######## note_sequencer ########
==> src/rtl/music_pkg.sv <==
// Shared definitions for the note sequencer: note codes, sequencer states and
// the octave-4 half-period table derived from the clock frequency.
package music_pkg;

    typedef enum logic [2:0] {IDLE, LOAD, PLAY, GAP, RETIRE} seq_state_t;

    localparam logic [3:0] REST    = 4'd0;
    localparam logic [3:0] NOTE_C  = 4'd1;
    localparam logic [3:0] NOTE_CS = 4'd2;
    localparam logic [3:0] NOTE_D  = 4'd3;
    localparam logic [3:0] NOTE_DS = 4'd4;
    localparam logic [3:0] NOTE_E  = 4'd5;
    localparam logic [3:0] NOTE_F  = 4'd6;
    localparam logic [3:0] NOTE_FS = 4'd7;
    localparam logic [3:0] NOTE_G  = 4'd8;
    localparam logic [3:0] NOTE_GS = 4'd9;
    localparam logic [3:0] NOTE_A  = 4'd10;
    localparam logic [3:0] NOTE_AS = 4'd11;
    localparam logic [3:0] NOTE_B  = 4'd12;

    // Indexed directly by the 4-bit note code; rest codes hold 0.
    typedef logic [15:0][15:0] hp_table_t;

    // Octave-4 equal-tempered frequencies in millihertz.
    function automatic longint note_mhz(input int note);
        case (note)
            1:       return 64'sd261626;
            2:       return 64'sd277183;
            3:       return 64'sd293665;
            4:       return 64'sd311127;
            5:       return 64'sd329628;
            6:       return 64'sd349228;
            7:       return 64'sd369994;
            8:       return 64'sd391995;
            9:       return 64'sd415305;
            10:      return 64'sd440000;
            11:      return 64'sd466164;
            12:      return 64'sd493883;
            default: return 64'sd0;
        endcase
    endfunction

    // round(clk_hz / (2*f)) in integer arithmetic, f in millihertz.
    function automatic hp_table_t note_hp_table(input longint clk_hz);
        hp_table_t t;
        longint    f;
        for (int i = 0; i < 16; i++) begin
            f = note_mhz(i);
            if (f == 0)
                t[i] = 16'd0;
            else
                t[i] = 16'((clk_hz * 1000 + f) / (2 * f));
        end
        return t;
    endfunction

endpackage

==> src/rtl/note_fifo.sv <==
// Synchronous show-ahead FIFO with a single-cycle flush; the head entry is
// visible on rd_data whenever empty is low.
module note_fifo #(
    parameter int WIDTH = 16,
    parameter int DEPTH = 8
) (
    input  logic             clk,
    input  logic             rst,
    input  logic             flush,
    input  logic             wr_en,
    input  logic [WIDTH-1:0] wr_data,
    input  logic             rd_en,
    output logic [WIDTH-1:0] rd_data,
    output logic             full,
    output logic             empty
);

    localparam int AW = $clog2(DEPTH);

    logic [WIDTH-1:0] mem [DEPTH];
    logic [AW-1:0]    wr_ptr;
    logic [AW-1:0]    rd_ptr;
    logic [AW:0]      count;
    logic             do_wr;
    logic             do_rd;

    assign full    = (count == (AW+1)'(DEPTH));
    assign empty   = (count == '0);
    assign do_wr   = wr_en && !full && !flush;
    assign do_rd   = rd_en && !empty && !flush;
    assign rd_data = mem[rd_ptr];

    // Pointers wrap naturally because DEPTH is a power of two.
    always_ff @(posedge clk) begin
        if (rst || flush) begin
            wr_ptr <= '0;
            rd_ptr <= '0;
            count  <= '0;
        end else begin
            if (do_wr) wr_ptr <= wr_ptr + 1'b1;
            if (do_rd) rd_ptr <= rd_ptr + 1'b1;
            case ({do_wr, do_rd})
                2'b10:   count <= count + 1'b1;
                2'b01:   count <= count - 1'b1;
                default: count <= count;
            endcase
        end
    end

    always_ff @(posedge clk) begin
        if (do_wr) mem[wr_ptr] <= wr_data;
    end

endmodule

==> src/rtl/note_sequencer.sv <==
// Plays queued note commands in order, presenting a held half-period and tone
// gate to the speaker stage, with a silent gap after every note.
module note_sequencer
    import music_pkg::*;
#(
    parameter int CLK_HZ     = 25_000_000,
    parameter int TICK_HZ    = 1000,
    parameter int FIFO_DEPTH = 8,
    parameter int DUR_W      = 10,
    parameter int GAP_TICKS  = 10
) (
    input  logic             clk,
    input  logic             rst,
    input  logic             cmd_valid,
    output logic             cmd_ready,
    input  logic [3:0]       cmd_note,
    input  logic [1:0]       cmd_octave,
    input  logic [DUR_W-1:0] cmd_dur,
    input  logic             clear,
    output logic [15:0]      half_period,
    output logic             tone_en,
    output logic             note_done,
    output logic             busy
);

    localparam int        TICK_DIV = CLK_HZ / TICK_HZ;
    localparam int        PRE_W    = $clog2(TICK_DIV + 1);
    localparam int        GAP_W    = $clog2(GAP_TICKS + 1);
    localparam int        TCK_W    = (DUR_W > GAP_W) ? DUR_W : GAP_W;
    localparam int        CMD_W    = 4 + 2 + DUR_W;
    localparam hp_table_t NOTE_HP  = note_hp_table(longint'(CLK_HZ));

    seq_state_t       state;
    seq_state_t       state_next;
    logic [CMD_W-1:0] head;
    logic             full;
    logic             empty;
    logic             pop;
    logic [3:0]       head_note;
    logic [1:0]       head_oct;
    logic [DUR_W-1:0] head_dur;
    logic             head_rest;
    logic [PRE_W-1:0] pres;
    logic [TCK_W-1:0] ticks;
    logic [TCK_W-1:0] dur;
    logic             rest_q;
    logic             tick_end;
    logic             phase_end;

    assign cmd_ready = !full && !clear;
    assign busy      = !empty || (state != IDLE);

    note_fifo #(
        .WIDTH (CMD_W),
        .DEPTH (FIFO_DEPTH)
    ) u_fifo (
        .clk     (clk),
        .rst     (rst),
        .flush   (clear),
        .wr_en   (cmd_valid && cmd_ready),
        .wr_data ({cmd_note, cmd_octave, cmd_dur}),
        .rd_en   (pop),
        .rd_data (head),
        .full    (full),
        .empty   (empty)
    );

    assign {head_note, head_oct, head_dur} = head;
    assign head_rest = (head_note == REST) || (head_note > NOTE_B);
    assign tick_end  = (pres == PRE_W'(TICK_DIV - 1));

    always_comb begin
        phase_end = 1'b0;
        if (tick_end) begin
            if (state == PLAY)
                phase_end = (ticks == dur - 1'b1);
            else if (state == GAP)
                phase_end = (ticks == TCK_W'(GAP_TICKS - 1));
        end
    end

    always_ff @(posedge clk) begin
        if (rst) state <= IDLE;
        else     state <= state_next;
    end

    always_comb begin
        state_next = state;
        pop        = 1'b0;
        tone_en    = 1'b0;
        note_done  = 1'b0;
        case (state)
            IDLE:   if (!empty) state_next = LOAD;
            LOAD: begin
                pop        = 1'b1;
                state_next = (head_dur == '0) ? RETIRE : PLAY;
            end
            PLAY: begin
                tone_en = !rest_q;
                if (phase_end) state_next = (GAP_TICKS == 0) ? RETIRE : GAP;
            end
            GAP:    if (phase_end) state_next = RETIRE;
            RETIRE: begin
                note_done  = 1'b1;
                state_next = empty ? IDLE : LOAD;
            end
            default: state_next = IDLE;
        endcase
        if (clear) begin
            state_next = IDLE;
            pop        = 1'b0;
        end
    end

    // Rests leave half_period untouched so the speaker stage sees no glitch.
    always_ff @(posedge clk) begin
        if (rst) begin
            pres        <= '0;
            ticks       <= '0;
            dur         <= '0;
            rest_q      <= 1'b1;
            half_period <= '0;
        end else if (clear) begin
            pres  <= '0;
            ticks <= '0;
        end else begin
            case (state)
                LOAD: begin
                    pres   <= '0;
                    ticks  <= '0;
                    dur    <= TCK_W'(head_dur);
                    rest_q <= head_rest;
                    if (!head_rest) half_period <= NOTE_HP[head_note] >> head_oct;
                end
                PLAY, GAP: begin
                    if (tick_end) begin
                        pres  <= '0;
                        ticks <= phase_end ? '0 : ticks + 1'b1;
                    end else begin
                        pres <= pres + 1'b1;
                    end
                end
                default: begin
                    pres  <= '0;
                    ticks <= '0;
                end
            endcase
        end
    end

endmodule
==> config.mk <==
export PLATFORM = sky130hd
export DESIGN_NAME = note_sequencer
export DESIGN_NICKNAME = d
export VERILOG_FILES = /design/src/rtl/music_pkg.sv /design/src/rtl/note_fifo.sv /design/src/rtl/note_sequencer.sv
export SDC_FILE = /design/constraint.sdc
export NUM_CORES = 1
export LEC_CHECK = 0
export CORE_MARGIN = 2
export CORE_UTILIZATION = 65
export CTS_CLUSTER_DIAMETER = 50
export DETAILED_ROUTE_END_ITERATION = 7
export PLACE_DENSITY = 0.95
export SETUP_SLACK_MARGIN = 0.5
export SLEW_MARGIN = 10
export SYNTH_ARGS = -nofsm -noshare
export SYNTH_HDL_FRONTEND = slang
export SYNTH_SLANG_ARGS = --single-unit
==> constraint.sdc <==
create_clock -name clk -period 6.4 [get_ports clk]
set_input_delay 1.28 -clock clk [delete_from_list [all_inputs] [get_ports clk]]
set_output_delay 1.28 -clock clk [all_outputs]
set_load 0.05 [all_outputs]
######## ram_fill_check_ctrl ########
===== config.mk =====
export PLATFORM = sky130hd
export DESIGN_NAME = ram_fill_check_ctrl
export DESIGN_NICKNAME = d
export VERILOG_FILES = /design/src/rtl/ram_ctrl_pkg.sv /design/src/rtl/ram_pattern_gen.sv /design/src/rtl/ram_fill_check_ctrl.sv
export SDC_FILE = /design/constraint.sdc
export NUM_CORES = 1
export LEC_CHECK = 0
export CORE_AREA = 2 2 59 103
export DETAILED_ROUTE_END_ITERATION = 8
export DIE_AREA = 0 0 61 105
export HOLD_SLACK_MARGIN = 0.1
export PLACE_DENSITY = 0.74
export SYNTH_ARGS = -nofsm -noshare
export SYNTH_HDL_FRONTEND = slang
export SYNTH_SLANG_ARGS = --single-unit

===== constraint.sdc =====
create_clock -name clk -period 6.46 [get_ports clk]
set_input_delay 0.646 -clock clk [delete_from_list [all_inputs] [get_ports clk]]
set_output_delay 0.646 -clock clk [all_outputs]
set_load 0.1 [all_outputs]

===== src/rtl/ram_ctrl_pkg.sv =====
// Shared constants for the ram128x16 fill/check sequencer: FSM state codes, pattern modes and
// checkerboard words.
package ram_ctrl_pkg;

    localparam logic [2:0] ST_IDLE     = 3'd0;
    localparam logic [2:0] ST_W_SETUP  = 3'd1;
    localparam logic [2:0] ST_W_PULSE  = 3'd2;
    localparam logic [2:0] ST_W_HOLD   = 3'd3;
    localparam logic [2:0] ST_R_WAIT   = 3'd4;
    localparam logic [2:0] ST_R_SAMPLE = 3'd5;
    localparam logic [2:0] ST_DONE     = 3'd6;

    localparam logic [1:0] MODE_ZERO    = 2'd0;
    localparam logic [1:0] MODE_ONES    = 2'd1;
    localparam logic [1:0] MODE_CHECKER = 2'd2;
    localparam logic [1:0] MODE_ADDR    = 2'd3;

    localparam logic [15:0] CHECKER_A = 16'hAAAA;
    localparam logic [15:0] CHECKER_B = 16'h5555;

endpackage


===== src/rtl/ram_pattern_gen.sv =====
// Expected RAM word for a given pattern mode and address; feeds both the write data and the
// read-back compare so the two can never disagree.
module ram_pattern_gen
    import ram_ctrl_pkg::*;
#(
    parameter int ADDR_W = 7,
    parameter int DATA_W = 16
) (
    input  logic [1:0]        i_mode,
    input  logic [ADDR_W-1:0] i_adrs,
    output logic [DATA_W-1:0] o_data
);

    always_comb begin
        unique case (i_mode)
            MODE_ZERO:    o_data = '0;
            MODE_ONES:    o_data = '1;
            MODE_CHECKER: o_data = i_adrs[0] ? DATA_W'(CHECKER_A) : DATA_W'(CHECKER_B);
            MODE_ADDR:    o_data = DATA_W'(i_adrs);
            default:      o_data = '0;
        endcase
    end

endmodule


===== src/rtl/ram_fill_check_ctrl.sv =====
// Clocked master for the asynchronous ram128x16: fills every word with a pattern, reads it all
// back, and reports pass / mismatch count / first failing address. All pins are registered.
module ram_fill_check_ctrl
    import ram_ctrl_pkg::*;
#(
    parameter int ADDR_W    = 7,
    parameter int DATA_W    = 16,
    parameter int DEPTH     = 128,
    parameter int READ_WAIT = 1
) (
    input  logic              clk,
    input  logic              rst,
    input  logic              start,
    input  logic [1:0]        mode,
    output logic [ADDR_W-1:0] adrs,
    output logic [DATA_W-1:0] data_wr,
    output logic              drive_en,
    output logic              _ce,
    output logic              _we,
    output logic              _oe,
    input  logic [DATA_W-1:0] data_rd,
    output logic              busy,
    output logic              done,
    output logic              pass,
    output logic [ADDR_W:0]   err_count,
    output logic [ADDR_W-1:0] fail_addr
);

    localparam logic [ADDR_W-1:0] LAST_ADRS = ADDR_W'(DEPTH - 1);
    localparam int                WAIT_W    = (READ_WAIT > 1) ? $clog2(READ_WAIT) : 1;
    localparam logic [WAIT_W-1:0] WAIT_LAST = WAIT_W'(READ_WAIT - 1);

    logic [2:0]        r_state, w_state_d;
    logic [1:0]        r_mode, w_mode_d;
    logic [ADDR_W-1:0] r_adrs, w_adrs_d;
    logic [WAIT_W-1:0] r_wait, w_wait_d;
    logic [ADDR_W:0]   r_err, w_err_d;
    logic [ADDR_W-1:0] r_fail, w_fail_d;
    logic              r_pass, w_pass_d;
    logic [DATA_W-1:0] r_data;
    logic              r_ce, r_we, r_oe, r_drive, r_busy, r_done;
    logic [DATA_W-1:0] w_pattern;
    logic              w_write, w_read;

    // Generator looks at the next address/mode so data_wr is valid on the first W_SETUP cycle
    // and r_data already holds the expected word when R_SAMPLE compares.
    ram_pattern_gen #(
        .ADDR_W (ADDR_W),
        .DATA_W (DATA_W)
    ) u_pattern (
        .i_mode (w_mode_d),
        .i_adrs (w_adrs_d),
        .o_data (w_pattern)
    );

    always_comb begin
        w_state_d = r_state;
        w_mode_d  = r_mode;
        w_adrs_d  = r_adrs;
        w_wait_d  = r_wait;
        w_err_d   = r_err;
        w_fail_d  = r_fail;
        w_pass_d  = r_pass;
        case (r_state)
            ST_IDLE: begin
                if (start) begin
                    w_state_d = ST_W_SETUP;
                    w_mode_d  = mode;
                    w_adrs_d  = '0;
                    w_err_d   = '0;
                    w_fail_d  = '0;
                    w_pass_d  = 1'b0;
                end
            end
            ST_W_SETUP: w_state_d = ST_W_PULSE;
            ST_W_PULSE: w_state_d = ST_W_HOLD;
            ST_W_HOLD: begin
                w_wait_d = '0;
                if (r_adrs == LAST_ADRS) begin
                    w_adrs_d  = '0;
                    w_state_d = ST_R_WAIT;
                end else begin
                    w_adrs_d  = r_adrs + 1'b1;
                    w_state_d = ST_W_SETUP;
                end
            end
            ST_R_WAIT: begin
                if (r_wait == WAIT_LAST) begin
                    w_state_d = ST_R_SAMPLE;
                end else begin
                    w_wait_d = r_wait + 1'b1;
                end
            end
            ST_R_SAMPLE: begin
                if (data_rd != r_data) begin
                    if (r_err == '0) begin
                        w_fail_d = r_adrs;
                    end
                    if (r_err != '1) begin
                        w_err_d = r_err + 1'b1;
                    end
                end
                if (r_adrs == LAST_ADRS) begin
                    w_state_d = ST_DONE;
                    w_pass_d  = (w_err_d == '0);
                end else begin
                    w_adrs_d  = r_adrs + 1'b1;
                    w_wait_d  = '0;
                    w_state_d = ST_R_WAIT;
                end
            end
            ST_DONE: w_state_d = ST_IDLE;
            default: w_state_d = ST_IDLE;
        endcase
    end

    assign w_write = (w_state_d == ST_W_SETUP) || (w_state_d == ST_W_PULSE) ||
                     (w_state_d == ST_W_HOLD);
    assign w_read  = (w_state_d == ST_R_WAIT) || (w_state_d == ST_R_SAMPLE);

    always_ff @(posedge clk or posedge rst) begin
        if (rst) begin
            r_state <= ST_IDLE;
            r_mode  <= MODE_ZERO;
            r_adrs  <= '0;
            r_wait  <= '0;
            r_err   <= '0;
            r_fail  <= '0;
            r_pass  <= 1'b0;
            r_data  <= '0;
            r_ce    <= 1'b1;
            r_we    <= 1'b1;
            r_oe    <= 1'b1;
            r_drive <= 1'b0;
            r_busy  <= 1'b0;
            r_done  <= 1'b0;
        end else begin
            r_state <= w_state_d;
            r_mode  <= w_mode_d;
            r_adrs  <= w_adrs_d;
            r_wait  <= w_wait_d;
            r_err   <= w_err_d;
            r_fail  <= w_fail_d;
            r_pass  <= w_pass_d;
            if ((w_state_d == ST_W_SETUP) || (w_state_d == ST_R_WAIT)) begin
                r_data <= w_pattern;
            end
            r_ce    <= ~(w_write | w_read);
            r_we    <= ~(w_state_d == ST_W_PULSE);
            r_oe    <= ~w_read;
            r_drive <= w_write;
            r_busy  <= w_write | w_read;
            r_done  <= (w_state_d == ST_DONE);
        end
    end

    assign adrs      = r_adrs;
    assign data_wr   = r_data;
    assign drive_en  = r_drive;
    assign _ce       = r_ce;
    assign _we       = r_we;
    assign _oe       = r_oe;
    assign busy      = r_busy;
    assign done      = r_done;
    assign pass      = r_pass;
    assign err_count = r_err;
    assign fail_addr = r_fail;

endmodule


######## serial_bit_packer ########
===== src/rtl/serial_bit_packer.sv =====
// serial_bit_packer: gathers an LSB-first serial bit stream into DATA_WIDTH-bit words and
// hands each word, with its ones count, to the popcount stage over a valid/ready handshake.
module serial_bit_packer #(
    parameter int DATA_WIDTH = 16
) (
    input  logic                        clk,
    input  logic                        resetn,
    input  logic                        din,
    input  logic                        din_valid,
    output logic                        din_ready,
    output logic [DATA_WIDTH-1:0]       dout,
    output logic [$clog2(DATA_WIDTH):0] dout_ones,
    output logic                        dout_valid,
    input  logic                        dout_ready
);
    localparam int CW = $clog2(DATA_WIDTH) + 1;
    localparam int IW = $clog2(DATA_WIDTH);
    localparam logic [IW-1:0] LAST_IDX = IW'(DATA_WIDTH - 1);

    // Handshake: a transfer happens on a rising edge where valid && ready. dout_valid is
    // registered and never looks at dout_ready; din_ready may follow dout_ready in the same
    // cycle so a completing bit can land on the edge that consumes the held word.

    logic [DATA_WIDTH-2:0] r_shift;
    logic [IW-1:0]         r_idx;
    logic [CW-1:0]         r_ones;
    logic [DATA_WIDTH-1:0] r_dout;
    logic [CW-1:0]         r_dout_ones;
    logic                  r_dout_valid;

    logic [DATA_WIDTH-2:0] w_shift_nxt;
    logic [CW-1:0]         w_din_ext;
    logic                  w_last;
    logic                  w_accept;

    assign w_last    = (r_idx == LAST_IDX);
    assign din_ready = resetn && (!w_last || !r_dout_valid || dout_ready);
    assign w_accept  = din_valid && din_ready;
    assign w_din_ext = {{(CW-1){1'b0}}, din};

    always_comb begin
        w_shift_nxt = r_shift;
        for (int i = 0; i < DATA_WIDTH - 1; i++) begin
            if (r_idx == IW'(i)) begin
                w_shift_nxt[i] = din;
            end
        end
    end

    always_ff @(posedge clk or negedge resetn) begin
        if (!resetn) begin
            r_shift      <= '0;
            r_idx        <= '0;
            r_ones       <= '0;
            r_dout       <= '0;
            r_dout_ones  <= '0;
            r_dout_valid <= 1'b0;
        end else begin
            if (w_accept) begin
                if (w_last) begin
                    r_dout      <= {din, r_shift};
                    r_dout_ones <= r_ones + w_din_ext;
                    r_idx       <= '0;
                    r_ones      <= '0;
                end else begin
                    r_shift <= w_shift_nxt;
                    r_ones  <= r_ones + w_din_ext;
                    r_idx   <= r_idx + IW'(1);
                end
            end
            // A completing bit wins over consumption so back-to-back words have no bubble.
            if (w_accept && w_last) begin
                r_dout_valid <= 1'b1;
            end else if (dout_ready) begin
                r_dout_valid <= 1'b0;
            end
        end
    end

    assign dout       = r_dout;
    assign dout_ones  = r_dout_ones;
    assign dout_valid = r_dout_valid;

endmodule


===== config.mk =====
export PLATFORM = sky130hd
export DESIGN_NAME = serial_bit_packer
export DESIGN_NICKNAME = d
export VERILOG_FILES = /design/src/rtl/serial_bit_packer.sv
export SDC_FILE = /design/constraint.sdc
export NUM_CORES = 1
export LEC_CHECK = 0
export ABC_AREA = 1
export CAP_MARGIN = 25
export CORE_ASPECT_RATIO = 0.5
export CORE_UTILIZATION = 58
export DETAILED_ROUTE_END_ITERATION = 7
export GPL_TIMING_DRIVEN = 0
export PLACE_DENSITY = 0.89
export SLEW_MARGIN = 40
export SYNTH_ARGS = -nofsm -noshare
export SYNTH_HDL_FRONTEND = slang
export SYNTH_SLANG_ARGS = --single-unit

===== constraint.sdc =====
create_clock -name clk -period 2.57 [get_ports clk]
set_clock_uncertainty 0.2 [all_clocks]
set_input_delay 0.514 -clock clk [delete_from_list [all_inputs] [get_ports clk]]
set_output_delay 0.514 -clock clk [all_outputs]
set_load 0.05 [all_outputs]

######## writeback_queue ########
<file path="src/rtl/writeback_queue.sv">
// Writeback queue: a circular FIFO of pending register-file writes, issued in order,
// with combinational forwarding of the youngest pending value for two lookup ports.
module writeback_queue #(
    parameter int DEPTH = 4
) (
    input  logic                     clock,
    input  logic                     ctrl_reset,
    input  logic                     in_valid,
    output logic                     in_ready,
    input  logic [4:0]               in_reg,
    input  logic [31:0]              in_data,
    input  logic                     drain_hold,
    output logic                     ctrl_writeEnable,
    output logic [4:0]               ctrl_writeReg,
    output logic [31:0]              data_writeReg,
    input  logic [4:0]               lookup_regA,
    input  logic [4:0]               lookup_regB,
    output logic                     fwd_hitA,
    output logic                     fwd_hitB,
    output logic [31:0]              fwd_dataA,
    output logic [31:0]              fwd_dataB,
    output logic [$clog2(DEPTH):0]   count,
    output logic                     empty,
    output logic                     full
);

    localparam int PTR_W = $clog2(DEPTH);
    localparam int CNT_W = PTR_W + 1;

    logic [4:0]       reg_mem_q  [DEPTH];
    logic [4:0]       reg_mem_d  [DEPTH];
    logic [31:0]      data_mem_q [DEPTH];
    logic [31:0]      data_mem_d [DEPTH];
    logic [PTR_W-1:0] head_q, head_d;
    logic [PTR_W-1:0] tail_q, tail_d;
    logic [CNT_W-1:0] count_q, count_d;

    logic push;
    logic pop;

    assign in_ready = (count_q != CNT_W'(DEPTH));
    assign pop      = (count_q != '0) && !drain_hold;
    // Writes to r0 are accepted but never stored.
    assign push     = in_valid && in_ready && (in_reg != 5'd0);

    assign count = count_q;
    assign empty = (count_q == '0);
    assign full  = (count_q == CNT_W'(DEPTH));

    assign ctrl_writeEnable = pop;
    assign ctrl_writeReg    = pop ? reg_mem_q[head_q]  : 5'd0;
    assign data_writeReg    = pop ? data_mem_q[head_q] : 32'd0;

    always_comb begin
        reg_mem_d  = reg_mem_q;
        data_mem_d = data_mem_q;
        head_d     = head_q;
        tail_d     = tail_q;
        count_d    = count_q;
        if (push) begin
            reg_mem_d[tail_q]  = in_reg;
            data_mem_d[tail_q] = in_data;
            tail_d             = tail_q + PTR_W'(1);
        end
        if (pop) begin
            head_d = head_q + PTR_W'(1);
        end
        case ({push, pop})
            2'b10:   count_d = count_q + CNT_W'(1);
            2'b01:   count_d = count_q - CNT_W'(1);
            default: count_d = count_q;
        endcase
    end

    // Walk oldest to youngest so the last match left standing is the youngest entry.
    always_comb begin
        logic [PTR_W-1:0] idx;
        fwd_hitA  = 1'b0;
        fwd_hitB  = 1'b0;
        fwd_dataA = 32'd0;
        fwd_dataB = 32'd0;
        idx       = head_q;
        for (int i = 0; i < DEPTH; i++) begin
            idx = head_q + PTR_W'(i);
            if (CNT_W'(i) < count_q) begin
                if ((lookup_regA != 5'd0) && (reg_mem_q[idx] == lookup_regA)) begin
                    fwd_hitA  = 1'b1;
                    fwd_dataA = data_mem_q[idx];
                end
                if ((lookup_regB != 5'd0) && (reg_mem_q[idx] == lookup_regB)) begin
                    fwd_hitB  = 1'b1;
                    fwd_dataB = data_mem_q[idx];
                end
            end
        end
    end

    always_ff @(posedge clock or negedge ctrl_reset) begin
        if (!ctrl_reset) begin
            head_q  <= '0;
            tail_q  <= '0;
            count_q <= '0;
            for (int i = 0; i < DEPTH; i++) begin
                reg_mem_q[i]  <= 5'd0;
                data_mem_q[i] <= 32'd0;
            end
        end else begin
            head_q     <= head_d;
            tail_q     <= tail_d;
            count_q    <= count_d;
            reg_mem_q  <= reg_mem_d;
            data_mem_q <= data_mem_d;
        end
    end

endmodule

</file>
<file path="config.mk">
export PLATFORM = sky130hd
export DESIGN_NAME = writeback_queue
export DESIGN_NICKNAME = d
export VERILOG_FILES = /design/src/rtl/writeback_queue.sv
export SDC_FILE = /design/constraint.sdc
export NUM_CORES = 1
export LEC_CHECK = 0
export CORE_ASPECT_RATIO = 2
export CORE_MARGIN = 2
export CORE_UTILIZATION = 45
export DETAILED_ROUTE_END_ITERATION = 10
export MAX_ROUTING_LAYER = met4
export PLACE_DENSITY = 0.71
export SLEW_MARGIN = 20
export SYNTH_ARGS = -nofsm -noshare
export SYNTH_HDL_FRONTEND = slang
export SYNTH_SLANG_ARGS = --single-unit
</file>
<file path="constraint.sdc">
create_clock -name clock -period 7.4 [get_ports clock]
set_input_delay 2.22 -clock clock [delete_from_list [all_inputs] [get_ports clock]]
set_output_delay 2.22 -clock clock [all_outputs]
set_load 0.05 [all_outputs]
</file>
**ram_fill_check_ctrl: signal wires on met1**

Supply wires on this layer in gray.
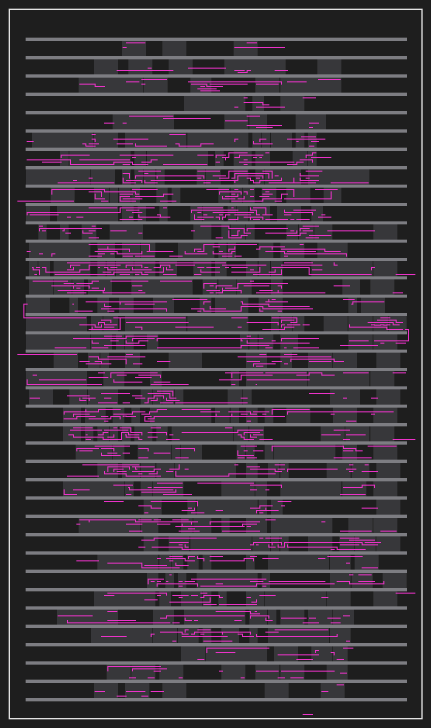
share of all routed wire	38%
nets with wire on the layer	299
main direction	horizontal
longest straight run	23.5 µm
final wirelength: 6290 µm
vias: 2276
GRT met1 Usage: 0.237

**ram_fill_check_ctrl: routing congestion map**

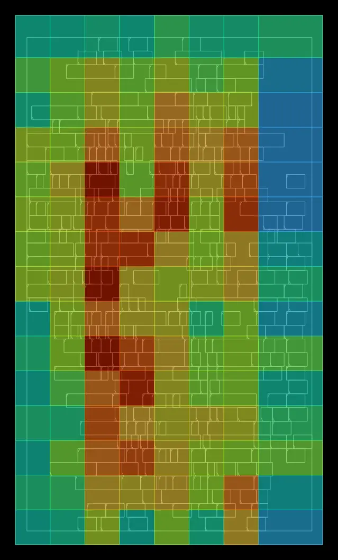
gr busiest metal: met2
Final Util: 0.575
wire per inst: 15.7 µm
M2 GR Usage: 0.343

==> flow_metrics.py, ram_fill_check_ctrl <==
# Metrics from the implementation run
metrics = {
    "global_route": {
        "track_usage": 0.203,
        "grt_max_degree": 44,
        "grt_pass1_vias": 2093,
        "antenna_found_initial": 0,
    },
    "sta": {
        "max_freq_ghz": 0.335,
        "slew_headroom": 0.290,
        "fin_ws_ns": 3.47,
        "hold_viol_final": 0,
        "fin_crit_ns": 2.99,
    },
    "synthesis": {
        "yosysTopAreaCell": "dfrtp_1",
        "ys_cells": 269,
        "yosys_warnings": 0,
        "synth_area_um2": 2460,
        "edf_count": 0,
        "most_common_cell": "dfrtp_1",
    },
    "clock_network": {
        "post_cts_resized": 0,
        "cts-root-buf": "clkbuf_8",
        "clk_pin_slew_ns": 0.08,
        "clk_path_buf_depth": 2,
    },
    "hold_path": {
        "whs_path_depth": 2,
    },
    "setup_path": {
        "cp_slowest_stage_delay_ns": 0.49,
        "r2r-start": "adrs[0]",
        "endpoint": "data_wr[6]",
        "cp_slowest_cell": "dfrtp_1",
        "crit_path_end_kind": "flop",
        "worstPathArrival_ns": 3.14,
        "crit_chain": "ha_1 > and3_1 > nand2_1 > ha_1 > nor3b_1 > o21ai_0 > a221oi_2 > nor2_1 > nor2_1 > o31ai_1",
        "critPathTopFamily": "simple AND/OR/NAND/NOR gates",
        "critPathBufInv": 0,
    },
    "floorplanning": {
        "dieHeight_um": 105,
        "die_x_um": 61,
    },
    "placement": {
        "dp.cells": 392,
        "placed_area_um2": 3100,
        "place_hpwl_um": 4680,
        "pre_cts_ws_ns": 3.32,
    },
    "status": {
        "status": "finished clean",
    },
    "flow_run": {
        "warnings": 27,
    },
    "drt": {
        "drcViolationCount": 0,
        "wl_met2_um": 3340,
        "drt-met1-wl_um": 2360,
        "first_pass_iters": 4,
    },
    "cells_and_area": {
        "lay_top_cells": "65 x clkdlybuf4s50_1, 40 x dfrtp_1, 33 x nand2_1",
        "layout_top_cell": "clkdlybuf4s50_1",
        "diodes": 0,
    },
}
## ram_fill_check_ctrl: kinds of logic (layout without fill, tap and decap cells)
family                   after synthesis  in the layout  share of synthesized area
XOR/XNOR                              10             10                     0.0356
AND/OR/NAND/NOR                      104            104                      0.230
adder cells (fa/ha/maj)                4              4                     0.0204
multiplexers                           4              4                     0.0163
buffers and inverters                 34             89                     0.0682
AND-OR/OR-AND                         70             70                      0.191
flip-flops                            43             43                      0.439
## ram_fill_check_ctrl: tightest hold or removal path: cells and delay by family (launching register included)
family	cells	cell delay, ns
compound gates	1	0.07
flops	1	0.36
simple gates	1	0.07
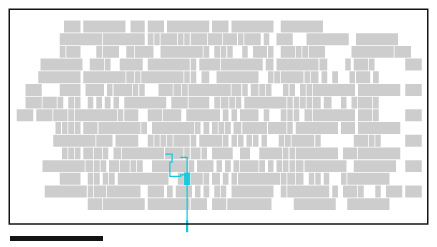
**Above:** serial_bit_packer (nets reached from selected ports).
Scale bar: 20 µm.
port	color	direction	end cells	buffers	wire
`din_ready`	cyan	output	1	1	26.0 µm
I/O pins: 28
input/output buffers: 27

==> flow_metrics.py, serial_bit_packer <==
# Metrics from the implementation run
metrics = {
    "status": {
        "status": "finished clean",
    },
    "synthesis": {
        "synth_cell_types": 20,
        "syn-mean-instance-area_um2": 8.82,
        "synth_flop_count": 46,
        "synthAoiAreaFrac": 0.120,
        "edf_count": 0,
        "mux_area_frac": 0,
        "netlist_top_cells_count": "84 x nand2_1, 46 x dfrtp_1, 33 x inv_1",
        "async_flop_share": 1.00,
    },
    "global_route": {
        "antenna_found_initial": 0,
        "track_usage": 0.256,
        "grt_pass1_wl_um": 7440,
        "grt_overflow_total": 0,
    },
    "setup_path": {
        "cp-startpoint": "dout_ready",
        "crit_path_end_kind": "output pin",
        "r2r_slack_ns": 0.73,
        "startpoint_type": "input pin",
        "cp_slowest_stage_delay_ns": 0.46,
        "r2r_end": "r_shift[6]",
        "r2r-start": "r_idx[0]",
        "reg2reg_depth": 7,
        "worstPathArrival_ns": 1.77,
    },
    "cells_and_area": {
        "drive_gt1_frac": 0.160,
        "layout.nets": 299,
        "n_fill_cell": 221,
        "post-route-util": 0.765,
        "comb_area_um2": 867,
        "stdcell_area_um2": 2710,
        "multiInputCombCellCount": 164,
        "layout-area-overhead-vs-synth_pct": 22.5,
        "inv_count": 33,
        "largest_reg_flops": 16,
        "biggestCellCategory": "registers",
        "lay_top_cells": "84 x nand2_1, 45 x dfrtp_1, 33 x inv_1",
        "diodes": 0,
        "layout_top_cell": "nand2_1",
    },
    "sta": {
        "fin_crit_ns": 2.48,
        "hold_ws_ns": 0.0728,
        "fin_crit_sh": 0.966,
        "slew_headroom": 0.664,
        "fin_ws_ns": 0.0877,
        "max_freq_ghz": 0.403,
    },
    "placement": {
        "place_hpwl_um": 3060,
        "placed_area_um2": 2570,
        "pre_cts_ws_ns": -0.324,
    },
    "clock_network": {
        "clk_path_buf_depth": 2,
        "cts-root-buf": "clkbuf_8",
        "htree_levels": 2,
        "cts_buffers": 5,
        "cts_tree": "built",
    },
    "flow_run": {
        "warnings": 29,
    },
    "drt": {
        "vias": 1749,
        "viasPerCell": 5.16,
        "first_pass_iters": 4,
        "wl_um": 4570,
        "avgRoutedWirePerCell_um": 13.5,
        "drcViolationCount": 0,
    },
    "floorplanning": {
        "dieArea_um2": 4080,
        "core_um2": 3550,
    },
}
-- serial_bit_packer: metal layers --
layer  vias to the layer above  global-route usage  routed length [µm]
met1                       837               0.301                2040
li1                        851                   -                   -
met4                         0               0.108                  68
met3                         8              0.0634                 206
met2                        53               0.461                2260
met5                         -                   0                   0
-- serial_bit_packer: timing repair --
action,CTS,global route
endpoints found under the hold margin,9,0
gates resized,3,2
cloned,0,0
hold buffers,2,0
setup endpoints to repair,1,1
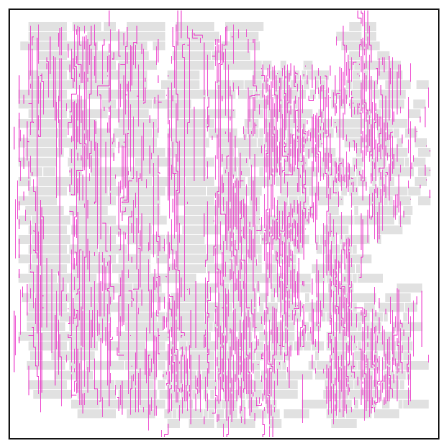
**Above:** note_sequencer (metal 2).
main direction	vertical
share of all routed wire	51%
wire length on this layer	9350 µm
nets with wire on the layer	667
longest straight run	68.3 µm

**note_sequencer: signal wires on met1**

Supply wires on this layer in gray.
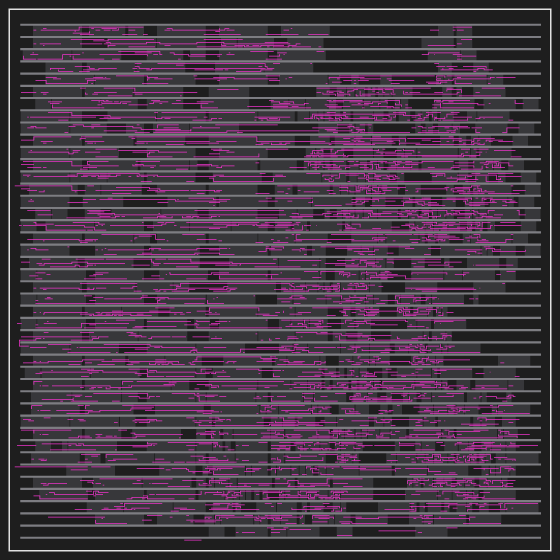
share of all routed wire	41%
main direction	horizontal
wire length on this layer	7460 µm
final wirelength: 18200 µm
vias: 5700
GRT met1 Usage: 0.350

==> flow_metrics.py, note_sequencer <==
# Metrics from the implementation run
metrics = {
    "status": {
        "status": "finished clean",
    },
    "cells_and_area": {
        "comb_area_um2": 3370,
        "n_sequential_cell": 196,
        "seq_share": 0.526,
        "buffer_area_frac": 0.0440,
        "layout.nets": 745,
        "reg_top3": "u_fifo.mem x128, half_period x16, pres x15",
    },
    "setup_path": {
        "crit_chain": "clkdlybuf4s50_1 > a21oi_1 > clkdlybuf4s50_1",
    },
    "sta": {
        "slew_violations": 0,
        "hold_viol_final": 0,
    },
    "drt": {
        "first_pass_iters": 7,
    },
    "clock_network": {
        "cts-root-buf": "clkbuf_16",
        "htree_levels": 4,
        "clk_pin_slew_ns": 0.07,
        "post_cts.repair.setup_buffers": 0,
    },
    "floorplanning": {
        "dieArea_um2": 14500,
    },
    "global_route": {
        "grt_pass1_vias": 5827,
    },
    "flow_run": {
        "max_cap_violations": 0,
    },
    "synthesis": {
        "syn-mean-instance-area_um2": 13.0,
        "synthTopLogicFamily": "multiplexers",
    },
}
[note_sequencer: through the flow]
step	setup slack (ns)	hold WS, ns	instance area (µm²)
floorplan	2.34	0.426	8780
global placement	2.34	0.440	9300
detailed placement	2.30	0.457	9300
CTS	2.28	0.474	9890
global route	2.24	0.499	9890
finish	2.29	0.470	9890
[note_sequencer: metal layers]
metal	part of all wire	routed length [µm]	global-route usage
met5	0	0	0
met4	0.023	413	0.0908
met1	0.41	7460	0.350
met2	0.51	9350	0.459
met3	0.054	983	0.0627
**writeback_queue: metal 2**

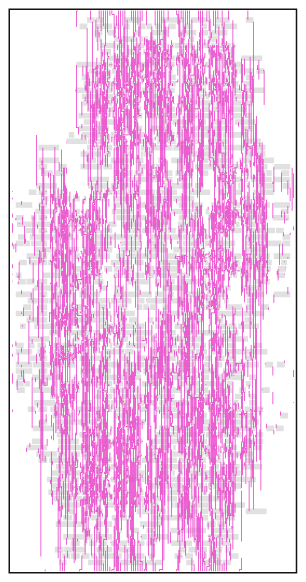
main direction	vertical
longest straight run	89.2 µm
M2 GR Usage: 0.493
vias: 11000

**writeback_queue: sequential cells grouped by signal name**

Other sequential cells in the stronger gray, the rest of the logic in the fainter gray.
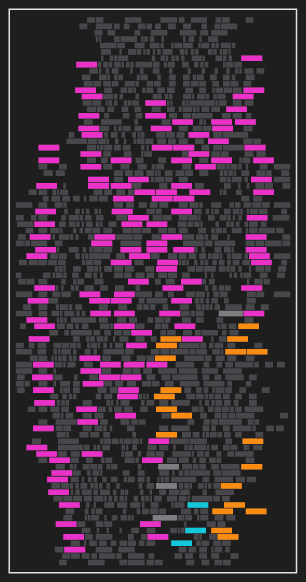
netlist name	color	flops
`data_mem_q`	magenta	128
`count`	cyan	3
`reg_mem_q`	orange	20
not colored	4
Seq/total area: 0.253
Final Util: 0.559
Seq. cell area: 3890 µm²

==> flow_metrics.py, writeback_queue <==
# Metrics from the implementation run
metrics = {
    "status": {
        "status": "finished clean",
    },
    "synthesis": {
        "most_common_cell": "mux2_2",
        "top_cell_area_share": 0.311,
        "edf_count": 0,
        "syn-mean-instance-area_um2": 9.88,
        "synth_area_um2": 12500,
        "fp_nets": 1323,
        "area_leaders": "dfrtp_1 31%, mux2_2 19%, mux2i_1 11%",
        "synth_flop_count": 155,
        "yosys-stat-area_um2": 12500,
        "async_flop_share": 1.00,
        "yosysTopAreaCell": "dfrtp_1",
        "synthAoiAreaFrac": 0.137,
        "synthTopLogicFamily": "multiplexers",
        "synthCells": 1263,
    },
    "setup_path": {
        "crit_chain": "clkdlybuf4s50_1 > nor3_1 > nand2_1 > nand3_1 > nor2_1 > nor2_4 > buf_4 > o211ai_1 > buf_12",
        "endpoint": "fwd_hitA",
        "r2r_slack_ns": 4.37,
        "cp_slowest_stage_delay_ns": 0.74,
        "cp_slowest_cell": "nor2_4",
        "cp_num_cells": 9,
        "crit_fanout": 20,
    },
    "clock_network": {
        "cts-root-buf": "clkbuf_16",
        "post_cts_resized": 1,
        "cts_buffers": 17,
        "post_cts.repair.setup_buffers": 0,
    },
    "sta": {
        "setup_violations": 0,
        "hold_ws_ns": 0.526,
        "fin_crit_ns": 7.30,
    },
    "floorplanning": {
        "floorplan.core_util": 0.455,
        "io_pins": 161,
        "core_um2": 27400,
        "dieArea_um2": 29200,
    },
    "drt": {
        "first_pass_iters": 8,
        "viasPerCell": 6.38,
        "top_layer": "met4",
        "drcViolationCount": 0,
        "drt-met1-wl_um": 14300,
        "drtAntennaViolNets": 0,
        "dr_wl_met3_um": 1970,
    },
    "flow_run": {
        "warnings": 32,
        "max_cap_violations": 0,
    },
    "global_route": {
        "gr-usage-met1": 0.295,
        "track_usage": 0.283,
        "antenna_found_initial": 3,
    },
    "cells_and_area": {
        "inv_count": 9,
        "n_sequential_cell": 155,
        "sh_comb_area": 0.525,
        "num-nonclk-buffers": 200,
        "clk_share": 0.0450,
        "drive_gt1_frac": 0.307,
        "largest_reg_flops": 128,
    },
    "placement": {
        "dp.cells": 1686,
        "place_hpwl_um": 27000,
    },
    "hold_path": {
        "hold_end": "data_mem_q[80]",
        "hp-class": "flop to flop",
    },
}
==> writeback_queue: stage by stage <==
step | setup slack, ns | TNS (ns) | instance area [µm²]
2_1_floorplan | 0.598 | 0 | 12500
3_3_place_gp | 0.0322 | 0 | 14600
3_5_place_dp | -0.0742 | -0.0742 | 14600
4_1_cts | 0.0799 | 0 | 15300
5_1_grt | 0.00424 | 0 | 15300
6_report | 0.0963 | 0 | 15300

######## bin_to_bcd3_feeder ########
===== config.mk =====
export PLATFORM = sky130hd
export DESIGN_NAME = bin_to_bcd3_feeder
export DESIGN_NICKNAME = d
export VERILOG_FILES = /design/src/rtl/seg_disp_pkg.sv /design/src/rtl/bcd_add3_digit.sv /design/src/rtl/bin_to_bcd3_feeder.sv
export SDC_FILE = /design/constraint.sdc
export NUM_CORES = 1
export LEC_CHECK = 0
export ABC_AREA = 1
export CAP_MARGIN = 20
export CORE_MARGIN = 2
export CORE_UTILIZATION = 24
export DETAILED_ROUTE_END_ITERATION = 12
export GPL_TIMING_DRIVEN = 0
export MAX_ROUTING_LAYER = met4
export PLACE_DENSITY = 0.39
export SLEW_MARGIN = 20
export SYNTH_ARGS = -nofsm -noshare
export SYNTH_HDL_FRONTEND = slang
export SYNTH_SLANG_ARGS = --single-unit

===== constraint.sdc =====
create_clock -name clk_i -period 2 [get_ports clk_i]
set_input_delay 0.4 -clock clk_i [delete_from_list [all_inputs] [get_ports clk_i]]
set_output_delay 0.4 -clock clk_i [all_outputs]
set_load 0.03 [all_outputs]

===== src/rtl/seg_disp_pkg.sv =====
// Shared constants, state encoding and BCD widths for the tri-digit display feeder.
package seg_disp_pkg;

  localparam int BCD_W       = 4;
  localparam int NUM_DIGITS  = 3;
  localparam int INT_DIGITS  = 5;
  localparam int BCD_MAX     = 999;
  localparam int BCD_FIELD_W = BCD_W * INT_DIGITS;

  localparam logic [BCD_W-1:0] BCD_NINE = 4'd9;

  typedef enum logic [1:0] {
    IDLE  = 2'd0,
    SHIFT = 2'd1,
    LOAD  = 2'd2,
    HOLD  = 2'd3
  } state_e;

endpackage


===== src/rtl/bcd_add3_digit.sv =====
// Double-dabble digit correction: adds 3 to a BCD digit that is 5 or more.
module bcd_add3_digit
  import seg_disp_pkg::*;
(
  input  logic [BCD_W-1:0] digit_i,
  output logic [BCD_W-1:0] digit_o
);

  // Correct the digit so that the following left shift carries into the next decade.
  always_comb begin
    if (digit_i >= 4'd5) begin
      digit_o = digit_i + 4'd3;
    end else begin
      digit_o = digit_i;
    end
  end

endmodule


===== src/rtl/bin_to_bcd3_feeder.sv =====
// Sequential binary-to-3-digit-BCD converter feeding the 74HC595 display driver.
// Build option BCD_OVERFLOW_SAT_EN: saturate the displayed digits to 999 on overflow.
module bin_to_bcd3_feeder
  import seg_disp_pkg::*;
#(
  parameter int IN_WIDTH  = 10,
  parameter int TRIG_HOLD = 4
) (
  input  logic                clk_i,
  input  logic                rst_i,
  input  logic                start_i,
  input  logic [IN_WIDTH-1:0] bin_i,
  output logic                busy_o,
  output logic [BCD_W-1:0]    num0_o,
  output logic [BCD_W-1:0]    num1_o,
  output logic [BCD_W-1:0]    num2_o,
  output logic                ovf_o,
  output logic                trigger_o
);

  localparam int SR_W   = BCD_FIELD_W + IN_WIDTH;
  localparam int CNT_W  = $clog2(IN_WIDTH + 1);
  localparam int HOLD_W = $clog2(TRIG_HOLD + 1);
  localparam logic [CNT_W-1:0]  LAST_BIT  = CNT_W'(IN_WIDTH - 1);
  localparam logic [HOLD_W-1:0] HOLD_LOAD = HOLD_W'(TRIG_HOLD - 1);

  state_e              state_q;
  logic [SR_W-1:0]     shift_q;
  logic [SR_W-1:0]     shift_d;
  logic [CNT_W-1:0]    bit_cnt_q;
  logic [HOLD_W-1:0]   hold_cnt_q;
  logic                busy_q;
  logic                trigger_q;
  logic                ovf_q;
  logic [BCD_W-1:0]    num0_q, num1_q, num2_q;

  logic [BCD_FIELD_W-1:0] bcd_corr_s;
  logic [BCD_FIELD_W-1:0] bcd_res_s;
  logic                   ovf_s;
  logic [BCD_W-1:0]       dig0_s, dig1_s, dig2_s;

  for (genvar g = 0; g < INT_DIGITS; g++) begin : g_add3
    bcd_add3_digit u_add3 (
      .digit_i(shift_q[IN_WIDTH + g*BCD_W +: BCD_W]),
      .digit_o(bcd_corr_s[g*BCD_W +: BCD_W])
    );
  end

  // One double-dabble step: corrected BCD field and untouched binary bits shift left together.
  always_comb begin
    shift_d = {bcd_corr_s, shift_q[IN_WIDTH-1:0]} << 1'b1;
  end

  // Final digit selection from the fully shifted BCD field.
  always_comb begin
    bcd_res_s = shift_q[SR_W-1 -: BCD_FIELD_W];
    ovf_s     = |bcd_res_s[BCD_FIELD_W-1 : NUM_DIGITS*BCD_W];
`ifdef BCD_OVERFLOW_SAT_EN
    if (ovf_s) begin
      dig0_s = BCD_NINE;
      dig1_s = BCD_NINE;
      dig2_s = BCD_NINE;
    end else begin
      dig0_s = bcd_res_s[0*BCD_W +: BCD_W];
      dig1_s = bcd_res_s[1*BCD_W +: BCD_W];
      dig2_s = bcd_res_s[2*BCD_W +: BCD_W];
    end
`else
    dig0_s = bcd_res_s[0*BCD_W +: BCD_W];
    dig1_s = bcd_res_s[1*BCD_W +: BCD_W];
    dig2_s = bcd_res_s[2*BCD_W +: BCD_W];
`endif
  end

  // Control FSM with counters and registered outputs; digits change only in LOAD.
  always_ff @(posedge clk_i or posedge rst_i) begin
    if (rst_i) begin
      state_q    <= IDLE;
      shift_q    <= '0;
      bit_cnt_q  <= '0;
      hold_cnt_q <= '0;
      busy_q     <= 1'b0;
      trigger_q  <= 1'b0;
      ovf_q      <= 1'b0;
      num0_q     <= 4'd0;
      num1_q     <= 4'd0;
      num2_q     <= 4'd0;
    end else begin
      case (state_q)
        IDLE: begin
          if (start_i) begin
            shift_q   <= {{BCD_FIELD_W{1'b0}}, bin_i};
            bit_cnt_q <= '0;
            busy_q    <= 1'b1;
            state_q   <= SHIFT;
          end
        end
        SHIFT: begin
          shift_q <= shift_d;
          if (bit_cnt_q == LAST_BIT) begin
            state_q <= LOAD;
          end else begin
            bit_cnt_q <= bit_cnt_q + CNT_W'(1);
          end
        end
        LOAD: begin
          num0_q     <= dig0_s;
          num1_q     <= dig1_s;
          num2_q     <= dig2_s;
          ovf_q      <= ovf_s;
          trigger_q  <= 1'b1;
          hold_cnt_q <= HOLD_LOAD;
          state_q    <= HOLD;
        end
        HOLD: begin
          if (hold_cnt_q == '0) begin
            trigger_q <= 1'b0;
            busy_q    <= 1'b0;
            state_q   <= IDLE;
          end else begin
            hold_cnt_q <= hold_cnt_q - HOLD_W'(1);
          end
        end
        default: begin
          state_q <= IDLE;
        end
      endcase
    end
  end

  assign busy_o    = busy_q;
  assign trigger_o = trigger_q;
  assign ovf_o     = ovf_q;
  assign num0_o    = num0_q;
  assign num1_o    = num1_q;
  assign num2_o    = num2_q;

endmodule


######## interval_timer_ctrl ########
**config.mk**
```make
export PLATFORM = sky130hd
export DESIGN_NAME = interval_timer_ctrl
export DESIGN_NICKNAME = d
export VERILOG_FILES = /design/src/rtl/interval_timer_ctrl.sv
export SDC_FILE = /design/constraint.sdc
export NUM_CORES = 1
export LEC_CHECK = 0
export CORE_UTILIZATION = 50
export DETAILED_ROUTE_END_ITERATION = 10
export PLACE_DENSITY = 0.94
export SYNTH_ARGS = -nofsm -noshare
export SYNTH_HDL_FRONTEND = slang
export SYNTH_SLANG_ARGS = --single-unit
```
**constraint.sdc**
```tcl
create_clock -name clk -period 2.6 [get_ports clk]
set_input_delay 0.26 -clock clk [delete_from_list [all_inputs] [get_ports clk]]
set_output_delay 0.26 -clock clk [all_outputs]
set_load 0.01 [all_outputs]
```
**src/rtl/interval_timer_ctrl.sv**
```systemverilog
// interval_timer_ctrl
// Drives a shared up-counter (load / load_value / en) and watches its count
// output to produce periodic or one-shot interval ticks.
//
// Ports:
//   clk, rst_n        clock (shared with the counter), async active-low reset
//   cfg_valid/ready   configuration handshake, accepted only in IDLE
//   cfg_start/limit   counter preload and terminal values (start <= limit)
//   cfg_oneshot       1 = stop after the first tick, 0 = periodic
//   stop              abort a running interval (LOAD or RUN)
//   count             counter output
//   cnt_load, cnt_load_value, cnt_en   counter controls
//   tick              pulse on the RUN cycle where count == limit
//   done              pulse on one-shot completion
//   cfg_err           pulse the cycle after a rejected configuration
//   busy              controller not idle
//   tick_count        saturating tick count since last accepted config
module interval_timer_ctrl #(
  parameter int WIDTH = 8
) (
  input  logic             clk,
  input  logic             rst_n,
  input  logic             cfg_valid,
  output logic             cfg_ready,
  input  logic [WIDTH-1:0] cfg_start,
  input  logic [WIDTH-1:0] cfg_limit,
  input  logic             cfg_oneshot,
  input  logic             stop,
  input  logic [WIDTH-1:0] count,
  output logic             cnt_load,
  output logic [WIDTH-1:0] cnt_load_value,
  output logic             cnt_en,
  output logic             tick,
  output logic             done,
  output logic             cfg_err,
  output logic             busy,
  output logic [WIDTH-1:0] tick_count
);

  typedef enum logic [1:0] {
    IDLE = 2'd0,
    LOAD = 2'd1,
    RUN  = 2'd2,
    DONE = 2'd3
  } state_t;

  state_t           state_reg;
  state_t           state_next;
  logic [WIDTH-1:0] start_q;
  logic [WIDTH-1:0] limit_q;
  logic             oneshot_q;
  logic [WIDTH-1:0] tick_count_reg;
  logic             cfg_err_reg;

  logic cfg_fire;
  logic cfg_ok;
  logic hit;

  assign cfg_fire = cfg_valid && (state_reg == IDLE);
  assign cfg_ok   = (cfg_start <= cfg_limit);
  // Exact equality: if the counter was pushed past the limit externally it
  // keeps counting until it wraps round to the limit again.
  assign hit      = (count == limit_q);

  assign cfg_ready      = (state_reg == IDLE);
  assign busy           = (state_reg != IDLE);
  assign done           = (state_reg == DONE);
  assign cnt_load_value = start_q;
  assign tick_count     = tick_count_reg;
  assign cfg_err        = cfg_err_reg;

  // Next state and combinational counter controls. stop takes priority over
  // hit so an aborted interval never reloads or ticks.
  always_comb begin
    state_next = state_reg;
    cnt_load   = 1'b0;
    cnt_en     = 1'b0;
    tick       = 1'b0;
    case (state_reg)
      IDLE: begin
        if (cfg_fire && cfg_ok) begin
          state_next = LOAD;
        end
      end
      LOAD: begin
        if (stop) begin
          state_next = IDLE;
        end else begin
          cnt_load   = 1'b1;
          state_next = RUN;
        end
      end
      RUN: begin
        if (stop) begin
          state_next = IDLE;
        end else if (hit) begin
          tick = 1'b1;
          if (oneshot_q) begin
            state_next = DONE;
          end else begin
            cnt_load = 1'b1;
          end
        end else begin
          cnt_en = 1'b1;
        end
      end
      DONE: begin
        state_next = IDLE;
      end
      default: begin
        state_next = IDLE;
      end
    endcase
  end

  always_ff @(posedge clk or negedge rst_n) begin
    if (!rst_n) begin
      state_reg      <= IDLE;
      start_q        <= '0;
      limit_q        <= '0;
      oneshot_q      <= 1'b0;
      tick_count_reg <= '0;
      cfg_err_reg    <= 1'b0;
    end else begin
      state_reg   <= state_next;
      cfg_err_reg <= cfg_fire && !cfg_ok;
      if (cfg_fire && cfg_ok) begin
        start_q        <= cfg_start;
        limit_q        <= cfg_limit;
        oneshot_q      <= cfg_oneshot;
        tick_count_reg <= '0;
      end else if (tick && (tick_count_reg != '1)) begin
        tick_count_reg <= tick_count_reg + 1'b1;
      end
    end
  end

endmodule
```
######## axi4l_mst ########
**src/rtl/axi4l_mst.sv**
```systemverilog
// axi4l_mst: single-outstanding AXI4-Lite master that turns a command/response
// stream into one AXI4-Lite read or write transaction per accepted command.
module axi4l_mst #(
    parameter int C_ADDR_WIDTH = 12,
    parameter int C_DATA_WIDTH = 32
) (
    input  logic                      aclk,
    input  logic                      areset,
    input  logic                      cmd_valid,
    output logic                      cmd_ready,
    input  logic                      cmd_write,
    input  logic [C_ADDR_WIDTH-1:0]   cmd_addr,
    input  logic [C_DATA_WIDTH-1:0]   cmd_wdata,
    input  logic [C_DATA_WIDTH/8-1:0] cmd_wstrb,
    input  logic [2:0]                cmd_prot,
    output logic                      rsp_valid,
    input  logic                      rsp_ready,
    output logic                      rsp_write,
    output logic [C_DATA_WIDTH-1:0]   rsp_rdata,
    output logic [1:0]                rsp_resp,
    output logic [15:0]               rsp_cycles,
    output logic [C_ADDR_WIDTH-1:0]   m_axi_awaddr,
    output logic [2:0]                m_axi_awprot,
    output logic                      m_axi_awvalid,
    input  logic                      m_axi_awready,
    output logic [C_DATA_WIDTH-1:0]   m_axi_wdata,
    output logic [C_DATA_WIDTH/8-1:0] m_axi_wstrb,
    output logic                      m_axi_wvalid,
    input  logic                      m_axi_wready,
    input  logic [1:0]                m_axi_bresp,
    input  logic                      m_axi_bvalid,
    output logic                      m_axi_bready,
    output logic [C_ADDR_WIDTH-1:0]   m_axi_araddr,
    output logic [2:0]                m_axi_arprot,
    output logic                      m_axi_arvalid,
    input  logic                      m_axi_arready,
    input  logic [C_DATA_WIDTH-1:0]   m_axi_rdata,
    input  logic [1:0]                m_axi_rresp,
    input  logic                      m_axi_rvalid,
    output logic                      m_axi_rready
);

    typedef enum logic [2:0] {
        ST_IDLE  = 3'd0,
        ST_WADDR = 3'd1,
        ST_WRESP = 3'd2,
        ST_RADDR = 3'd3,
        ST_RDATA = 3'd4,
        ST_RSP   = 3'd5
    } state_t;

    state_t state_r, state_s;
    logic   aw_done_r, w_done_r, aw_done_s, w_done_s;
    logic   cmd_ready_s, awvalid_s, wvalid_s, bready_s, arvalid_s, rready_s, rsp_valid_s;

    function automatic logic [15:0] sat_inc(input logic [15:0] v);
        if (v == 16'hFFFF) begin
            return v;
        end else begin
            return v + 16'd1;
        end
    endfunction

    // Handshakes are formed from the registered valid/ready we drive.
    wire aw_hs_s  = m_axi_awvalid & m_axi_awready;
    wire w_hs_s   = m_axi_wvalid & m_axi_wready;
    wire b_hs_s   = m_axi_bvalid & m_axi_bready;
    wire ar_hs_s  = m_axi_arvalid & m_axi_arready;
    wire r_hs_s   = m_axi_rvalid & m_axi_rready;
    wire rsp_hs_s = rsp_valid & rsp_ready;
    wire accept_s = (state_r == ST_IDLE) & cmd_ready & cmd_valid;
    wire busy_s   = (state_r != ST_IDLE) & (state_r != ST_RSP);

    // State register.
    always_ff @(posedge aclk) begin
        if (areset) begin
            state_r <= ST_IDLE;
        end else begin
            state_r <= state_s;
        end
    end

    // Next-state logic.
    always_comb begin
        state_s = state_r;
        case (state_r)
            ST_IDLE:  if (accept_s) state_s = cmd_write ? ST_WADDR : ST_RADDR;
                      else state_s = ST_IDLE;
            ST_WADDR: if ((aw_done_r | aw_hs_s) & (w_done_r | w_hs_s)) state_s = ST_WRESP;
                      else state_s = ST_WADDR;
            ST_WRESP: if (b_hs_s) state_s = ST_RSP;
                      else state_s = ST_WRESP;
            ST_RADDR: if (ar_hs_s) state_s = ST_RDATA;
                      else state_s = ST_RADDR;
            ST_RDATA: if (r_hs_s) state_s = ST_RSP;
                      else state_s = ST_RDATA;
            ST_RSP:   if (rsp_hs_s) state_s = ST_IDLE;
                      else state_s = ST_RSP;
            default:  state_s = ST_IDLE;
        endcase
    end

    // Next values of the registered control outputs, derived from the next state.
    always_comb begin
        if (state_r == ST_WADDR) begin
            aw_done_s = aw_done_r | aw_hs_s;
            w_done_s  = w_done_r | w_hs_s;
        end else begin
            aw_done_s = 1'b0;
            w_done_s  = 1'b0;
        end
        cmd_ready_s = (state_s == ST_IDLE);
        awvalid_s   = (state_s == ST_WADDR) & ~aw_done_s;
        wvalid_s    = (state_s == ST_WADDR) & ~w_done_s;
        bready_s    = (state_s == ST_WRESP);
        arvalid_s   = (state_s == ST_RADDR);
        rready_s    = (state_s == ST_RDATA);
        rsp_valid_s = (state_s == ST_RSP);
    end

    // Output registers, command capture, response capture and latency count.
    always_ff @(posedge aclk) begin
        if (areset) begin
            aw_done_r     <= 1'b0;
            w_done_r      <= 1'b0;
            cmd_ready     <= 1'b0;
            m_axi_awvalid <= 1'b0;
            m_axi_wvalid  <= 1'b0;
            m_axi_bready  <= 1'b0;
            m_axi_arvalid <= 1'b0;
            m_axi_rready  <= 1'b0;
            rsp_valid     <= 1'b0;
            m_axi_awaddr  <= '0;
            m_axi_awprot  <= 3'd0;
            m_axi_wdata   <= '0;
            m_axi_wstrb   <= '0;
            m_axi_araddr  <= '0;
            m_axi_arprot  <= 3'd0;
            rsp_write     <= 1'b0;
            rsp_rdata     <= '0;
            rsp_resp      <= 2'd0;
            rsp_cycles    <= 16'd0;
        end else begin
            aw_done_r     <= aw_done_s;
            w_done_r      <= w_done_s;
            cmd_ready     <= cmd_ready_s;
            m_axi_awvalid <= awvalid_s;
            m_axi_wvalid  <= wvalid_s;
            m_axi_bready  <= bready_s;
            m_axi_arvalid <= arvalid_s;
            m_axi_rready  <= rready_s;
            rsp_valid     <= rsp_valid_s;
            if (accept_s) begin
                if (cmd_write) begin
                    m_axi_awaddr <= cmd_addr;
                    m_axi_awprot <= cmd_prot;
                    m_axi_wdata  <= cmd_wdata;
                    m_axi_wstrb  <= cmd_wstrb;
                end else begin
                    m_axi_araddr <= cmd_addr;
                    m_axi_arprot <= cmd_prot;
                end
                rsp_write  <= cmd_write;
                rsp_rdata  <= '0;
                rsp_resp   <= 2'd0;
                rsp_cycles <= 16'd0;
            end else if (busy_s) begin
                // The count includes the B/R handshake cycle itself.
                rsp_cycles <= sat_inc(rsp_cycles);
                if (b_hs_s) begin
                    rsp_resp <= m_axi_bresp;
                end else if (r_hs_s) begin
                    rsp_rdata <= m_axi_rdata;
                    rsp_resp  <= m_axi_rresp;
                end
            end
        end
    end

endmodule
```
**config.mk**
```make
export PLATFORM = sky130hd
export DESIGN_NAME = axi4l_mst
export DESIGN_NICKNAME = d
export VERILOG_FILES = /design/src/rtl/axi4l_mst.sv
export SDC_FILE = /design/constraint.sdc
export NUM_CORES = 1
export LEC_CHECK = 0
export ABC_AREA = 1
export CAP_MARGIN = 20
export CORE_MARGIN = 2
export CORE_UTILIZATION = 39
export CTS_BUF_LIST = sky130_fd_sc_hd__clkbuf_8
export CTS_CLUSTER_SIZE = 20
export DETAILED_ROUTE_END_ITERATION = 10
export PLACE_DENSITY = 0.78
export SYNTH_ARGS = -nofsm -noshare
export SYNTH_HDL_FRONTEND = slang
export SYNTH_SLANG_ARGS = --single-unit
```
**constraint.sdc**
```tcl
create_clock -name aclk -period 1.45 [get_ports aclk]
set_input_delay 0.2175 -clock aclk [delete_from_list [all_inputs] [get_ports aclk]]
set_output_delay 0.2175 -clock aclk [all_outputs]
set_load 0.01 [all_outputs]
```
######## jk_bank_ctrl ########
===== src/rtl/jk_ctrl_pkg.sv =====
`default_nettype none
// +------------------------------------------------------------------+
// | jk_ctrl_pkg : JK operation encodings and controller state type   |
// | rev 1.0                                                          |
// +------------------------------------------------------------------+
package jk_ctrl_pkg;

  localparam logic [1:0] OP_HOLD = 2'b00;
  localparam logic [1:0] OP_CLR  = 2'b01;
  localparam logic [1:0] OP_SET  = 2'b10;
  localparam logic [1:0] OP_TGL  = 2'b11;

  typedef enum logic [1:0] {
    ST_IDLE   = 2'd0,
    ST_MASTER = 2'd1,
    ST_SLAVE  = 2'd2
  } state_t;

endpackage : jk_ctrl_pkg
`default_nettype wire


===== src/rtl/jk_bank.sv =====
`default_nettype none
// +------------------------------------------------------------------+
// | jk_bank : W-bit master/slave JK register pair                    |
// | rev 1.0                                                          |
// +------------------------------------------------------------------+
module jk_bank
  import jk_ctrl_pkg::*;
#(
  parameter int W = 8
) (
  input  logic         clk,
  input  logic         rst_n,
  input  logic         master_en,
  input  logic         slave_en,
  input  logic [1:0]   op,
  input  logic [W-1:0] mask,
  output logic [W-1:0] qm,
  output logic [W-1:0] q
);

  logic [W-1:0] qm_q, qm_d;
  logic [W-1:0] q_q,  q_d;

  // Master is always computed from the slave value, so unmasked bits track Q.
  always_comb begin
    qm_d = qm_q;
    q_d  = q_q;
    if (master_en) begin
      case (op)
        OP_HOLD: qm_d = q_q;
        OP_CLR:  qm_d = q_q & ~mask;
        OP_SET:  qm_d = q_q | mask;
        OP_TGL:  qm_d = q_q ^ mask;
        default: qm_d = q_q;
      endcase
    end
    if (slave_en) begin
      q_d = qm_q;
    end
  end

  always_ff @(posedge clk or negedge rst_n) begin
    if (!rst_n) begin
      qm_q <= '0;
      q_q  <= '0;
    end else begin
      qm_q <= qm_d;
      q_q  <= q_d;
    end
  end

  assign qm = qm_q;
  assign q  = q_q;

endmodule : jk_bank
`default_nettype wire


===== src/rtl/jk_bank_ctrl.sv =====
`default_nettype none
// +------------------------------------------------------------------+
// | jk_bank_ctrl : two-requester round-robin controller for jk_bank  |
// | rev 1.0                                                          |
// +------------------------------------------------------------------+
module jk_bank_ctrl
  import jk_ctrl_pkg::*;
#(
  parameter int W = 8
) (
  input  logic         clk,
  input  logic         rst_n,
  input  logic         req0_valid,
  input  logic [1:0]   req0_op,
  input  logic [W-1:0] req0_mask,
  output logic         req0_ready,
  input  logic         req1_valid,
  input  logic [1:0]   req1_op,
  input  logic [W-1:0] req1_mask,
  output logic         req1_ready,
  output logic [W-1:0] qm,
  output logic [W-1:0] q,
  output logic         busy,
  output logic         done,
  output logic         grant_id
);

  state_t       state_q, state_d;
  logic         rr_q, rr_d;
  logic         grant_id_q, grant_id_d;
  logic         done_q, done_d;
  logic [1:0]   op_q, op_d;
  logic [W-1:0] mask_q, mask_d;
  logic         sel;
  logic         accept;

  // rr_q names the requester that wins a tie; a lone requester always wins.
  always_comb begin
    sel = rr_q;
    if (req0_valid && !req1_valid) begin
      sel = 1'b0;
    end else if (req1_valid && !req0_valid) begin
      sel = 1'b1;
    end
  end

  assign req0_ready = rst_n && (state_q == ST_IDLE) && req0_valid && !sel;
  assign req1_ready = rst_n && (state_q == ST_IDLE) && req1_valid &&  sel;
  assign accept     = req0_ready || req1_ready;

  always_comb begin
    state_d    = state_q;
    rr_d       = rr_q;
    grant_id_d = grant_id_q;
    op_d       = op_q;
    mask_d     = mask_q;
    done_d     = (state_q == ST_SLAVE);
    case (state_q)
      ST_IDLE: begin
        if (accept) begin
          state_d    = ST_MASTER;
          grant_id_d = sel;
          rr_d       = ~sel;
          op_d       = sel ? req1_op   : req0_op;
          mask_d     = sel ? req1_mask : req0_mask;
        end
      end
      ST_MASTER: state_d = ST_SLAVE;
      ST_SLAVE:  state_d = ST_IDLE;
      default:   state_d = ST_IDLE;
    endcase
  end

  always_ff @(posedge clk or negedge rst_n) begin
    if (!rst_n) begin
      state_q    <= ST_IDLE;
      rr_q       <= 1'b0;
      grant_id_q <= 1'b0;
      done_q     <= 1'b0;
      op_q       <= OP_HOLD;
      mask_q     <= '0;
    end else begin
      state_q    <= state_d;
      rr_q       <= rr_d;
      grant_id_q <= grant_id_d;
      done_q     <= done_d;
      op_q       <= op_d;
      mask_q     <= mask_d;
    end
  end

  jk_bank #(
    .W (W)
  ) u_bank (
    .clk       (clk),
    .rst_n     (rst_n),
    .master_en (state_q == ST_MASTER),
    .slave_en  (state_q == ST_SLAVE),
    .op        (op_q),
    .mask      (mask_q),
    .qm        (qm),
    .q         (q)
  );

  assign busy     = (state_q != ST_IDLE);
  assign done     = done_q;
  assign grant_id = grant_id_q;

endmodule : jk_bank_ctrl
`default_nettype wire


===== config.mk =====
export PLATFORM = sky130hd
export DESIGN_NAME = jk_bank_ctrl
export DESIGN_NICKNAME = d
export VERILOG_FILES = /design/src/rtl/jk_ctrl_pkg.sv /design/src/rtl/jk_bank.sv /design/src/rtl/jk_bank_ctrl.sv
export SDC_FILE = /design/constraint.sdc
export NUM_CORES = 1
export LEC_CHECK = 0
export ABC_AREA = 1
export CAP_MARGIN = 40
export CORE_MARGIN = 3
export CORE_UTILIZATION = 53
export CTS_CLUSTER_SIZE = 20
export DETAILED_ROUTE_END_ITERATION = 7
export PLACE_DENSITY = 0.85
export SKIP_CTS_REPAIR_TIMING = 1
export SLEW_MARGIN = 30
export SYNTH_ARGS = -nofsm -noshare
export SYNTH_HDL_FRONTEND = slang
export SYNTH_SLANG_ARGS = --single-unit

===== constraint.sdc =====
create_clock -name clk -period 1.9 [get_ports clk]
set_clock_uncertainty 0.05 [all_clocks]
set_input_delay 0.38 -clock clk [delete_from_list [all_inputs] [get_ports clk]]
set_output_delay 0.38 -clock clk [all_outputs]
set_load 0.01 [all_outputs]

**jk_bank_ctrl: metal 2**

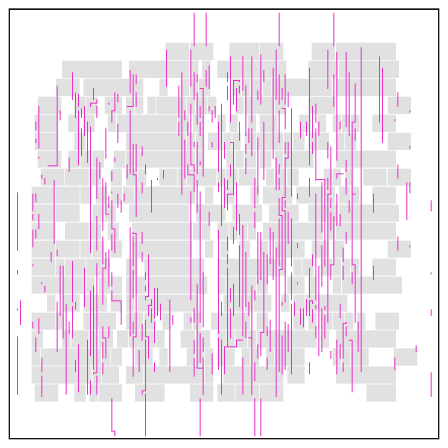
nets with wire on the layer	251
share of all routed wire	46%
main direction	vertical
M2 GR Usage: 0.332
vias: 1627
final wirelength: 3730 µm

==> flow_metrics.py, jk_bank_ctrl <==
# Metrics from the implementation run
metrics = {
    "clock_network": {
        "htree_levels": 2,
        "cts-root-buf": "clkbuf_4",
        "cts.sinks": 31,
    },
    "sta": {
        "slew_headroom": 0.639,
        "max_freq_ghz": 0.558,
        "hold_viol_final": 0,
        "rsz0062_at_grt": "no",
        "finalSetupTns_ns": 0,
        "hold_ws_ns": 0.0864,
    },
    "cells_and_area": {
        "layout.nets": 321,
        "lay_top_cells": "58 x nand2_1, 47 x nand3_1, 40 x clkdlybuf4s50_1",
        "drive_gt1_frac": 0.0957,
        "n_sequential_cell": 31,
        "layout_top_cell": "nand2_1",
        "post-route-util": 0.749,
        "sh_comb_area": 0.364,
        "final_cells": 326,
        "seq_area_um2": 776,
        "multiInputCombCellCount": 156,
        "num-nonclk-buffers": 52,
    },
    "synthesis": {
        "ys_cells": 231,
        "synth_cell_types": 17,
        "synth_area_um2": 1830,
        "flop_cell": "dfrtp_1",
        "yosys_warnings": 0,
        "top_cell_area_share": 0.424,
        "synth_flop_count": 31,
    },
    "pwr": {
        "p_leak_nw": 1.24,
        "pg_seq_w": 0.00111,
        "p_total_w": 0.00282,
        "p_sw_w": 0.00110,
    },
    "drt": {
        "drt-met1-wl_um": 1760,
        "drtAntennaViolNets": 0,
        "drt_iter0_markers": 98,
        "dr_wl_met3_um": 187,
    },
    "setup_path": {
        "crit_required_ns": 1.47,
        "worstPathArrival_ns": 1.36,
        "crit_path_end_kind": "output pin",
        "cp_slowest_stage_delay_ns": 0.47,
        "reg2reg_depth": 4,
        "endpoint": "req0_ready",
    },
    "status": {
        "status": "finished clean",
    },
    "placement": {
        "dp.cells": 316,
        "gp_congestion": 0.732,
        "io_buffers": 44,
        "pre_cts_ws_ns": -0.335,
    },
    "floorplanning": {
        "dieHeight_um": 64.7,
    },
}
jk_bank_ctrl: layer usage:
| metal | global-route usage | vias to the layer above |
|---|---|---|
| met5 | 0 | - |
| met4 | 0.0950 | 0 |
| met3 | 0.0468 | 7 |
| met2 | 0.332 | 51 |
| met1 | 0.252 | 736 |
| li1 | - | 833 |
jk_bank_ctrl: cell families (layout without fill, tap and decap cells):
family	Yosys count	in the layout	share of synthesized area
AND-OR/OR-AND	25	25	0.0842
adder cells (fa/ha/maj)	16	16	0.110
buffers and inverters	44	95	0.104
flip-flops	31	31	0.424
AND/OR/NAND/NOR	115	115	0.278
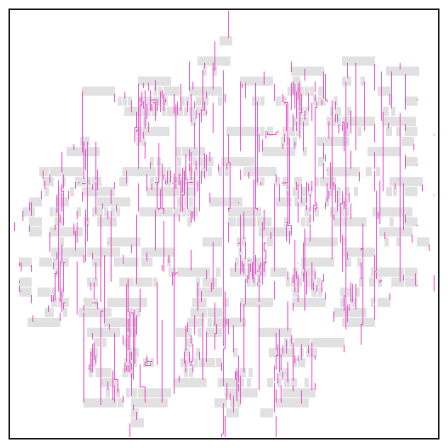
**Above:** bin_to_bcd3_feeder (metal 2).
longest straight run	74.5 µm
main direction	vertical
share of all routed wire	44%
wire length on this layer	2860 µm
nets with wire on the layer	317
vias: 2387
final wirelength: 6560 µm
M2 GR Usage: 0.182

==> flow_metrics.py, bin_to_bcd3_feeder <==
# Metrics from the implementation run
metrics = {
    "cells_and_area": {
        "seq_share": 0.367,
        "regMostFlops": "shift_q",
        "clk_share": 0.0453,
        "biggestCellCategory": "combinational gates",
        "inv_count": 39,
        "diodes": 0,
        "multiInputCombCellCount": 257,
    },
    "synthesis": {
        "synthAoiAreaFrac": 0.104,
        "yosysTopAreaCell": "dfrtp_1",
        "synthCells": 359,
    },
    "setup_path": {
        "critPathBufInv": 1,
        "r2r-start": "state_q[0]",
        "crit_fanout": 2,
    },
    "clock_network": {
        "cts-root-buf": "clkbuf_16",
        "post_cts.repair.setup_buffers": 0,
        "clk_path_buf_depth": 2,
    },
    "placement": {
        "pre_cts_ws_ns": 0.245,
    },
    "floorplanning": {
        "io_pins": 28,
        "dieHeight_um": 116,
    },
    "drt": {
        "dr_wl_met3_um": 273,
        "wl_met2_um": 2860,
    },
    "status": {
        "status": "finished clean",
    },
    "pwr": {
        "ir_drop_mv": 0.402,
        "p_clk_frac": 0.210,
    },
}
-- bin_to_bcd3_feeder: power by group through the flow --
| stage | sequential, W | combinational [W] | clock, W |
|---|---|---|---|
| detailed placement | 0.00156 | 0.00230 | 0 |
| global placement | 0.00157 | 0.00229 | 0 |
| CTS | 0.00155 | 0.00231 | 0.00105 |
| global route | 0.00159 | 0.00256 | 0.00109 |
| finish | 0.00154 | 0.00225 | 0.00101 |
| floorplan | 0.00166 | 0.00155 | 0 |
**interval_timer_ctrl: routing congestion map**

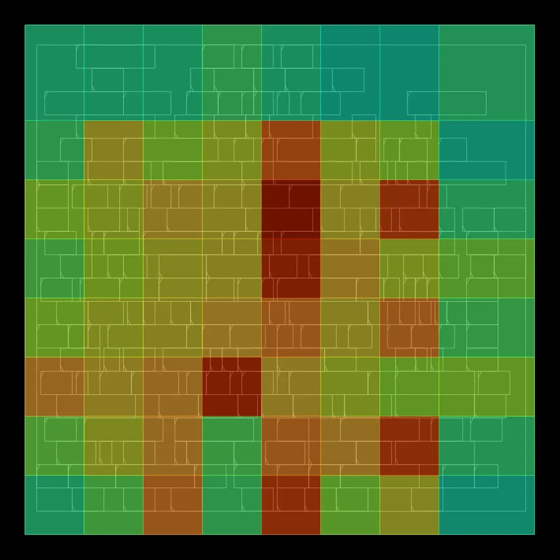
gr busiest metal: met2
M2 GR Usage: 0.440
met3 usage: 0.0590
overall global routing resource usage: 0.244

==> flow_metrics.py, interval_timer_ctrl <==
# Metrics from the implementation run
metrics = {
    "synthesis": {
        "xor_share": 0.0690,
        "edf_count": 0,
        "yosysTopAreaCell": "dfrtp_1",
        "synth-simple-area-share": 0.156,
        "netlist_top_cells_count": "28 x dfrtp_1, 13 x ha_1, 13 x inv_1",
        "syn-mean-instance-area_um2": 11.4,
    },
    "setup_path": {
        "crit_required_ns": 2.34,
        "path_class": "flop to output pin",
        "crit_path_end_kind": "output pin",
        "cp_slowest_stage_delay_ns": 0.54,
    },
    "global_route": {
        "grt_pass1_wl_um": 6320,
        "grt_pass1_vias": 1394,
        "grt_max_degree": 29,
    },
    "drt": {
        "dr_wl_met3_um": 163,
        "avgRoutedWirePerCell_um": 15.0,
        "drcViolationCount": 0,
        "top_layer": "met4",
    },
    "placement": {
        "placed_area_um2": 2240,
        "place_hpwl_um": 3040,
        "gp_congestion": 0.847,
        "io_buffers": 51,
    },
    "pwr": {
        "ir_drop_mv": 0.576,
    },
    "cells_and_area": {
        "seq_share": 0.305,
        "multiInputCombCellCount": 102,
        "diodes": 0,
    },
    "floorplanning": {
        "dieArea_um2": 3530,
        "dieHeight_um": 59.5,
        "io_pins": 52,
        "n_tap_cell": 44,
    },
    "sta": {
        "slew_headroom": 0.768,
        "hold_viol_final": 0,
        "worst_pin_slew_ns": 0.348,
        "slew_violations": 0,
        "fin_crit_ns": 2.44,
        "fin_crit_sh": 0.940,
    },
    "status": {
        "status": "finished clean",
    },
    "clock_network": {
        "cts_tree": "built",
    },
    "hold_path": {
        "hp-class": "input pin to asynchronous set/reset pin",
    },
}
-- interval_timer_ctrl: critical path: cells and delay by family, from the launching register on --
kind / cells / cell delay, ns
buffers and inverters: 3 / 0.83
adder cells (fa/ha/maj): 1 / 0.22
AND/OR/NAND/NOR: 2 / 0.36
flip-flops: 1 / 0.43
-- interval_timer_ctrl: cells by family (layout without fill, tap and decap cells) --
kind of cell,count (synthesis),count (layout)
simple gates,42,42
compound gates,15,15
mux,19,19
buf+inv,15,73
xor+xnor,13,13
fa+ha+maj,13,13
flops,28,28
**axi4l_mst: nets reached from selected ports**

Scale bar: 20 µm.
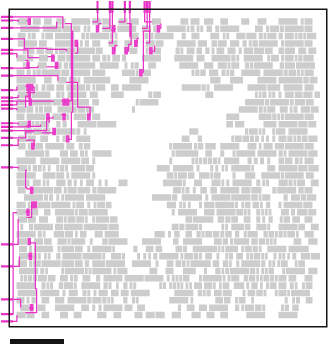
port	color	direction	end cells	buffers	wire
`cmd_wdata`	magenta	input	32	32	590 µm

**axi4l_mst: routing congestion map**

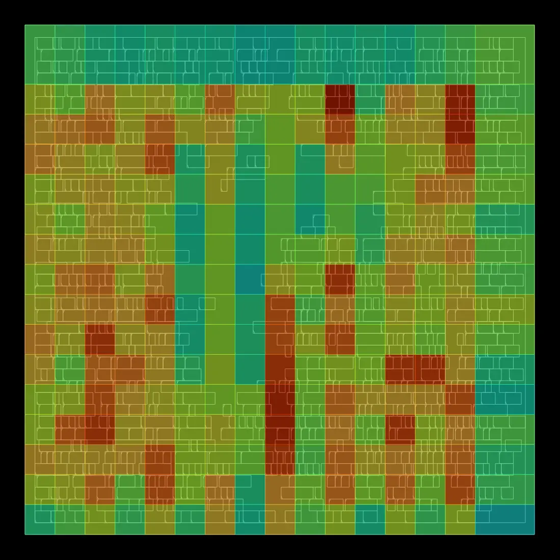
overall global routing resource usage: 0.218
Final Util: 0.676
wire per inst: 14.0 µm
GRT met1 Usage: 0.258

==> flow_metrics.py, axi4l_mst <==
# Metrics from the implementation run
metrics = {
    "clock_network": {
        "clkLatencyLatePin_ns": 0.44,
        "clk_path_buf_depth": 2,
        "cts_tree": "built",
    },
    "sta": {
        "setup_violations": 2,
        "finalSetupTns_ns": -0.0463,
        "fin_ws_ns": -0.0425,
        "rsz0062_at_grt": "yes",
    },
    "drt": {
        "wl_met2_um": 7650,
    },
    "setup_path": {
        "cp_slowest_cell": "dfxtp_4",
    },
    "hold_path": {
        "hold_end": "m_axi_wdata[6]",
    },
    "status": {
        "status": "complete, but fails checks",
        "violations": "negative setup slack",
    },
    "cells_and_area": {
        "inv_count": 28,
        "seq_share": 0.305,
        "layout.nets": 1049,
    },
    "synthesis": {
        "synthTopLogicFamily": "simple AND/OR/NAND/NOR gates",
        "ys_cells": 669,
        "yosysTopAreaCell": "dfxtp_1",
    },
}
==> axi4l_mst: sequential cells by signal, summed over array words and instances (netlist names), 2 cells and up <==
register      cells
m_axi_wdata      32
rsp_rdata        32
rsp_cycles       16
m_axi_araddr     12
m_axi_awaddr     12
m_axi_wstrb       4
m_axi_arprot      3
m_axi_awprot      3
state_r           3
rsp_resp          2
==> axi4l_mst: where the power goes <==
part / switching, W / internal (W)
combinational: 0.000849 / 0.000890
sequential: 0.000114 / 0.00375
clock: 0.00140 / 0.00134
total: 0.00236 / 0.00598

## Gallery

Sequential cells grouped by signal name.
Other sequential cells in the stronger gray, the rest of the logic in the fainter gray.
shot_01.png
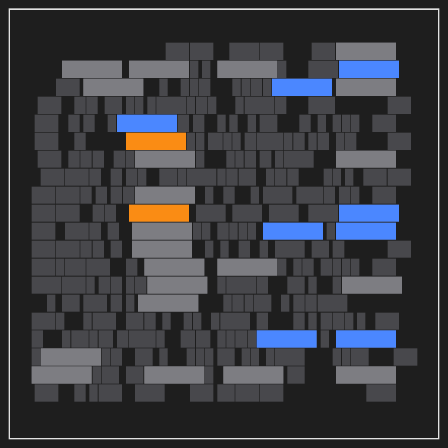
shot_02.png
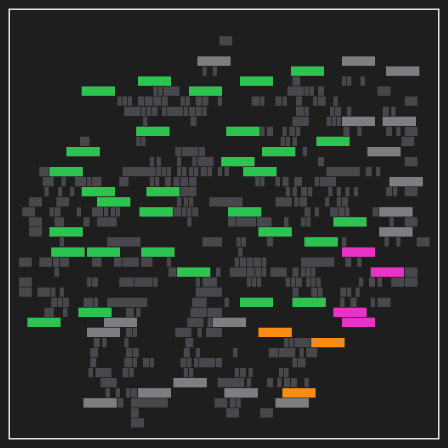
shot_03.png
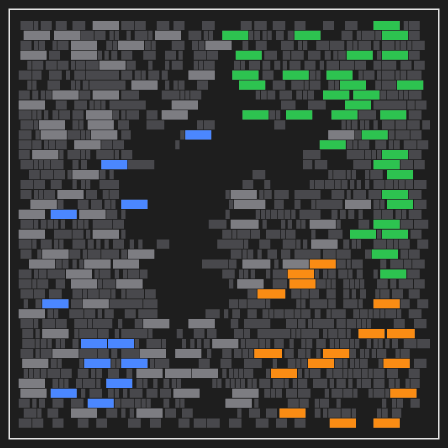
shot_04.png
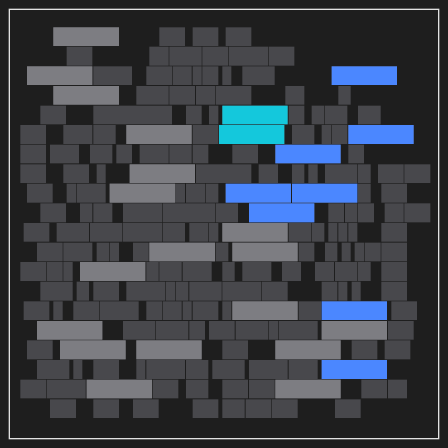
- fewest cells: shot_04.png
- most sequential cells: shot_03.png
- shot_04.png = interval_timer_ctrl
- shot_01.png = jk_bank_ctrl
- shot_03.png = axi4l_mst
- shot_02.png = bin_to_bcd3_feeder

Key to shot_04.png:
netlist name	color	flops
`tick_count`	blue	8
`state_reg`	cyan	2
not colored	18


######## result_serializer ########
**result_serializer: sequential cells grouped by signal name**

Other sequential cells in the stronger gray, the rest of the logic in the fainter gray.
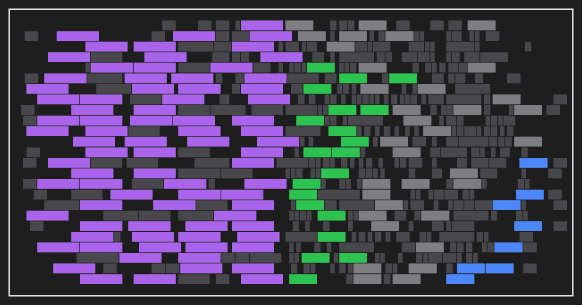

$ cat src/rtl/result_serializer_pkg.sv
// Shared types and helpers for the result serializer.
// Optional macro RESULT_SER_CHECKSUM_EN appends an XOR checksum byte to every frame.
package result_ser_pkg;

  localparam int unsigned DATA_W = 20;

`ifdef RESULT_SER_CHECKSUM_EN
  localparam int unsigned FRAME_BYTES = 4;
`else
  localparam int unsigned FRAME_BYTES = 3;
`endif

  localparam int unsigned IDX_W = 2;

  typedef enum logic [1:0] {
    IDLE,
    LOAD,
    SEND
  } state_t;

  // Maps a byte index to its slice of the result word, MSB first.
  function automatic logic [7:0] byte_sel(input logic [DATA_W-1:0] d,
                                          input logic [IDX_W-1:0]  idx);
    logic [7:0] b0;
    logic [7:0] b1;
    logic [7:0] b2;
    b0 = {4'b0, d[19:16]};
    b1 = d[15:8];
    b2 = d[7:0];
    case (idx)
      2'd0:    byte_sel = b0;
      2'd1:    byte_sel = b1;
      2'd2:    byte_sel = b2;
`ifdef RESULT_SER_CHECKSUM_EN
      default: byte_sel = b0 ^ b1 ^ b2;
`else
      default: byte_sel = '0;
`endif
    endcase
  endfunction

endpackage

$ cat src/rtl/result_serializer_sync_fifo.sv
// Synchronous FIFO with registered read data; push is accepted when full
// provided a pop happens in the same cycle.
module sync_fifo #(
  parameter int unsigned DEPTH  = 4,
  parameter int unsigned DATA_W = 20
) (
  input  logic                     clk,
  input  logic                     rst,
  input  logic                     push,
  input  logic                     pop,
  input  logic [DATA_W-1:0]        wdata,
  output logic [DATA_W-1:0]        rdata,
  output logic [$clog2(DEPTH):0]   count,
  output logic                     full,
  output logic                     empty
);

  localparam int unsigned PTR_W = $clog2(DEPTH);

  logic [DATA_W-1:0] mem [DEPTH];
  logic [PTR_W-1:0]  wr_ptr;
  logic [PTR_W-1:0]  rd_ptr;
  logic              do_push;
  logic              do_pop;

  assign full    = (count == (PTR_W+1)'(DEPTH));
  assign empty   = (count == '0);
  assign do_pop  = pop && !empty;
  assign do_push = push && (!full || do_pop);

  // Storage array write; contents need no reset.
  always_ff @(posedge clk) begin
    if (do_push) begin
      mem[wr_ptr] <= wdata;
    end
  end

  // Pointers, occupancy and registered read port.
  always_ff @(posedge clk) begin
    if (rst) begin
      wr_ptr <= '0;
      rd_ptr <= '0;
      count  <= '0;
      rdata  <= '0;
    end else begin
      if (do_push) begin
        wr_ptr <= wr_ptr + PTR_W'(1);
      end
      if (do_pop) begin
        rdata  <= mem[rd_ptr];
        rd_ptr <= rd_ptr + PTR_W'(1);
      end
      case ({do_push, do_pop})
        2'b10:   count <= count + (PTR_W+1)'(1);
        2'b01:   count <= count - (PTR_W+1)'(1);
        default: count <= count;
      endcase
    end
  end

endmodule

$ cat src/rtl/result_serializer.sv
// Buffers single-cycle results and streams each as an MSB-first byte frame
// on a valid/ready interface. Macro RESULT_SER_CHECKSUM_EN adds a checksum byte.
module result_serializer #(
  parameter int unsigned DEPTH  = 4,
  parameter int unsigned DATA_W = 20
) (
  input  logic                   clk,
  input  logic                   rst,
  input  logic                   in_valid,
  input  logic [DATA_W-1:0]      in_data,
  output logic                   out_valid,
  input  logic                   out_ready,
  output logic [7:0]             out_data,
  output logic                   out_last,
  output logic                   overflow,
  output logic [$clog2(DEPTH):0] fifo_count
);

  import result_ser_pkg::*;

  localparam logic [IDX_W-1:0] LAST_IDX = IDX_W'(FRAME_BYTES - 1);

  state_t            state_q;
  state_t            state_d;
  logic [IDX_W-1:0]  idx_q;
  logic [IDX_W-1:0]  idx_d;
  logic [IDX_W-1:0]  idx_inc;
  logic [DATA_W-1:0] frame_q;
  logic [DATA_W-1:0] frame_d;
  logic              valid_d;
  logic [7:0]        data_d;
  logic              last_d;
  logic              fifo_pop;
  logic [DATA_W-1:0] fifo_rdata;
  logic              fifo_full;
  logic              fifo_empty;
  logic              drop;

  sync_fifo #(
    .DEPTH  (DEPTH),
    .DATA_W (DATA_W)
  ) u_fifo (
    .clk   (clk),
    .rst   (rst),
    .push  (in_valid),
    .pop   (fifo_pop),
    .wdata (in_data),
    .rdata (fifo_rdata),
    .count (fifo_count),
    .full  (fifo_full),
    .empty (fifo_empty)
  );

  assign idx_inc = idx_q + IDX_W'(1);
  assign drop    = in_valid && fifo_full && !fifo_pop;

  // Next-state and next-output logic; output registers hold unless changed.
  always_comb begin
    state_d  = state_q;
    idx_d    = idx_q;
    frame_d  = frame_q;
    valid_d  = out_valid;
    data_d   = out_data;
    last_d   = out_last;
    fifo_pop = 1'b0;
    case (state_q)
      IDLE: begin
        if (!fifo_empty) begin
          fifo_pop = 1'b1;
          state_d  = LOAD;
        end
      end
      LOAD: begin
        // Read data was registered by the pop, so B0 comes straight from it.
        frame_d = fifo_rdata;
        data_d  = byte_sel(fifo_rdata, '0);
        last_d  = 1'b0;
        valid_d = 1'b1;
        idx_d   = '0;
        state_d = SEND;
      end
      SEND: begin
        if (out_valid && out_ready) begin
          if (idx_q == LAST_IDX) begin
            valid_d = 1'b0;
            last_d  = 1'b0;
            state_d = IDLE;
          end else begin
            idx_d  = idx_inc;
            data_d = byte_sel(frame_q, idx_inc);
            last_d = (idx_inc == LAST_IDX);
          end
        end
      end
      default: state_d = IDLE;
    endcase
  end

  // State, frame and output registers plus the sticky overflow flag.
  always_ff @(posedge clk) begin
    if (rst) begin
      state_q   <= IDLE;
      idx_q     <= '0;
      frame_q   <= '0;
      out_valid <= 1'b0;
      out_data  <= '0;
      out_last  <= 1'b0;
      overflow  <= 1'b0;
    end else begin
      state_q   <= state_d;
      idx_q     <= idx_d;
      frame_q   <= frame_d;
      out_valid <= valid_d;
      out_data  <= data_d;
      out_last  <= last_d;
      overflow  <= overflow | drop;
    end
  end

endmodule
$ cat config.mk
export PLATFORM = sky130hd
export DESIGN_NAME = result_serializer
export DESIGN_NICKNAME = d
export VERILOG_FILES = /design/src/rtl/result_serializer_pkg.sv /design/src/rtl/result_serializer_sync_fifo.sv /design/src/rtl/result_serializer.sv
export SDC_FILE = /design/constraint.sdc
export NUM_CORES = 1
export LEC_CHECK = 0
export ABC_CLOCK_PERIOD_IN_PS = 5500
export CAP_MARGIN = 20
export CORE_ASPECT_RATIO = 0.5
export CORE_UTILIZATION = 55
export DETAILED_ROUTE_END_ITERATION = 8
export PLACE_DENSITY = 0.75
export SETUP_SLACK_MARGIN = 0.3
export SYNTH_ARGS = -nofsm -noshare
export SYNTH_HDL_FRONTEND = slang
export SYNTH_SLANG_ARGS = --single-unit
$ cat constraint.sdc
create_clock -name clk -period 5.5 [get_ports clk]
set_input_delay 1.1 -clock clk [delete_from_list [all_inputs] [get_ports clk]]
set_output_delay 1.1 -clock clk [all_outputs]
set_load 0.03 [all_outputs]
######## cpu_prog_loader_flat ########
--- config.mk ---
export PLATFORM = sky130hd
export DESIGN_NAME = cpu_prog_loader_flat
export DESIGN_NICKNAME = d
export VERILOG_FILES = /design/src/rtl/cpu_prog_loader_if.sv /design/src/rtl/cpu_prog_loader.sv /design/src/flat_wrapper.sv
export SDC_FILE = /design/constraint.sdc
export NUM_CORES = 1
export LEC_CHECK = 0
export ABC_AREA = 1
export CAP_MARGIN = 10
export CORE_UTILIZATION = 56
export DETAILED_ROUTE_END_ITERATION = 7
export HOLD_SLACK_MARGIN = 0.12
export MAX_ROUTING_LAYER = met4
export PLACE_DENSITY = 0.86
export SYNTH_ARGS = -nofsm -noshare
export SYNTH_HDL_FRONTEND = slang
export SYNTH_SLANG_ARGS = --single-unit
--- constraint.sdc ---
create_clock -name iclk -period 2.1 [get_ports iclk]
set_input_delay 0.42 -clock iclk [delete_from_list [all_inputs] [get_ports iclk]]
set_output_delay 0.42 -clock iclk [all_outputs]
set_load 0.03 [all_outputs]
--- src/rtl/cpu_prog_loader_if.sv ---
// Boot stream and memory backdoor bundle between the host feeder and
// the program loader.
interface cpu_prog_loader_if #(
    parameter int pDATA_WIDTH = 8,
    parameter int pADDR_WIDTH = 8
);
    logic                   ivalid;
    logic [pDATA_WIDTH-1:0] idata;
    logic                   oready;
    logic                   omem_we;
    logic [pADDR_WIDTH-1:0] omem_addr;
    logic [pDATA_WIDTH-1:0] omem_data;

    modport master (
        output ivalid,
        output idata,
        input  oready,
        input  omem_we,
        input  omem_addr,
        input  omem_data
    );

    modport slave (
        input  ivalid,
        input  idata,
        output oready,
        output omem_we,
        output omem_addr,
        output omem_data
    );
endinterface

--- src/rtl/cpu_prog_loader.sv ---
// Boot loader: parses framed bytes, backdoor-writes the payload and
// releases the CPU once the frame checksum matches.
module cpu_prog_loader #(
    parameter int pDATA_WIDTH = 8,
    parameter int pADDR_WIDTH = 8
) (
    input  logic             iclk,
    input  logic             irst,
    cpu_prog_loader_if.slave bus,
    output logic             ocpu_rst_n,
    output logic             ocpu_en,
    output logic             obusy,
    output logic             odone,
    output logic             oerr
);
    localparam int RW = pADDR_WIDTH + 1;
    localparam logic [pDATA_WIDTH-1:0] HDR = pDATA_WIDTH'(8'hA5);
    localparam logic [RW-1:0] FULL = RW'(1) << pADDR_WIDTH;

    typedef enum logic [2:0] {
        IDLE, ADDR, LEN, DATA, CSUM, RUN, ERR
    } state_t;

    state_t                 state;
    logic                   ready;
    logic                   mem_we;
    logic [pADDR_WIDTH-1:0] mem_addr;
    logic [pDATA_WIDTH-1:0] mem_data;
    logic [pADDR_WIDTH-1:0] addr;
    logic [RW-1:0]          rem;
    logic [pDATA_WIDTH-1:0] sum;
    logic [pADDR_WIDTH-1:0] len;
    logic                   take;
    logic                   hdr;

    assign take = bus.ivalid & ready;
    assign hdr  = take && (bus.idata == HDR);
    assign len  = pADDR_WIDTH'(bus.idata);

    assign bus.oready    = ready;
    assign bus.omem_we   = mem_we;
    assign bus.omem_addr = mem_addr;
    assign bus.omem_data = mem_data;

    always_ff @(posedge iclk) begin
        if (irst) begin
            state      <= IDLE;
            ready      <= 1'b0;
            mem_we     <= 1'b0;
            mem_addr   <= '0;
            mem_data   <= '0;
            addr       <= '0;
            rem        <= '0;
            sum        <= '0;
            ocpu_rst_n <= 1'b0;
            ocpu_en    <= 1'b0;
            obusy      <= 1'b0;
            odone      <= 1'b0;
            oerr       <= 1'b0;
        end else begin
            ready  <= 1'b1;
            mem_we <= 1'b0;
            unique case (state)
                IDLE: begin
                    if (hdr) begin
                        state <= ADDR;
                        obusy <= 1'b1;
                    end
                end
                ADDR: begin
                    if (take) begin
                        addr  <= pADDR_WIDTH'(bus.idata);
                        state <= LEN;
                    end
                end
                LEN: begin
                    if (take) begin
                        // a zero length means the whole address space
                        rem   <= (len == '0) ? FULL : {1'b0, len};
                        sum   <= '0;
                        state <= DATA;
                    end
                end
                DATA: begin
                    if (take) begin
                        mem_we   <= 1'b1;
                        mem_addr <= addr;
                        mem_data <= bus.idata;
                        addr     <= addr + pADDR_WIDTH'(1);
                        sum      <= sum + bus.idata;
                        rem      <= rem - RW'(1);
                        if (rem == RW'(1)) begin
                            state <= CSUM;
                        end
                    end
                end
                CSUM: begin
                    if (take) begin
                        obusy <= 1'b0;
                        if (bus.idata == sum) begin
                            state      <= RUN;
                            odone      <= 1'b1;
                            ocpu_rst_n <= 1'b1;
                        end else begin
                            state <= ERR;
                            oerr  <= 1'b1;
                        end
                    end
                end
                RUN, ERR: begin
                    if (hdr) begin
                        state      <= ADDR;
                        obusy      <= 1'b1;
                        odone      <= 1'b0;
                        oerr       <= 1'b0;
                        ocpu_rst_n <= 1'b0;
                        ocpu_en    <= 1'b0;
                    end else if (ocpu_rst_n) begin
                        // enable trails reset release by one clock
                        ocpu_en <= 1'b1;
                    end
                end
                default: state <= IDLE;
            endcase
        end
    end
endmodule

--- src/flat_wrapper.sv ---
// flat-port wrapper written by rule: the top's interface ports become plain ports
module cpu_prog_loader_flat 
#(
    parameter int pDATA_WIDTH = 8,
    parameter int pADDR_WIDTH = 8
)
  (iclk, irst, ocpu_rst_n, ocpu_en, obusy, odone, oerr, bus_ivalid, bus_idata, bus_oready, bus_omem_we, bus_omem_addr, bus_omem_data);
  cpu_prog_loader_if #(.pDATA_WIDTH(pDATA_WIDTH), .pADDR_WIDTH(pADDR_WIDTH)) bus_i ();
  input  logic iclk;
  input  logic irst;
  output logic ocpu_rst_n;
  output logic ocpu_en;
  output logic obusy;
  output logic odone;
  output logic oerr;
  input wire logic [$bits(bus_i.ivalid)-1:0] bus_ivalid;
  input wire logic [$bits(bus_i.idata)-1:0] bus_idata;
  output wire logic [$bits(bus_i.oready)-1:0] bus_oready;
  output wire logic [$bits(bus_i.omem_we)-1:0] bus_omem_we;
  output wire logic [$bits(bus_i.omem_addr)-1:0] bus_omem_addr;
  output wire logic [$bits(bus_i.omem_data)-1:0] bus_omem_data;
  assign bus_i.ivalid = bus_ivalid;
  assign bus_i.idata = bus_idata;
  assign bus_oready = bus_i.oready;
  assign bus_omem_we = bus_i.omem_we;
  assign bus_omem_addr = bus_i.omem_addr;
  assign bus_omem_data = bus_i.omem_data;
  cpu_prog_loader #(.pDATA_WIDTH(pDATA_WIDTH), .pADDR_WIDTH(pADDR_WIDTH)) u_core (.iclk(iclk), .irst(irst), .bus(bus_i), .ocpu_rst_n(ocpu_rst_n), .ocpu_en(ocpu_en), .obusy(obusy), .odone(odone), .oerr(oerr));
endmodule
######## fb_calc_nbunch ########
[config.mk]
export PLATFORM = sky130hd
export DESIGN_NAME = fb_calc_nbunch
export DESIGN_NICKNAME = d
export VERILOG_FILES = /design/src/rtl/fb_calc_pkg.sv /design/src/rtl/fb_calc_mac.sv /design/src/rtl/fb_calc_nbunch.sv
export SDC_FILE = /design/constraint.sdc
export NUM_CORES = 1
export LEC_CHECK = 0
export CORE_AREA = 2 2 183 185
export CTS_CLUSTER_DIAMETER = 30
export DETAILED_ROUTE_END_ITERATION = 8
export DIE_AREA = 0 0 185 187
export PLACE_DENSITY = 0.68
export SLEW_MARGIN = 20
export SYNTH_ARGS = -nofsm -noshare
export SYNTH_HDL_FRONTEND = slang
export SYNTH_HIERARCHICAL = 1
export SYNTH_SLANG_ARGS = --single-unit
[constraint.sdc]
create_clock -name clk -period 16.81 [get_ports clk]
set_input_delay 2.5215 -clock clk [delete_from_list [all_inputs] [get_ports clk]]
set_output_delay 2.5215 -clock clk [all_outputs]
set_load 0.1 [all_outputs]
[src/rtl/fb_calc_pkg.sv]
// Shared widths and arithmetic helpers for the multi-bunch feedback calculator.
package fb_calc_pkg;

  localparam int unsigned CHARGE_W_DEF = 21;
  localparam int unsigned SIG_W_DEF    = 15;
  localparam int unsigned OUT_W_DEF    = 13;
  localparam int unsigned FRAC_SH_DEF  = 12;
  localparam int unsigned N_BUNCH_DEF  = 2;
  localparam int unsigned CNT_W_DEF    = 8;

  // Clip a sign-extended value into the signed range of out_w bits.
  function automatic logic signed [63:0] sat_signed(input logic signed [63:0] val,
                                                    input int unsigned       out_w);
    logic signed [63:0] hi;
    logic signed [63:0] lo;
    hi = (64'sd1 <<< (out_w - 1)) - 64'sd1;
    lo = -(64'sd1 <<< (out_w - 1));
    if (val > hi)
      return hi;
    else if (val < lo)
      return lo;
    else
      return val;
  endfunction

  function automatic int unsigned idx_width(input int unsigned n);
    return (n <= 1) ? 1 : $clog2(n);
  endfunction

endpackage

[src/rtl/fb_calc_mac.sv]
// Three-stage multiply / correction-add / shift-saturate pipeline.
module fb_calc_mac
  import fb_calc_pkg::*;
#(
  parameter int unsigned CHARGE_W = CHARGE_W_DEF,
  parameter int unsigned SIG_W    = SIG_W_DEF,
  parameter int unsigned OUT_W    = OUT_W_DEF,
  parameter int unsigned FRAC_SH  = FRAC_SH_DEF,
  parameter int unsigned N_BUNCH  = N_BUNCH_DEF,
  parameter int unsigned IDX_W    = 1
) (
  input  logic                       clk,
  input  logic                       rst,
  input  logic signed [CHARGE_W-1:0] charge_in,
  input  logic signed [SIG_W-1:0]    signal_in,
  input  logic [IDX_W-1:0]           idx_in,
  input  logic [N_BUNCH*OUT_W-1:0]   dly_flat,
  output logic signed [OUT_W-1:0]    pout,
  output logic                       sat
);

  localparam int unsigned PROD_W = CHARGE_W + SIG_W;
  localparam int unsigned SUM_W  = PROD_W + 1;

  logic signed [PROD_W-1:0] prod_s1;
  logic [IDX_W-1:0]         idx_s1;
  logic signed [SUM_W-1:0]  sum_s2;
  logic signed [OUT_W-1:0]  dly_sel;
  logic signed [SUM_W-1:0]  corr_ext;
  logic signed [63:0]       shifted;
  logic signed [OUT_W-1:0]  pout_next;
  logic                     clip;

  always_comb begin
    dly_sel = '0;
    for (int unsigned b = 0; b < N_BUNCH; b++) begin
      if (idx_s1 == IDX_W'(b))
        dly_sel = dly_flat[b*OUT_W +: OUT_W];
    end
    corr_ext  = {{(SUM_W-OUT_W){dly_sel[OUT_W-1]}}, dly_sel} <<< FRAC_SH;
    shifted   = $signed({{(64-SUM_W){sum_s2[SUM_W-1]}}, sum_s2}) >>> FRAC_SH;
    pout_next = OUT_W'(sat_signed(shifted, OUT_W));
    clip      = ({{(64-OUT_W){pout_next[OUT_W-1]}}, pout_next} != shifted);
  end

  always_ff @(posedge clk) begin
    if (rst) begin
      prod_s1 <= '0;
      idx_s1  <= '0;
      sum_s2  <= '0;
      pout    <= '0;
      sat     <= 1'b0;
    end else begin
      prod_s1 <= charge_in * signal_in;
      idx_s1  <= idx_in;
      sum_s2  <= $signed({prod_s1[PROD_W-1], prod_s1}) + corr_ext;
      pout    <= pout_next;
      sat     <= clip;
    end
  end

endmodule

[src/rtl/fb_calc_nbunch.sv]
// Multi-bunch feedback calculator: sample counter, bunch index, per-bunch
// correction bank and feedback window around the fb_calc_mac pipeline.
module fb_calc_nbunch
  import fb_calc_pkg::*;
#(
  parameter int unsigned CHARGE_W   = CHARGE_W_DEF,
  parameter int unsigned SIG_W      = SIG_W_DEF,
  parameter int unsigned OUT_W      = OUT_W_DEF,
  parameter int unsigned FRAC_SH    = FRAC_SH_DEF,
  parameter int unsigned N_BUNCH    = N_BUNCH_DEF,
  parameter int unsigned CNT_W      = CNT_W_DEF,
  parameter int unsigned SAMPLE_IDX = 5,
  parameter int unsigned FB_START   = 3,
  parameter int unsigned FB_LEN     = 2
) (
  input  logic                               clk,
  input  logic                               rst,
  input  logic                               store_strb,
  input  logic                               bunch_strb,
  input  logic signed [CHARGE_W-1:0]         charge_in,
  input  logic signed [SIG_W-1:0]            signal_in,
  input  logic                               delay_en,
  input  logic [N_BUNCH*OUT_W-1:0]           banana_corr,
  output logic signed [OUT_W-1:0]            pout,
  output logic                               fb_cond,
  output logic [idx_width(N_BUNCH)-1:0]      bunch_idx,
  output logic                               sat,
  output logic                               idx_ovf
);

  localparam int unsigned IDX_W = idx_width(N_BUNCH);

  logic [CNT_W-1:0]        j;
  logic                    first;
  logic signed [OUT_W-1:0] acc [N_BUNCH];
  logic signed [OUT_W-1:0] dly [N_BUNCH];
  logic [N_BUNCH*OUT_W-1:0] dly_flat;
  logic                    capture;
  logic                    in_window;
  logic signed [OUT_W-1:0] ban_sel;
  logic signed [63:0]      pout_ext;
  logic signed [63:0]      ban_ext;
  logic signed [OUT_W-1:0] acc_next;

  always_comb begin
    capture   = store_strb && delay_en && (j == CNT_W'(SAMPLE_IDX));
    in_window = (j >= CNT_W'(FB_START)) && (j <= CNT_W'(FB_START + FB_LEN - 1));
    ban_sel   = '0;
    dly_flat  = '0;
    for (int unsigned b = 0; b < N_BUNCH; b++) begin
      if (bunch_idx == IDX_W'(b))
        ban_sel = banana_corr[b*OUT_W +: OUT_W];
      dly_flat[b*OUT_W +: OUT_W] = dly[b];
    end
    pout_ext = {{(64-OUT_W){pout[OUT_W-1]}}, pout};
    ban_ext  = {{(64-OUT_W){ban_sel[OUT_W-1]}}, ban_sel};
    acc_next = OUT_W'(sat_signed(pout_ext + (ban_ext >>> 2), OUT_W));
  end

  // store_strb low outranks bunch_strb; the counter parks at all-ones.
  always_ff @(posedge clk) begin
    if (rst || !store_strb)
      j <= '1;
    else if (bunch_strb)
      j <= '0;
    else if (j != '1)
      j <= j + CNT_W'(1);
  end

  always_ff @(posedge clk) begin
    if (rst || !store_strb) begin
      bunch_idx <= '0;
      first     <= 1'b1;
      idx_ovf   <= 1'b0;
    end else if (bunch_strb) begin
      if (first)
        first <= 1'b0;
      else if (bunch_idx == IDX_W'(N_BUNCH - 1))
        idx_ovf <= 1'b1;
      else
        bunch_idx <= bunch_idx + IDX_W'(1);
    end
  end

  always_ff @(posedge clk) begin
    if (rst || !store_strb) begin
      for (int unsigned b = 0; b < N_BUNCH; b++)
        acc[b] <= '0;
    end else if (capture) begin
      for (int unsigned b = 0; b < N_BUNCH; b++) begin
        if (bunch_idx == IDX_W'(b))
          acc[b] <= acc_next;
      end
    end
  end

  always_ff @(posedge clk) begin
    for (int unsigned b = 0; b < N_BUNCH; b++)
      dly[b] <= rst ? '0 : acc[b];
  end

  always_ff @(posedge clk) begin
    if (rst)
      fb_cond <= 1'b0;
    else
      fb_cond <= store_strb && in_window;
  end

  fb_calc_mac #(
    .CHARGE_W (CHARGE_W),
    .SIG_W    (SIG_W),
    .OUT_W    (OUT_W),
    .FRAC_SH  (FRAC_SH),
    .N_BUNCH  (N_BUNCH),
    .IDX_W    (IDX_W)
  ) u_mac (
    .clk       (clk),
    .rst       (rst),
    .charge_in (charge_in),
    .signal_in (signal_in),
    .idx_in    (bunch_idx),
    .dly_flat  (dly_flat),
    .pout      (pout),
    .sat       (sat)
  );

endmodule
**fb_calc_nbunch: nets reached from selected ports**

Scale bar: 50 µm.
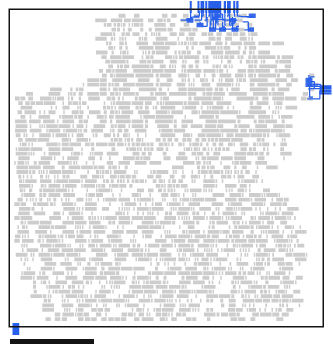
port	color	direction	end cells	buffers	wire
`banana_corr`	blue	input	11	22	313 µm

==> flow_metrics.py, fb_calc_nbunch <==
# Metrics from the implementation run
metrics = {
    "status": {
        "status": "finished clean",
    },
    "cells_and_area": {
        "stdcell_area_um2": 18800,
        "drive_gt1_frac": 0.0529,
        "layout.nets": 2376,
        "lay_top_cells": "371 x inv_1, 301 x fa_1, 238 x nand2_1",
    },
    "global_route": {
        "use_met3": 0.0362,
        "use_met2": 0.401,
        "busiest_layer": "met2",
        "grt_overflow_total": 0,
        "gr-usage-met1": 0.291,
        "grt_max_degree": 93,
    },
    "drt": {
        "first_pass_iters": 5,
        "wl_met2_um": 18700,
        "drt-met1-wl_um": 15900,
    },
    "sta": {
        "slew_headroom": 0.254,
        "finalClockSkew_ns": 0.0110,
        "max_freq_ghz": 0.105,
        "rsz0062_at_grt": "no",
        "fin_ws_ns": 7.25,
    },
    "synthesis": {
        "syn-mean-instance-area_um2": 9.27,
        "synthCells": 1848,
        "ys_seq_share": 0.165,
        "flop_cell": "dfxtp_1",
        "yosys_warnings": 6,
        "synth_cell_types": 77,
        "most_common_cell": "inv_1",
        "synth_flop_count": 128,
    },
    "clock_network": {
        "clk_pin_slew_ns": 0.06,
        "htree_levels": 4,
        "post_cts.repair.setup_buffers": 0,
        "clkLatencyLatePin_ns": 0.41,
        "cts_tree": "built",
        "cts.sinks": 128,
    },
    "floorplanning": {
        "floorplan.core_util": 0.521,
    },
    "setup_path": {
        "startpoint_type": "input pin",
        "r2r_slack_ns": 12.97,
        "timing.critical_path.mode_cell": "fa_1",
        "crit_path_end_kind": "flop",
        "crit_chain": "clkdlybuf4s50_1 > clkinv_1 > nor2_1 > fa_1 > fa_1 > fa_1 > fa_1 > fa_1 > inv_1 > fa_1 > inv_1 > ha_1 > nand3_1 > a211oi_2 > o211ai_1 > or2_1 > o221ai_2 > a21oi_1 > or4b_1 > nand3_1",
        "cp_slowest_stage_delay_ns": 0.69,
    },
    "flow_run": {
        "max_cap_violations": 0,
    },
    "hold_path": {
        "whs_path_depth": 1,
    },
    "placement": {
        "dp.cells": 2307,
    },
}
==> fb_calc_nbunch: kinds of logic after synthesis <==
| logic type | synth area share |
|---|---|
| compound gates | 0.0797 |
| xor+xnor | 0.0256 |
| fa+ha+maj | 0.447 |
| buf+inv | 0.101 |
| flops | 0.165 |
| mux | 0.0187 |
| simple gates | 0.164 |
==> fb_calc_nbunch: cell type report <==
class	count	area share
multi-input combinational	1276	0.670
sequential	128	0.150
inverter	372	0.0743
timing repair buffer	83	0.0434
tap	448	0.0298
clock buffer	23	0.0272
clock inverter	9	0.00532
**cpu_prog_loader_flat: sequential cells grouped by signal name**

Other sequential cells in the stronger gray, the rest of the logic in the fainter gray.
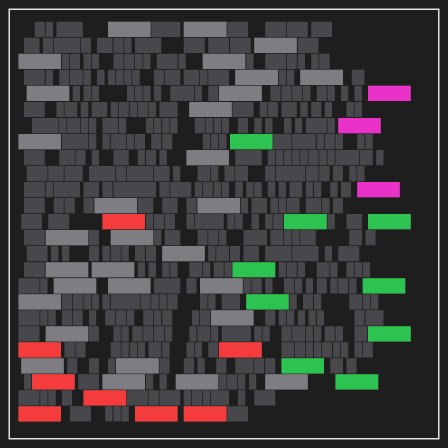
netlist name	color	flops
`u_core.state`	magenta	3
`u_core.bus.omem_addr`	red	8
`u_core.rem`	green	9
Seq/total area: 0.301
Final Util: 0.699
Seq. cell area: 1000 µm²

==> flow_metrics.py, cpu_prog_loader_flat <==
# Metrics from the implementation run
metrics = {
    "status": {
        "status": "finished clean",
    },
    "synthesis": {
        "mux_area_frac": 0,
        "most_common_cell": "nand2_1",
        "ys_seq_share": 0.358,
        "yosys-stat-area_um2": 2800,
        "synth_cell_types": 36,
        "flop_cell": "dfxtp_1",
        "edf_count": 0,
        "adder_share": 0.0519,
        "fp_nets": 431,
        "synth_area_um2": 2800,
        "top_cell_area_share": 0.358,
        "synth_flop_count": 50,
    },
    "setup_path": {
        "crit_required_ns": 2.36,
        "cp-startpoint": "bus_idata[0]",
        "startpoint_type": "input pin",
        "crit_chain": "clkdlybuf4s50_1 > ha_1 > fa_1 > a31oi_1 > nor2_1 > nor2_1 > nand2_1 > a21oi_1",
        "r2r-start": "u_core.sum[0]",
        "timing.critical_path.mode_cell": "nor2_1",
    },
    "global_route": {
        "use_met3": 0.0525,
        "grt_overflow_total": 0,
        "gr-usage-met1": 0.359,
    },
    "floorplanning": {
        "rows": 25,
        "core_um2": 4750,
        "die_x_um": 72.7,
    },
    "cells_and_area": {
        "sh_comb_area": 0.447,
        "multiInputCombCellCount": 293,
        "clk_share": 0.0286,
        "n_fill_cell": 408,
        "num-nonclk-buffers": 50,
        "diodes": 0,
    },
    "sta": {
        "worst_pin_slew_ns": 0.364,
        "slew_headroom": 0.757,
        "hold_ws_ns": 0.450,
        "rsz0062_at_grt": "no",
        "finalSetupTns_ns": 0,
        "hold_viol_final": 0,
    },
    "clock_network": {
        "cts.sinks": 50,
        "cts-root-buf": "clkbuf_8",
        "clk_pin_slew_ns": 0.10,
        "clkLatencyLatePin_ns": 0.32,
        "clk_path_buf_depth": 2,
    },
    "flow_run": {
        "max_cap_violations": 0,
    },
    "drt": {
        "wl_met2_um": 3100,
        "drcViolationCount": 0,
        "vias": 2792,
        "wl_um": 6780,
    },
}
-- cpu_prog_loader_flat: sequential cells by signal, summed over array words and instances, names as in the netlist --
name	cells
u_core.rem	9
u_core.addr	8
u_core.bus.omem_addr	8
u_core.bus.omem_data	8
u_core.sum	8
u_core.state	3
u_core.bus.omem_we	1
u_core.bus.oready	1
u_core.obusy	1
u_core.ocpu_en	1
u_core.odone	1
u_core.oerr	1
**result_serializer: nets reached from selected ports**

Scale bar: 50 µm.
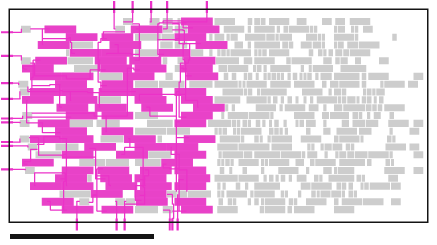
port	color	direction	end cells	buffers	wire
`in_data`	magenta	input	80	20	932 µm
I/O pins: 38
input/output buffers: 37

Notes on 'sequential cells grouped by signal name' of result_serializer above:
netlist name	color	flops
`out_data`	blue	8
`u_fifo.rdata`	green	20
`u_fifo.mem`	purple	80

==> flow_metrics.py, result_serializer <==
# Metrics from the implementation run
metrics = {
    "status": {
        "status": "finished clean",
    },
    "flow_run": {
        "max_cap_violations": 0,
        "warnings": 32,
    },
    "clock_network": {
        "hold_buffers": 0,
        "clk_pin_slew_ns": 0.06,
        "post_cts_resized": 0,
        "htree_levels": 4,
        "clk_path_buf_depth": 2,
    },
    "cells_and_area": {
        "largest_reg_flops": 80,
        "num-nonclk-buffers": 39,
        "buffer_area_frac": 0.0597,
        "clk_share": 0.0907,
        "regMostFlops": "u_fifo.mem",
        "diodes": 0,
        "post-route-util": 0.681,
        "layout.nets": 497,
        "seq_area_um2": 3640,
        "stdcell_area_um2": 6580,
    },
    "sta": {
        "rsz0062_at_grt": "no",
        "finalClockSkew_ns": 0.00491,
        "hold_viol_final": 0,
    },
    "synthesis": {
        "most_common_cell": "nand2_1",
        "yosysTopAreaCell": "edfxtp_1",
        "mux_area_frac": 0.0863,
        "xor_share": 0.00469,
        "synth-simple-area-share": 0.112,
        "netlist_top_cells_count": "90 x nand2_1, 80 x edfxtp_1, 62 x dfxtp_1",
        "ys_cells": 431,
        "adder_share": 0.0215,
    },
    "floorplanning": {
        "floorplan.core_util": 0.579,
        "dieHeight_um": 73.3,
    },
    "placement": {
        "placed_area_um2": 5960,
    },
    "global_route": {
        "grt_pass1_wl_um": 16800,
        "grt_max_degree": 65,
        "grt_pass1_vias": 3197,
        "grt_overflow_total": 0,
    },
    "setup_path": {
        "critPathTopFamily": "simple AND/OR/NAND/NOR gates",
        "critPathBufInv": 1,
        "crit_required_ns": 5.53,
    },
    "drt": {
        "drcViolationCount": 0,
        "wl_um": 10500,
        "viasPerCell": 5.54,
    },
}
## result_serializer: final timing paths
check                       start                to  slack, ns  cells after the start
setup / recovery         in_valid  u_fifo.mem[2][8]       2.60                      3
hold / removal    u_fifo.rdata[2]        frame_q[2]       0.45                      2
setup reg to reg       state_q[0]   u_fifo.count[2]       2.80                      9
hold reg to reg   u_fifo.rdata[2]        frame_q[2]       0.45                      2
## result_serializer: routing by layer
metal	wire [µm]	share of wire	vias to the layer above	global-route usage
met5	0	0	-	0
met4	59	0.0056	0	0.0690
met3	463	0.044	8	0.0626
met2	4870	0.46	74	0.335
met1	5140	0.49	1672	0.315
li1	-	-	1639	-

## Gallery

Signal wires on met1.
Supply wires on this layer in gray.
panel A
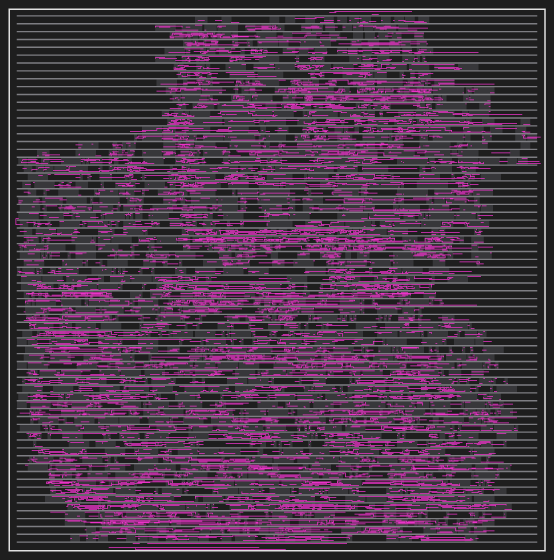
panel B
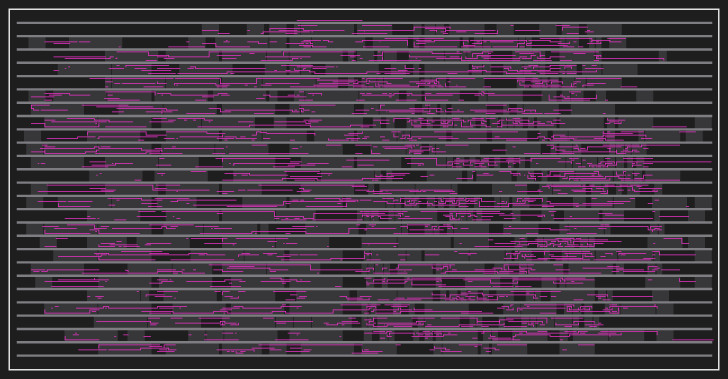
panel C
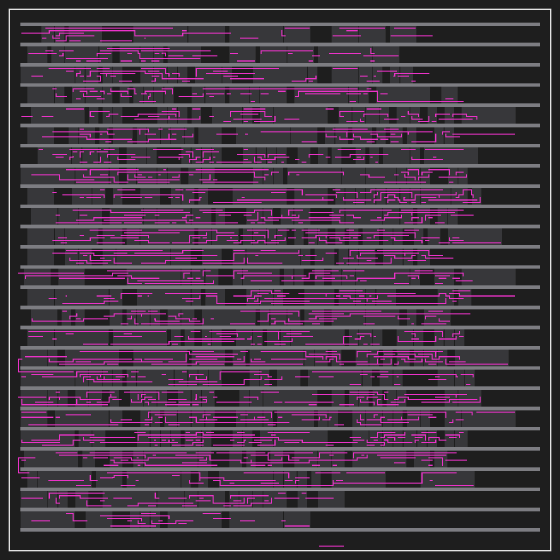
cpu_prog_loader_flat -> panel C
result_serializer -> panel B
fb_calc_nbunch -> panel A

Key to panel A:
wire length on this layer	15900 µm
share of all routed wire	43%



==> notes/layouts.md <==
Pictures saved along the way, in no particular order.

Signal wires on met1.
Supply wires on this layer in gray.
(a)
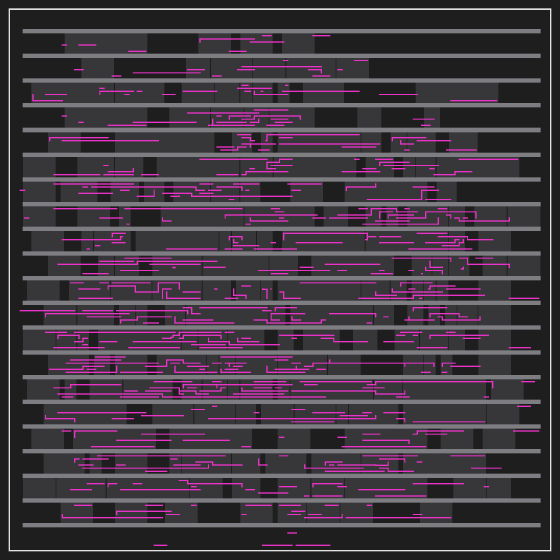
(b)
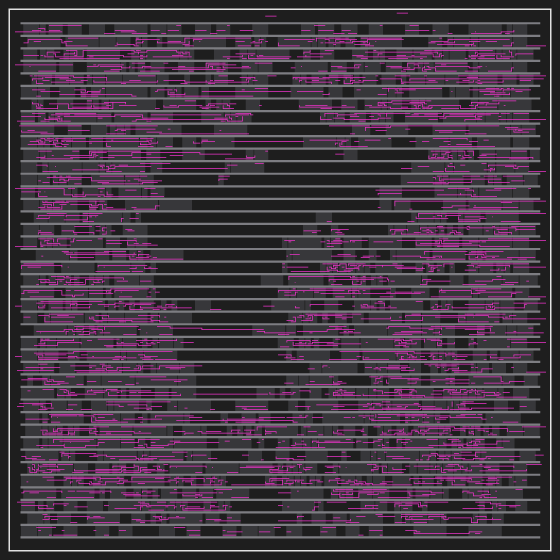
(c)
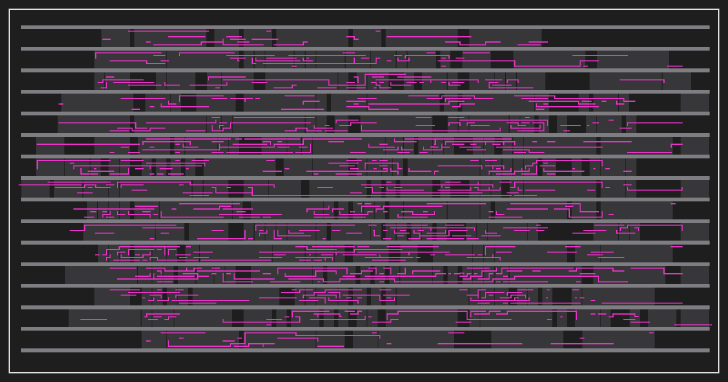
(d)
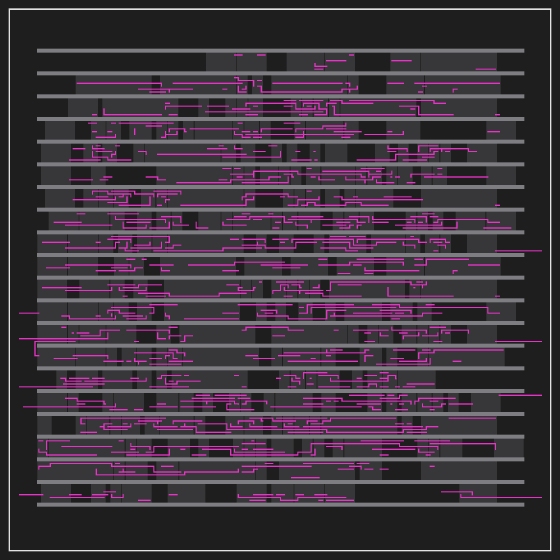
(e)
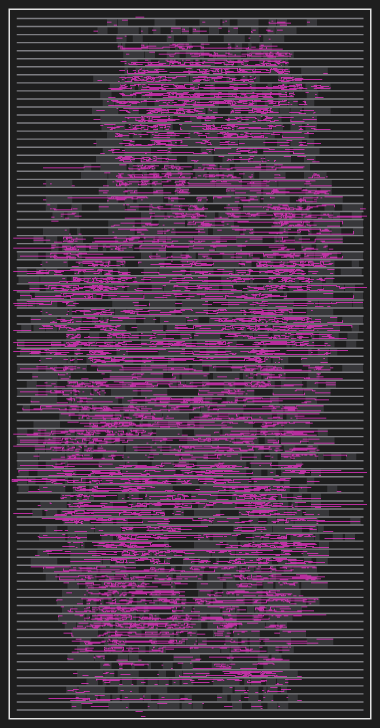
(f)
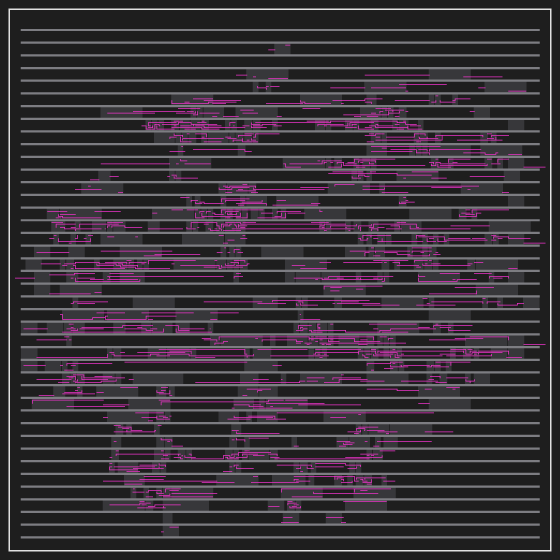
| from | picture |
|---|---|
| writeback_queue | (e) |
| interval_timer_ctrl | (a) |
| bin_to_bcd3_feeder | (f) |
| axi4l_mst | (b) |
| serial_bit_packer | (c) |
| jk_bank_ctrl | (d) |

Key to (a):
share of all routed wire	40%
nets with wire on the layer	211


==> gallery <==
Metal 2.
picture 1
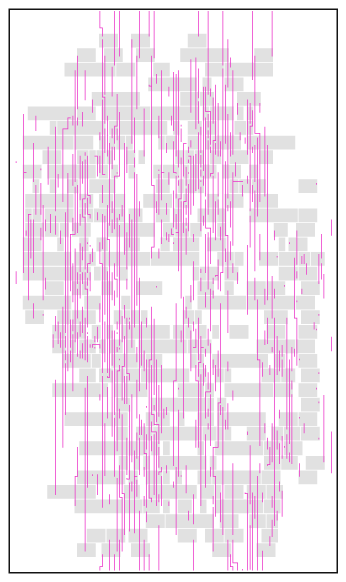
picture 2
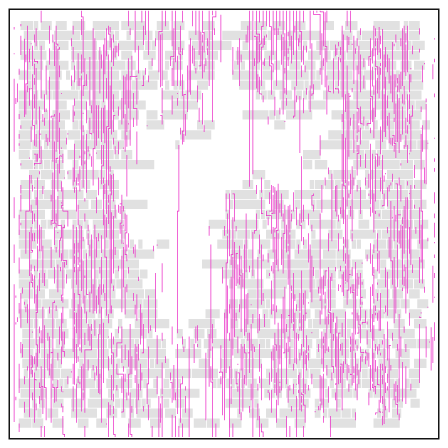
picture 3
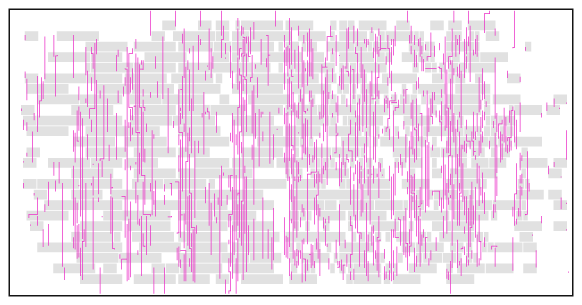
picture 4
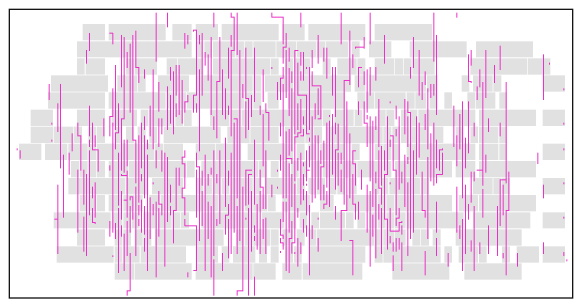
picture 5
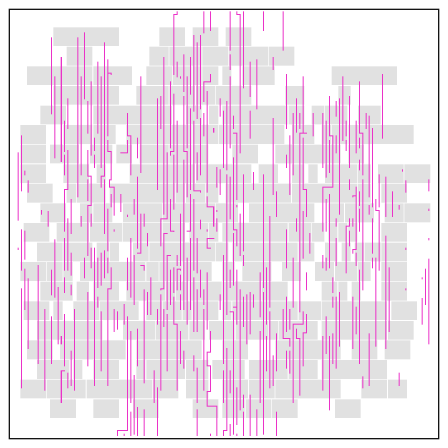
picture 6
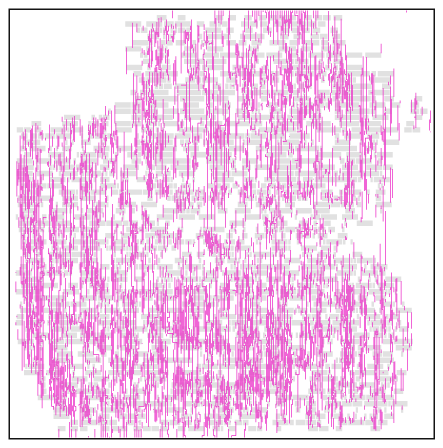
picture 1 -> ram_fill_check_ctrl
picture 6 -> fb_calc_nbunch
picture 2 -> axi4l_mst
picture 3 -> result_serializer
picture 4 -> serial_bit_packer
picture 5 -> interval_timer_ctrl

Key to picture 5:
longest straight run	24.8 µm
share of all routed wire	55%
main direction	vertical
wire length on this layer	2030 µm
nets with wire on the layer	229

Power is estimated from default activity; no workload was simulated.
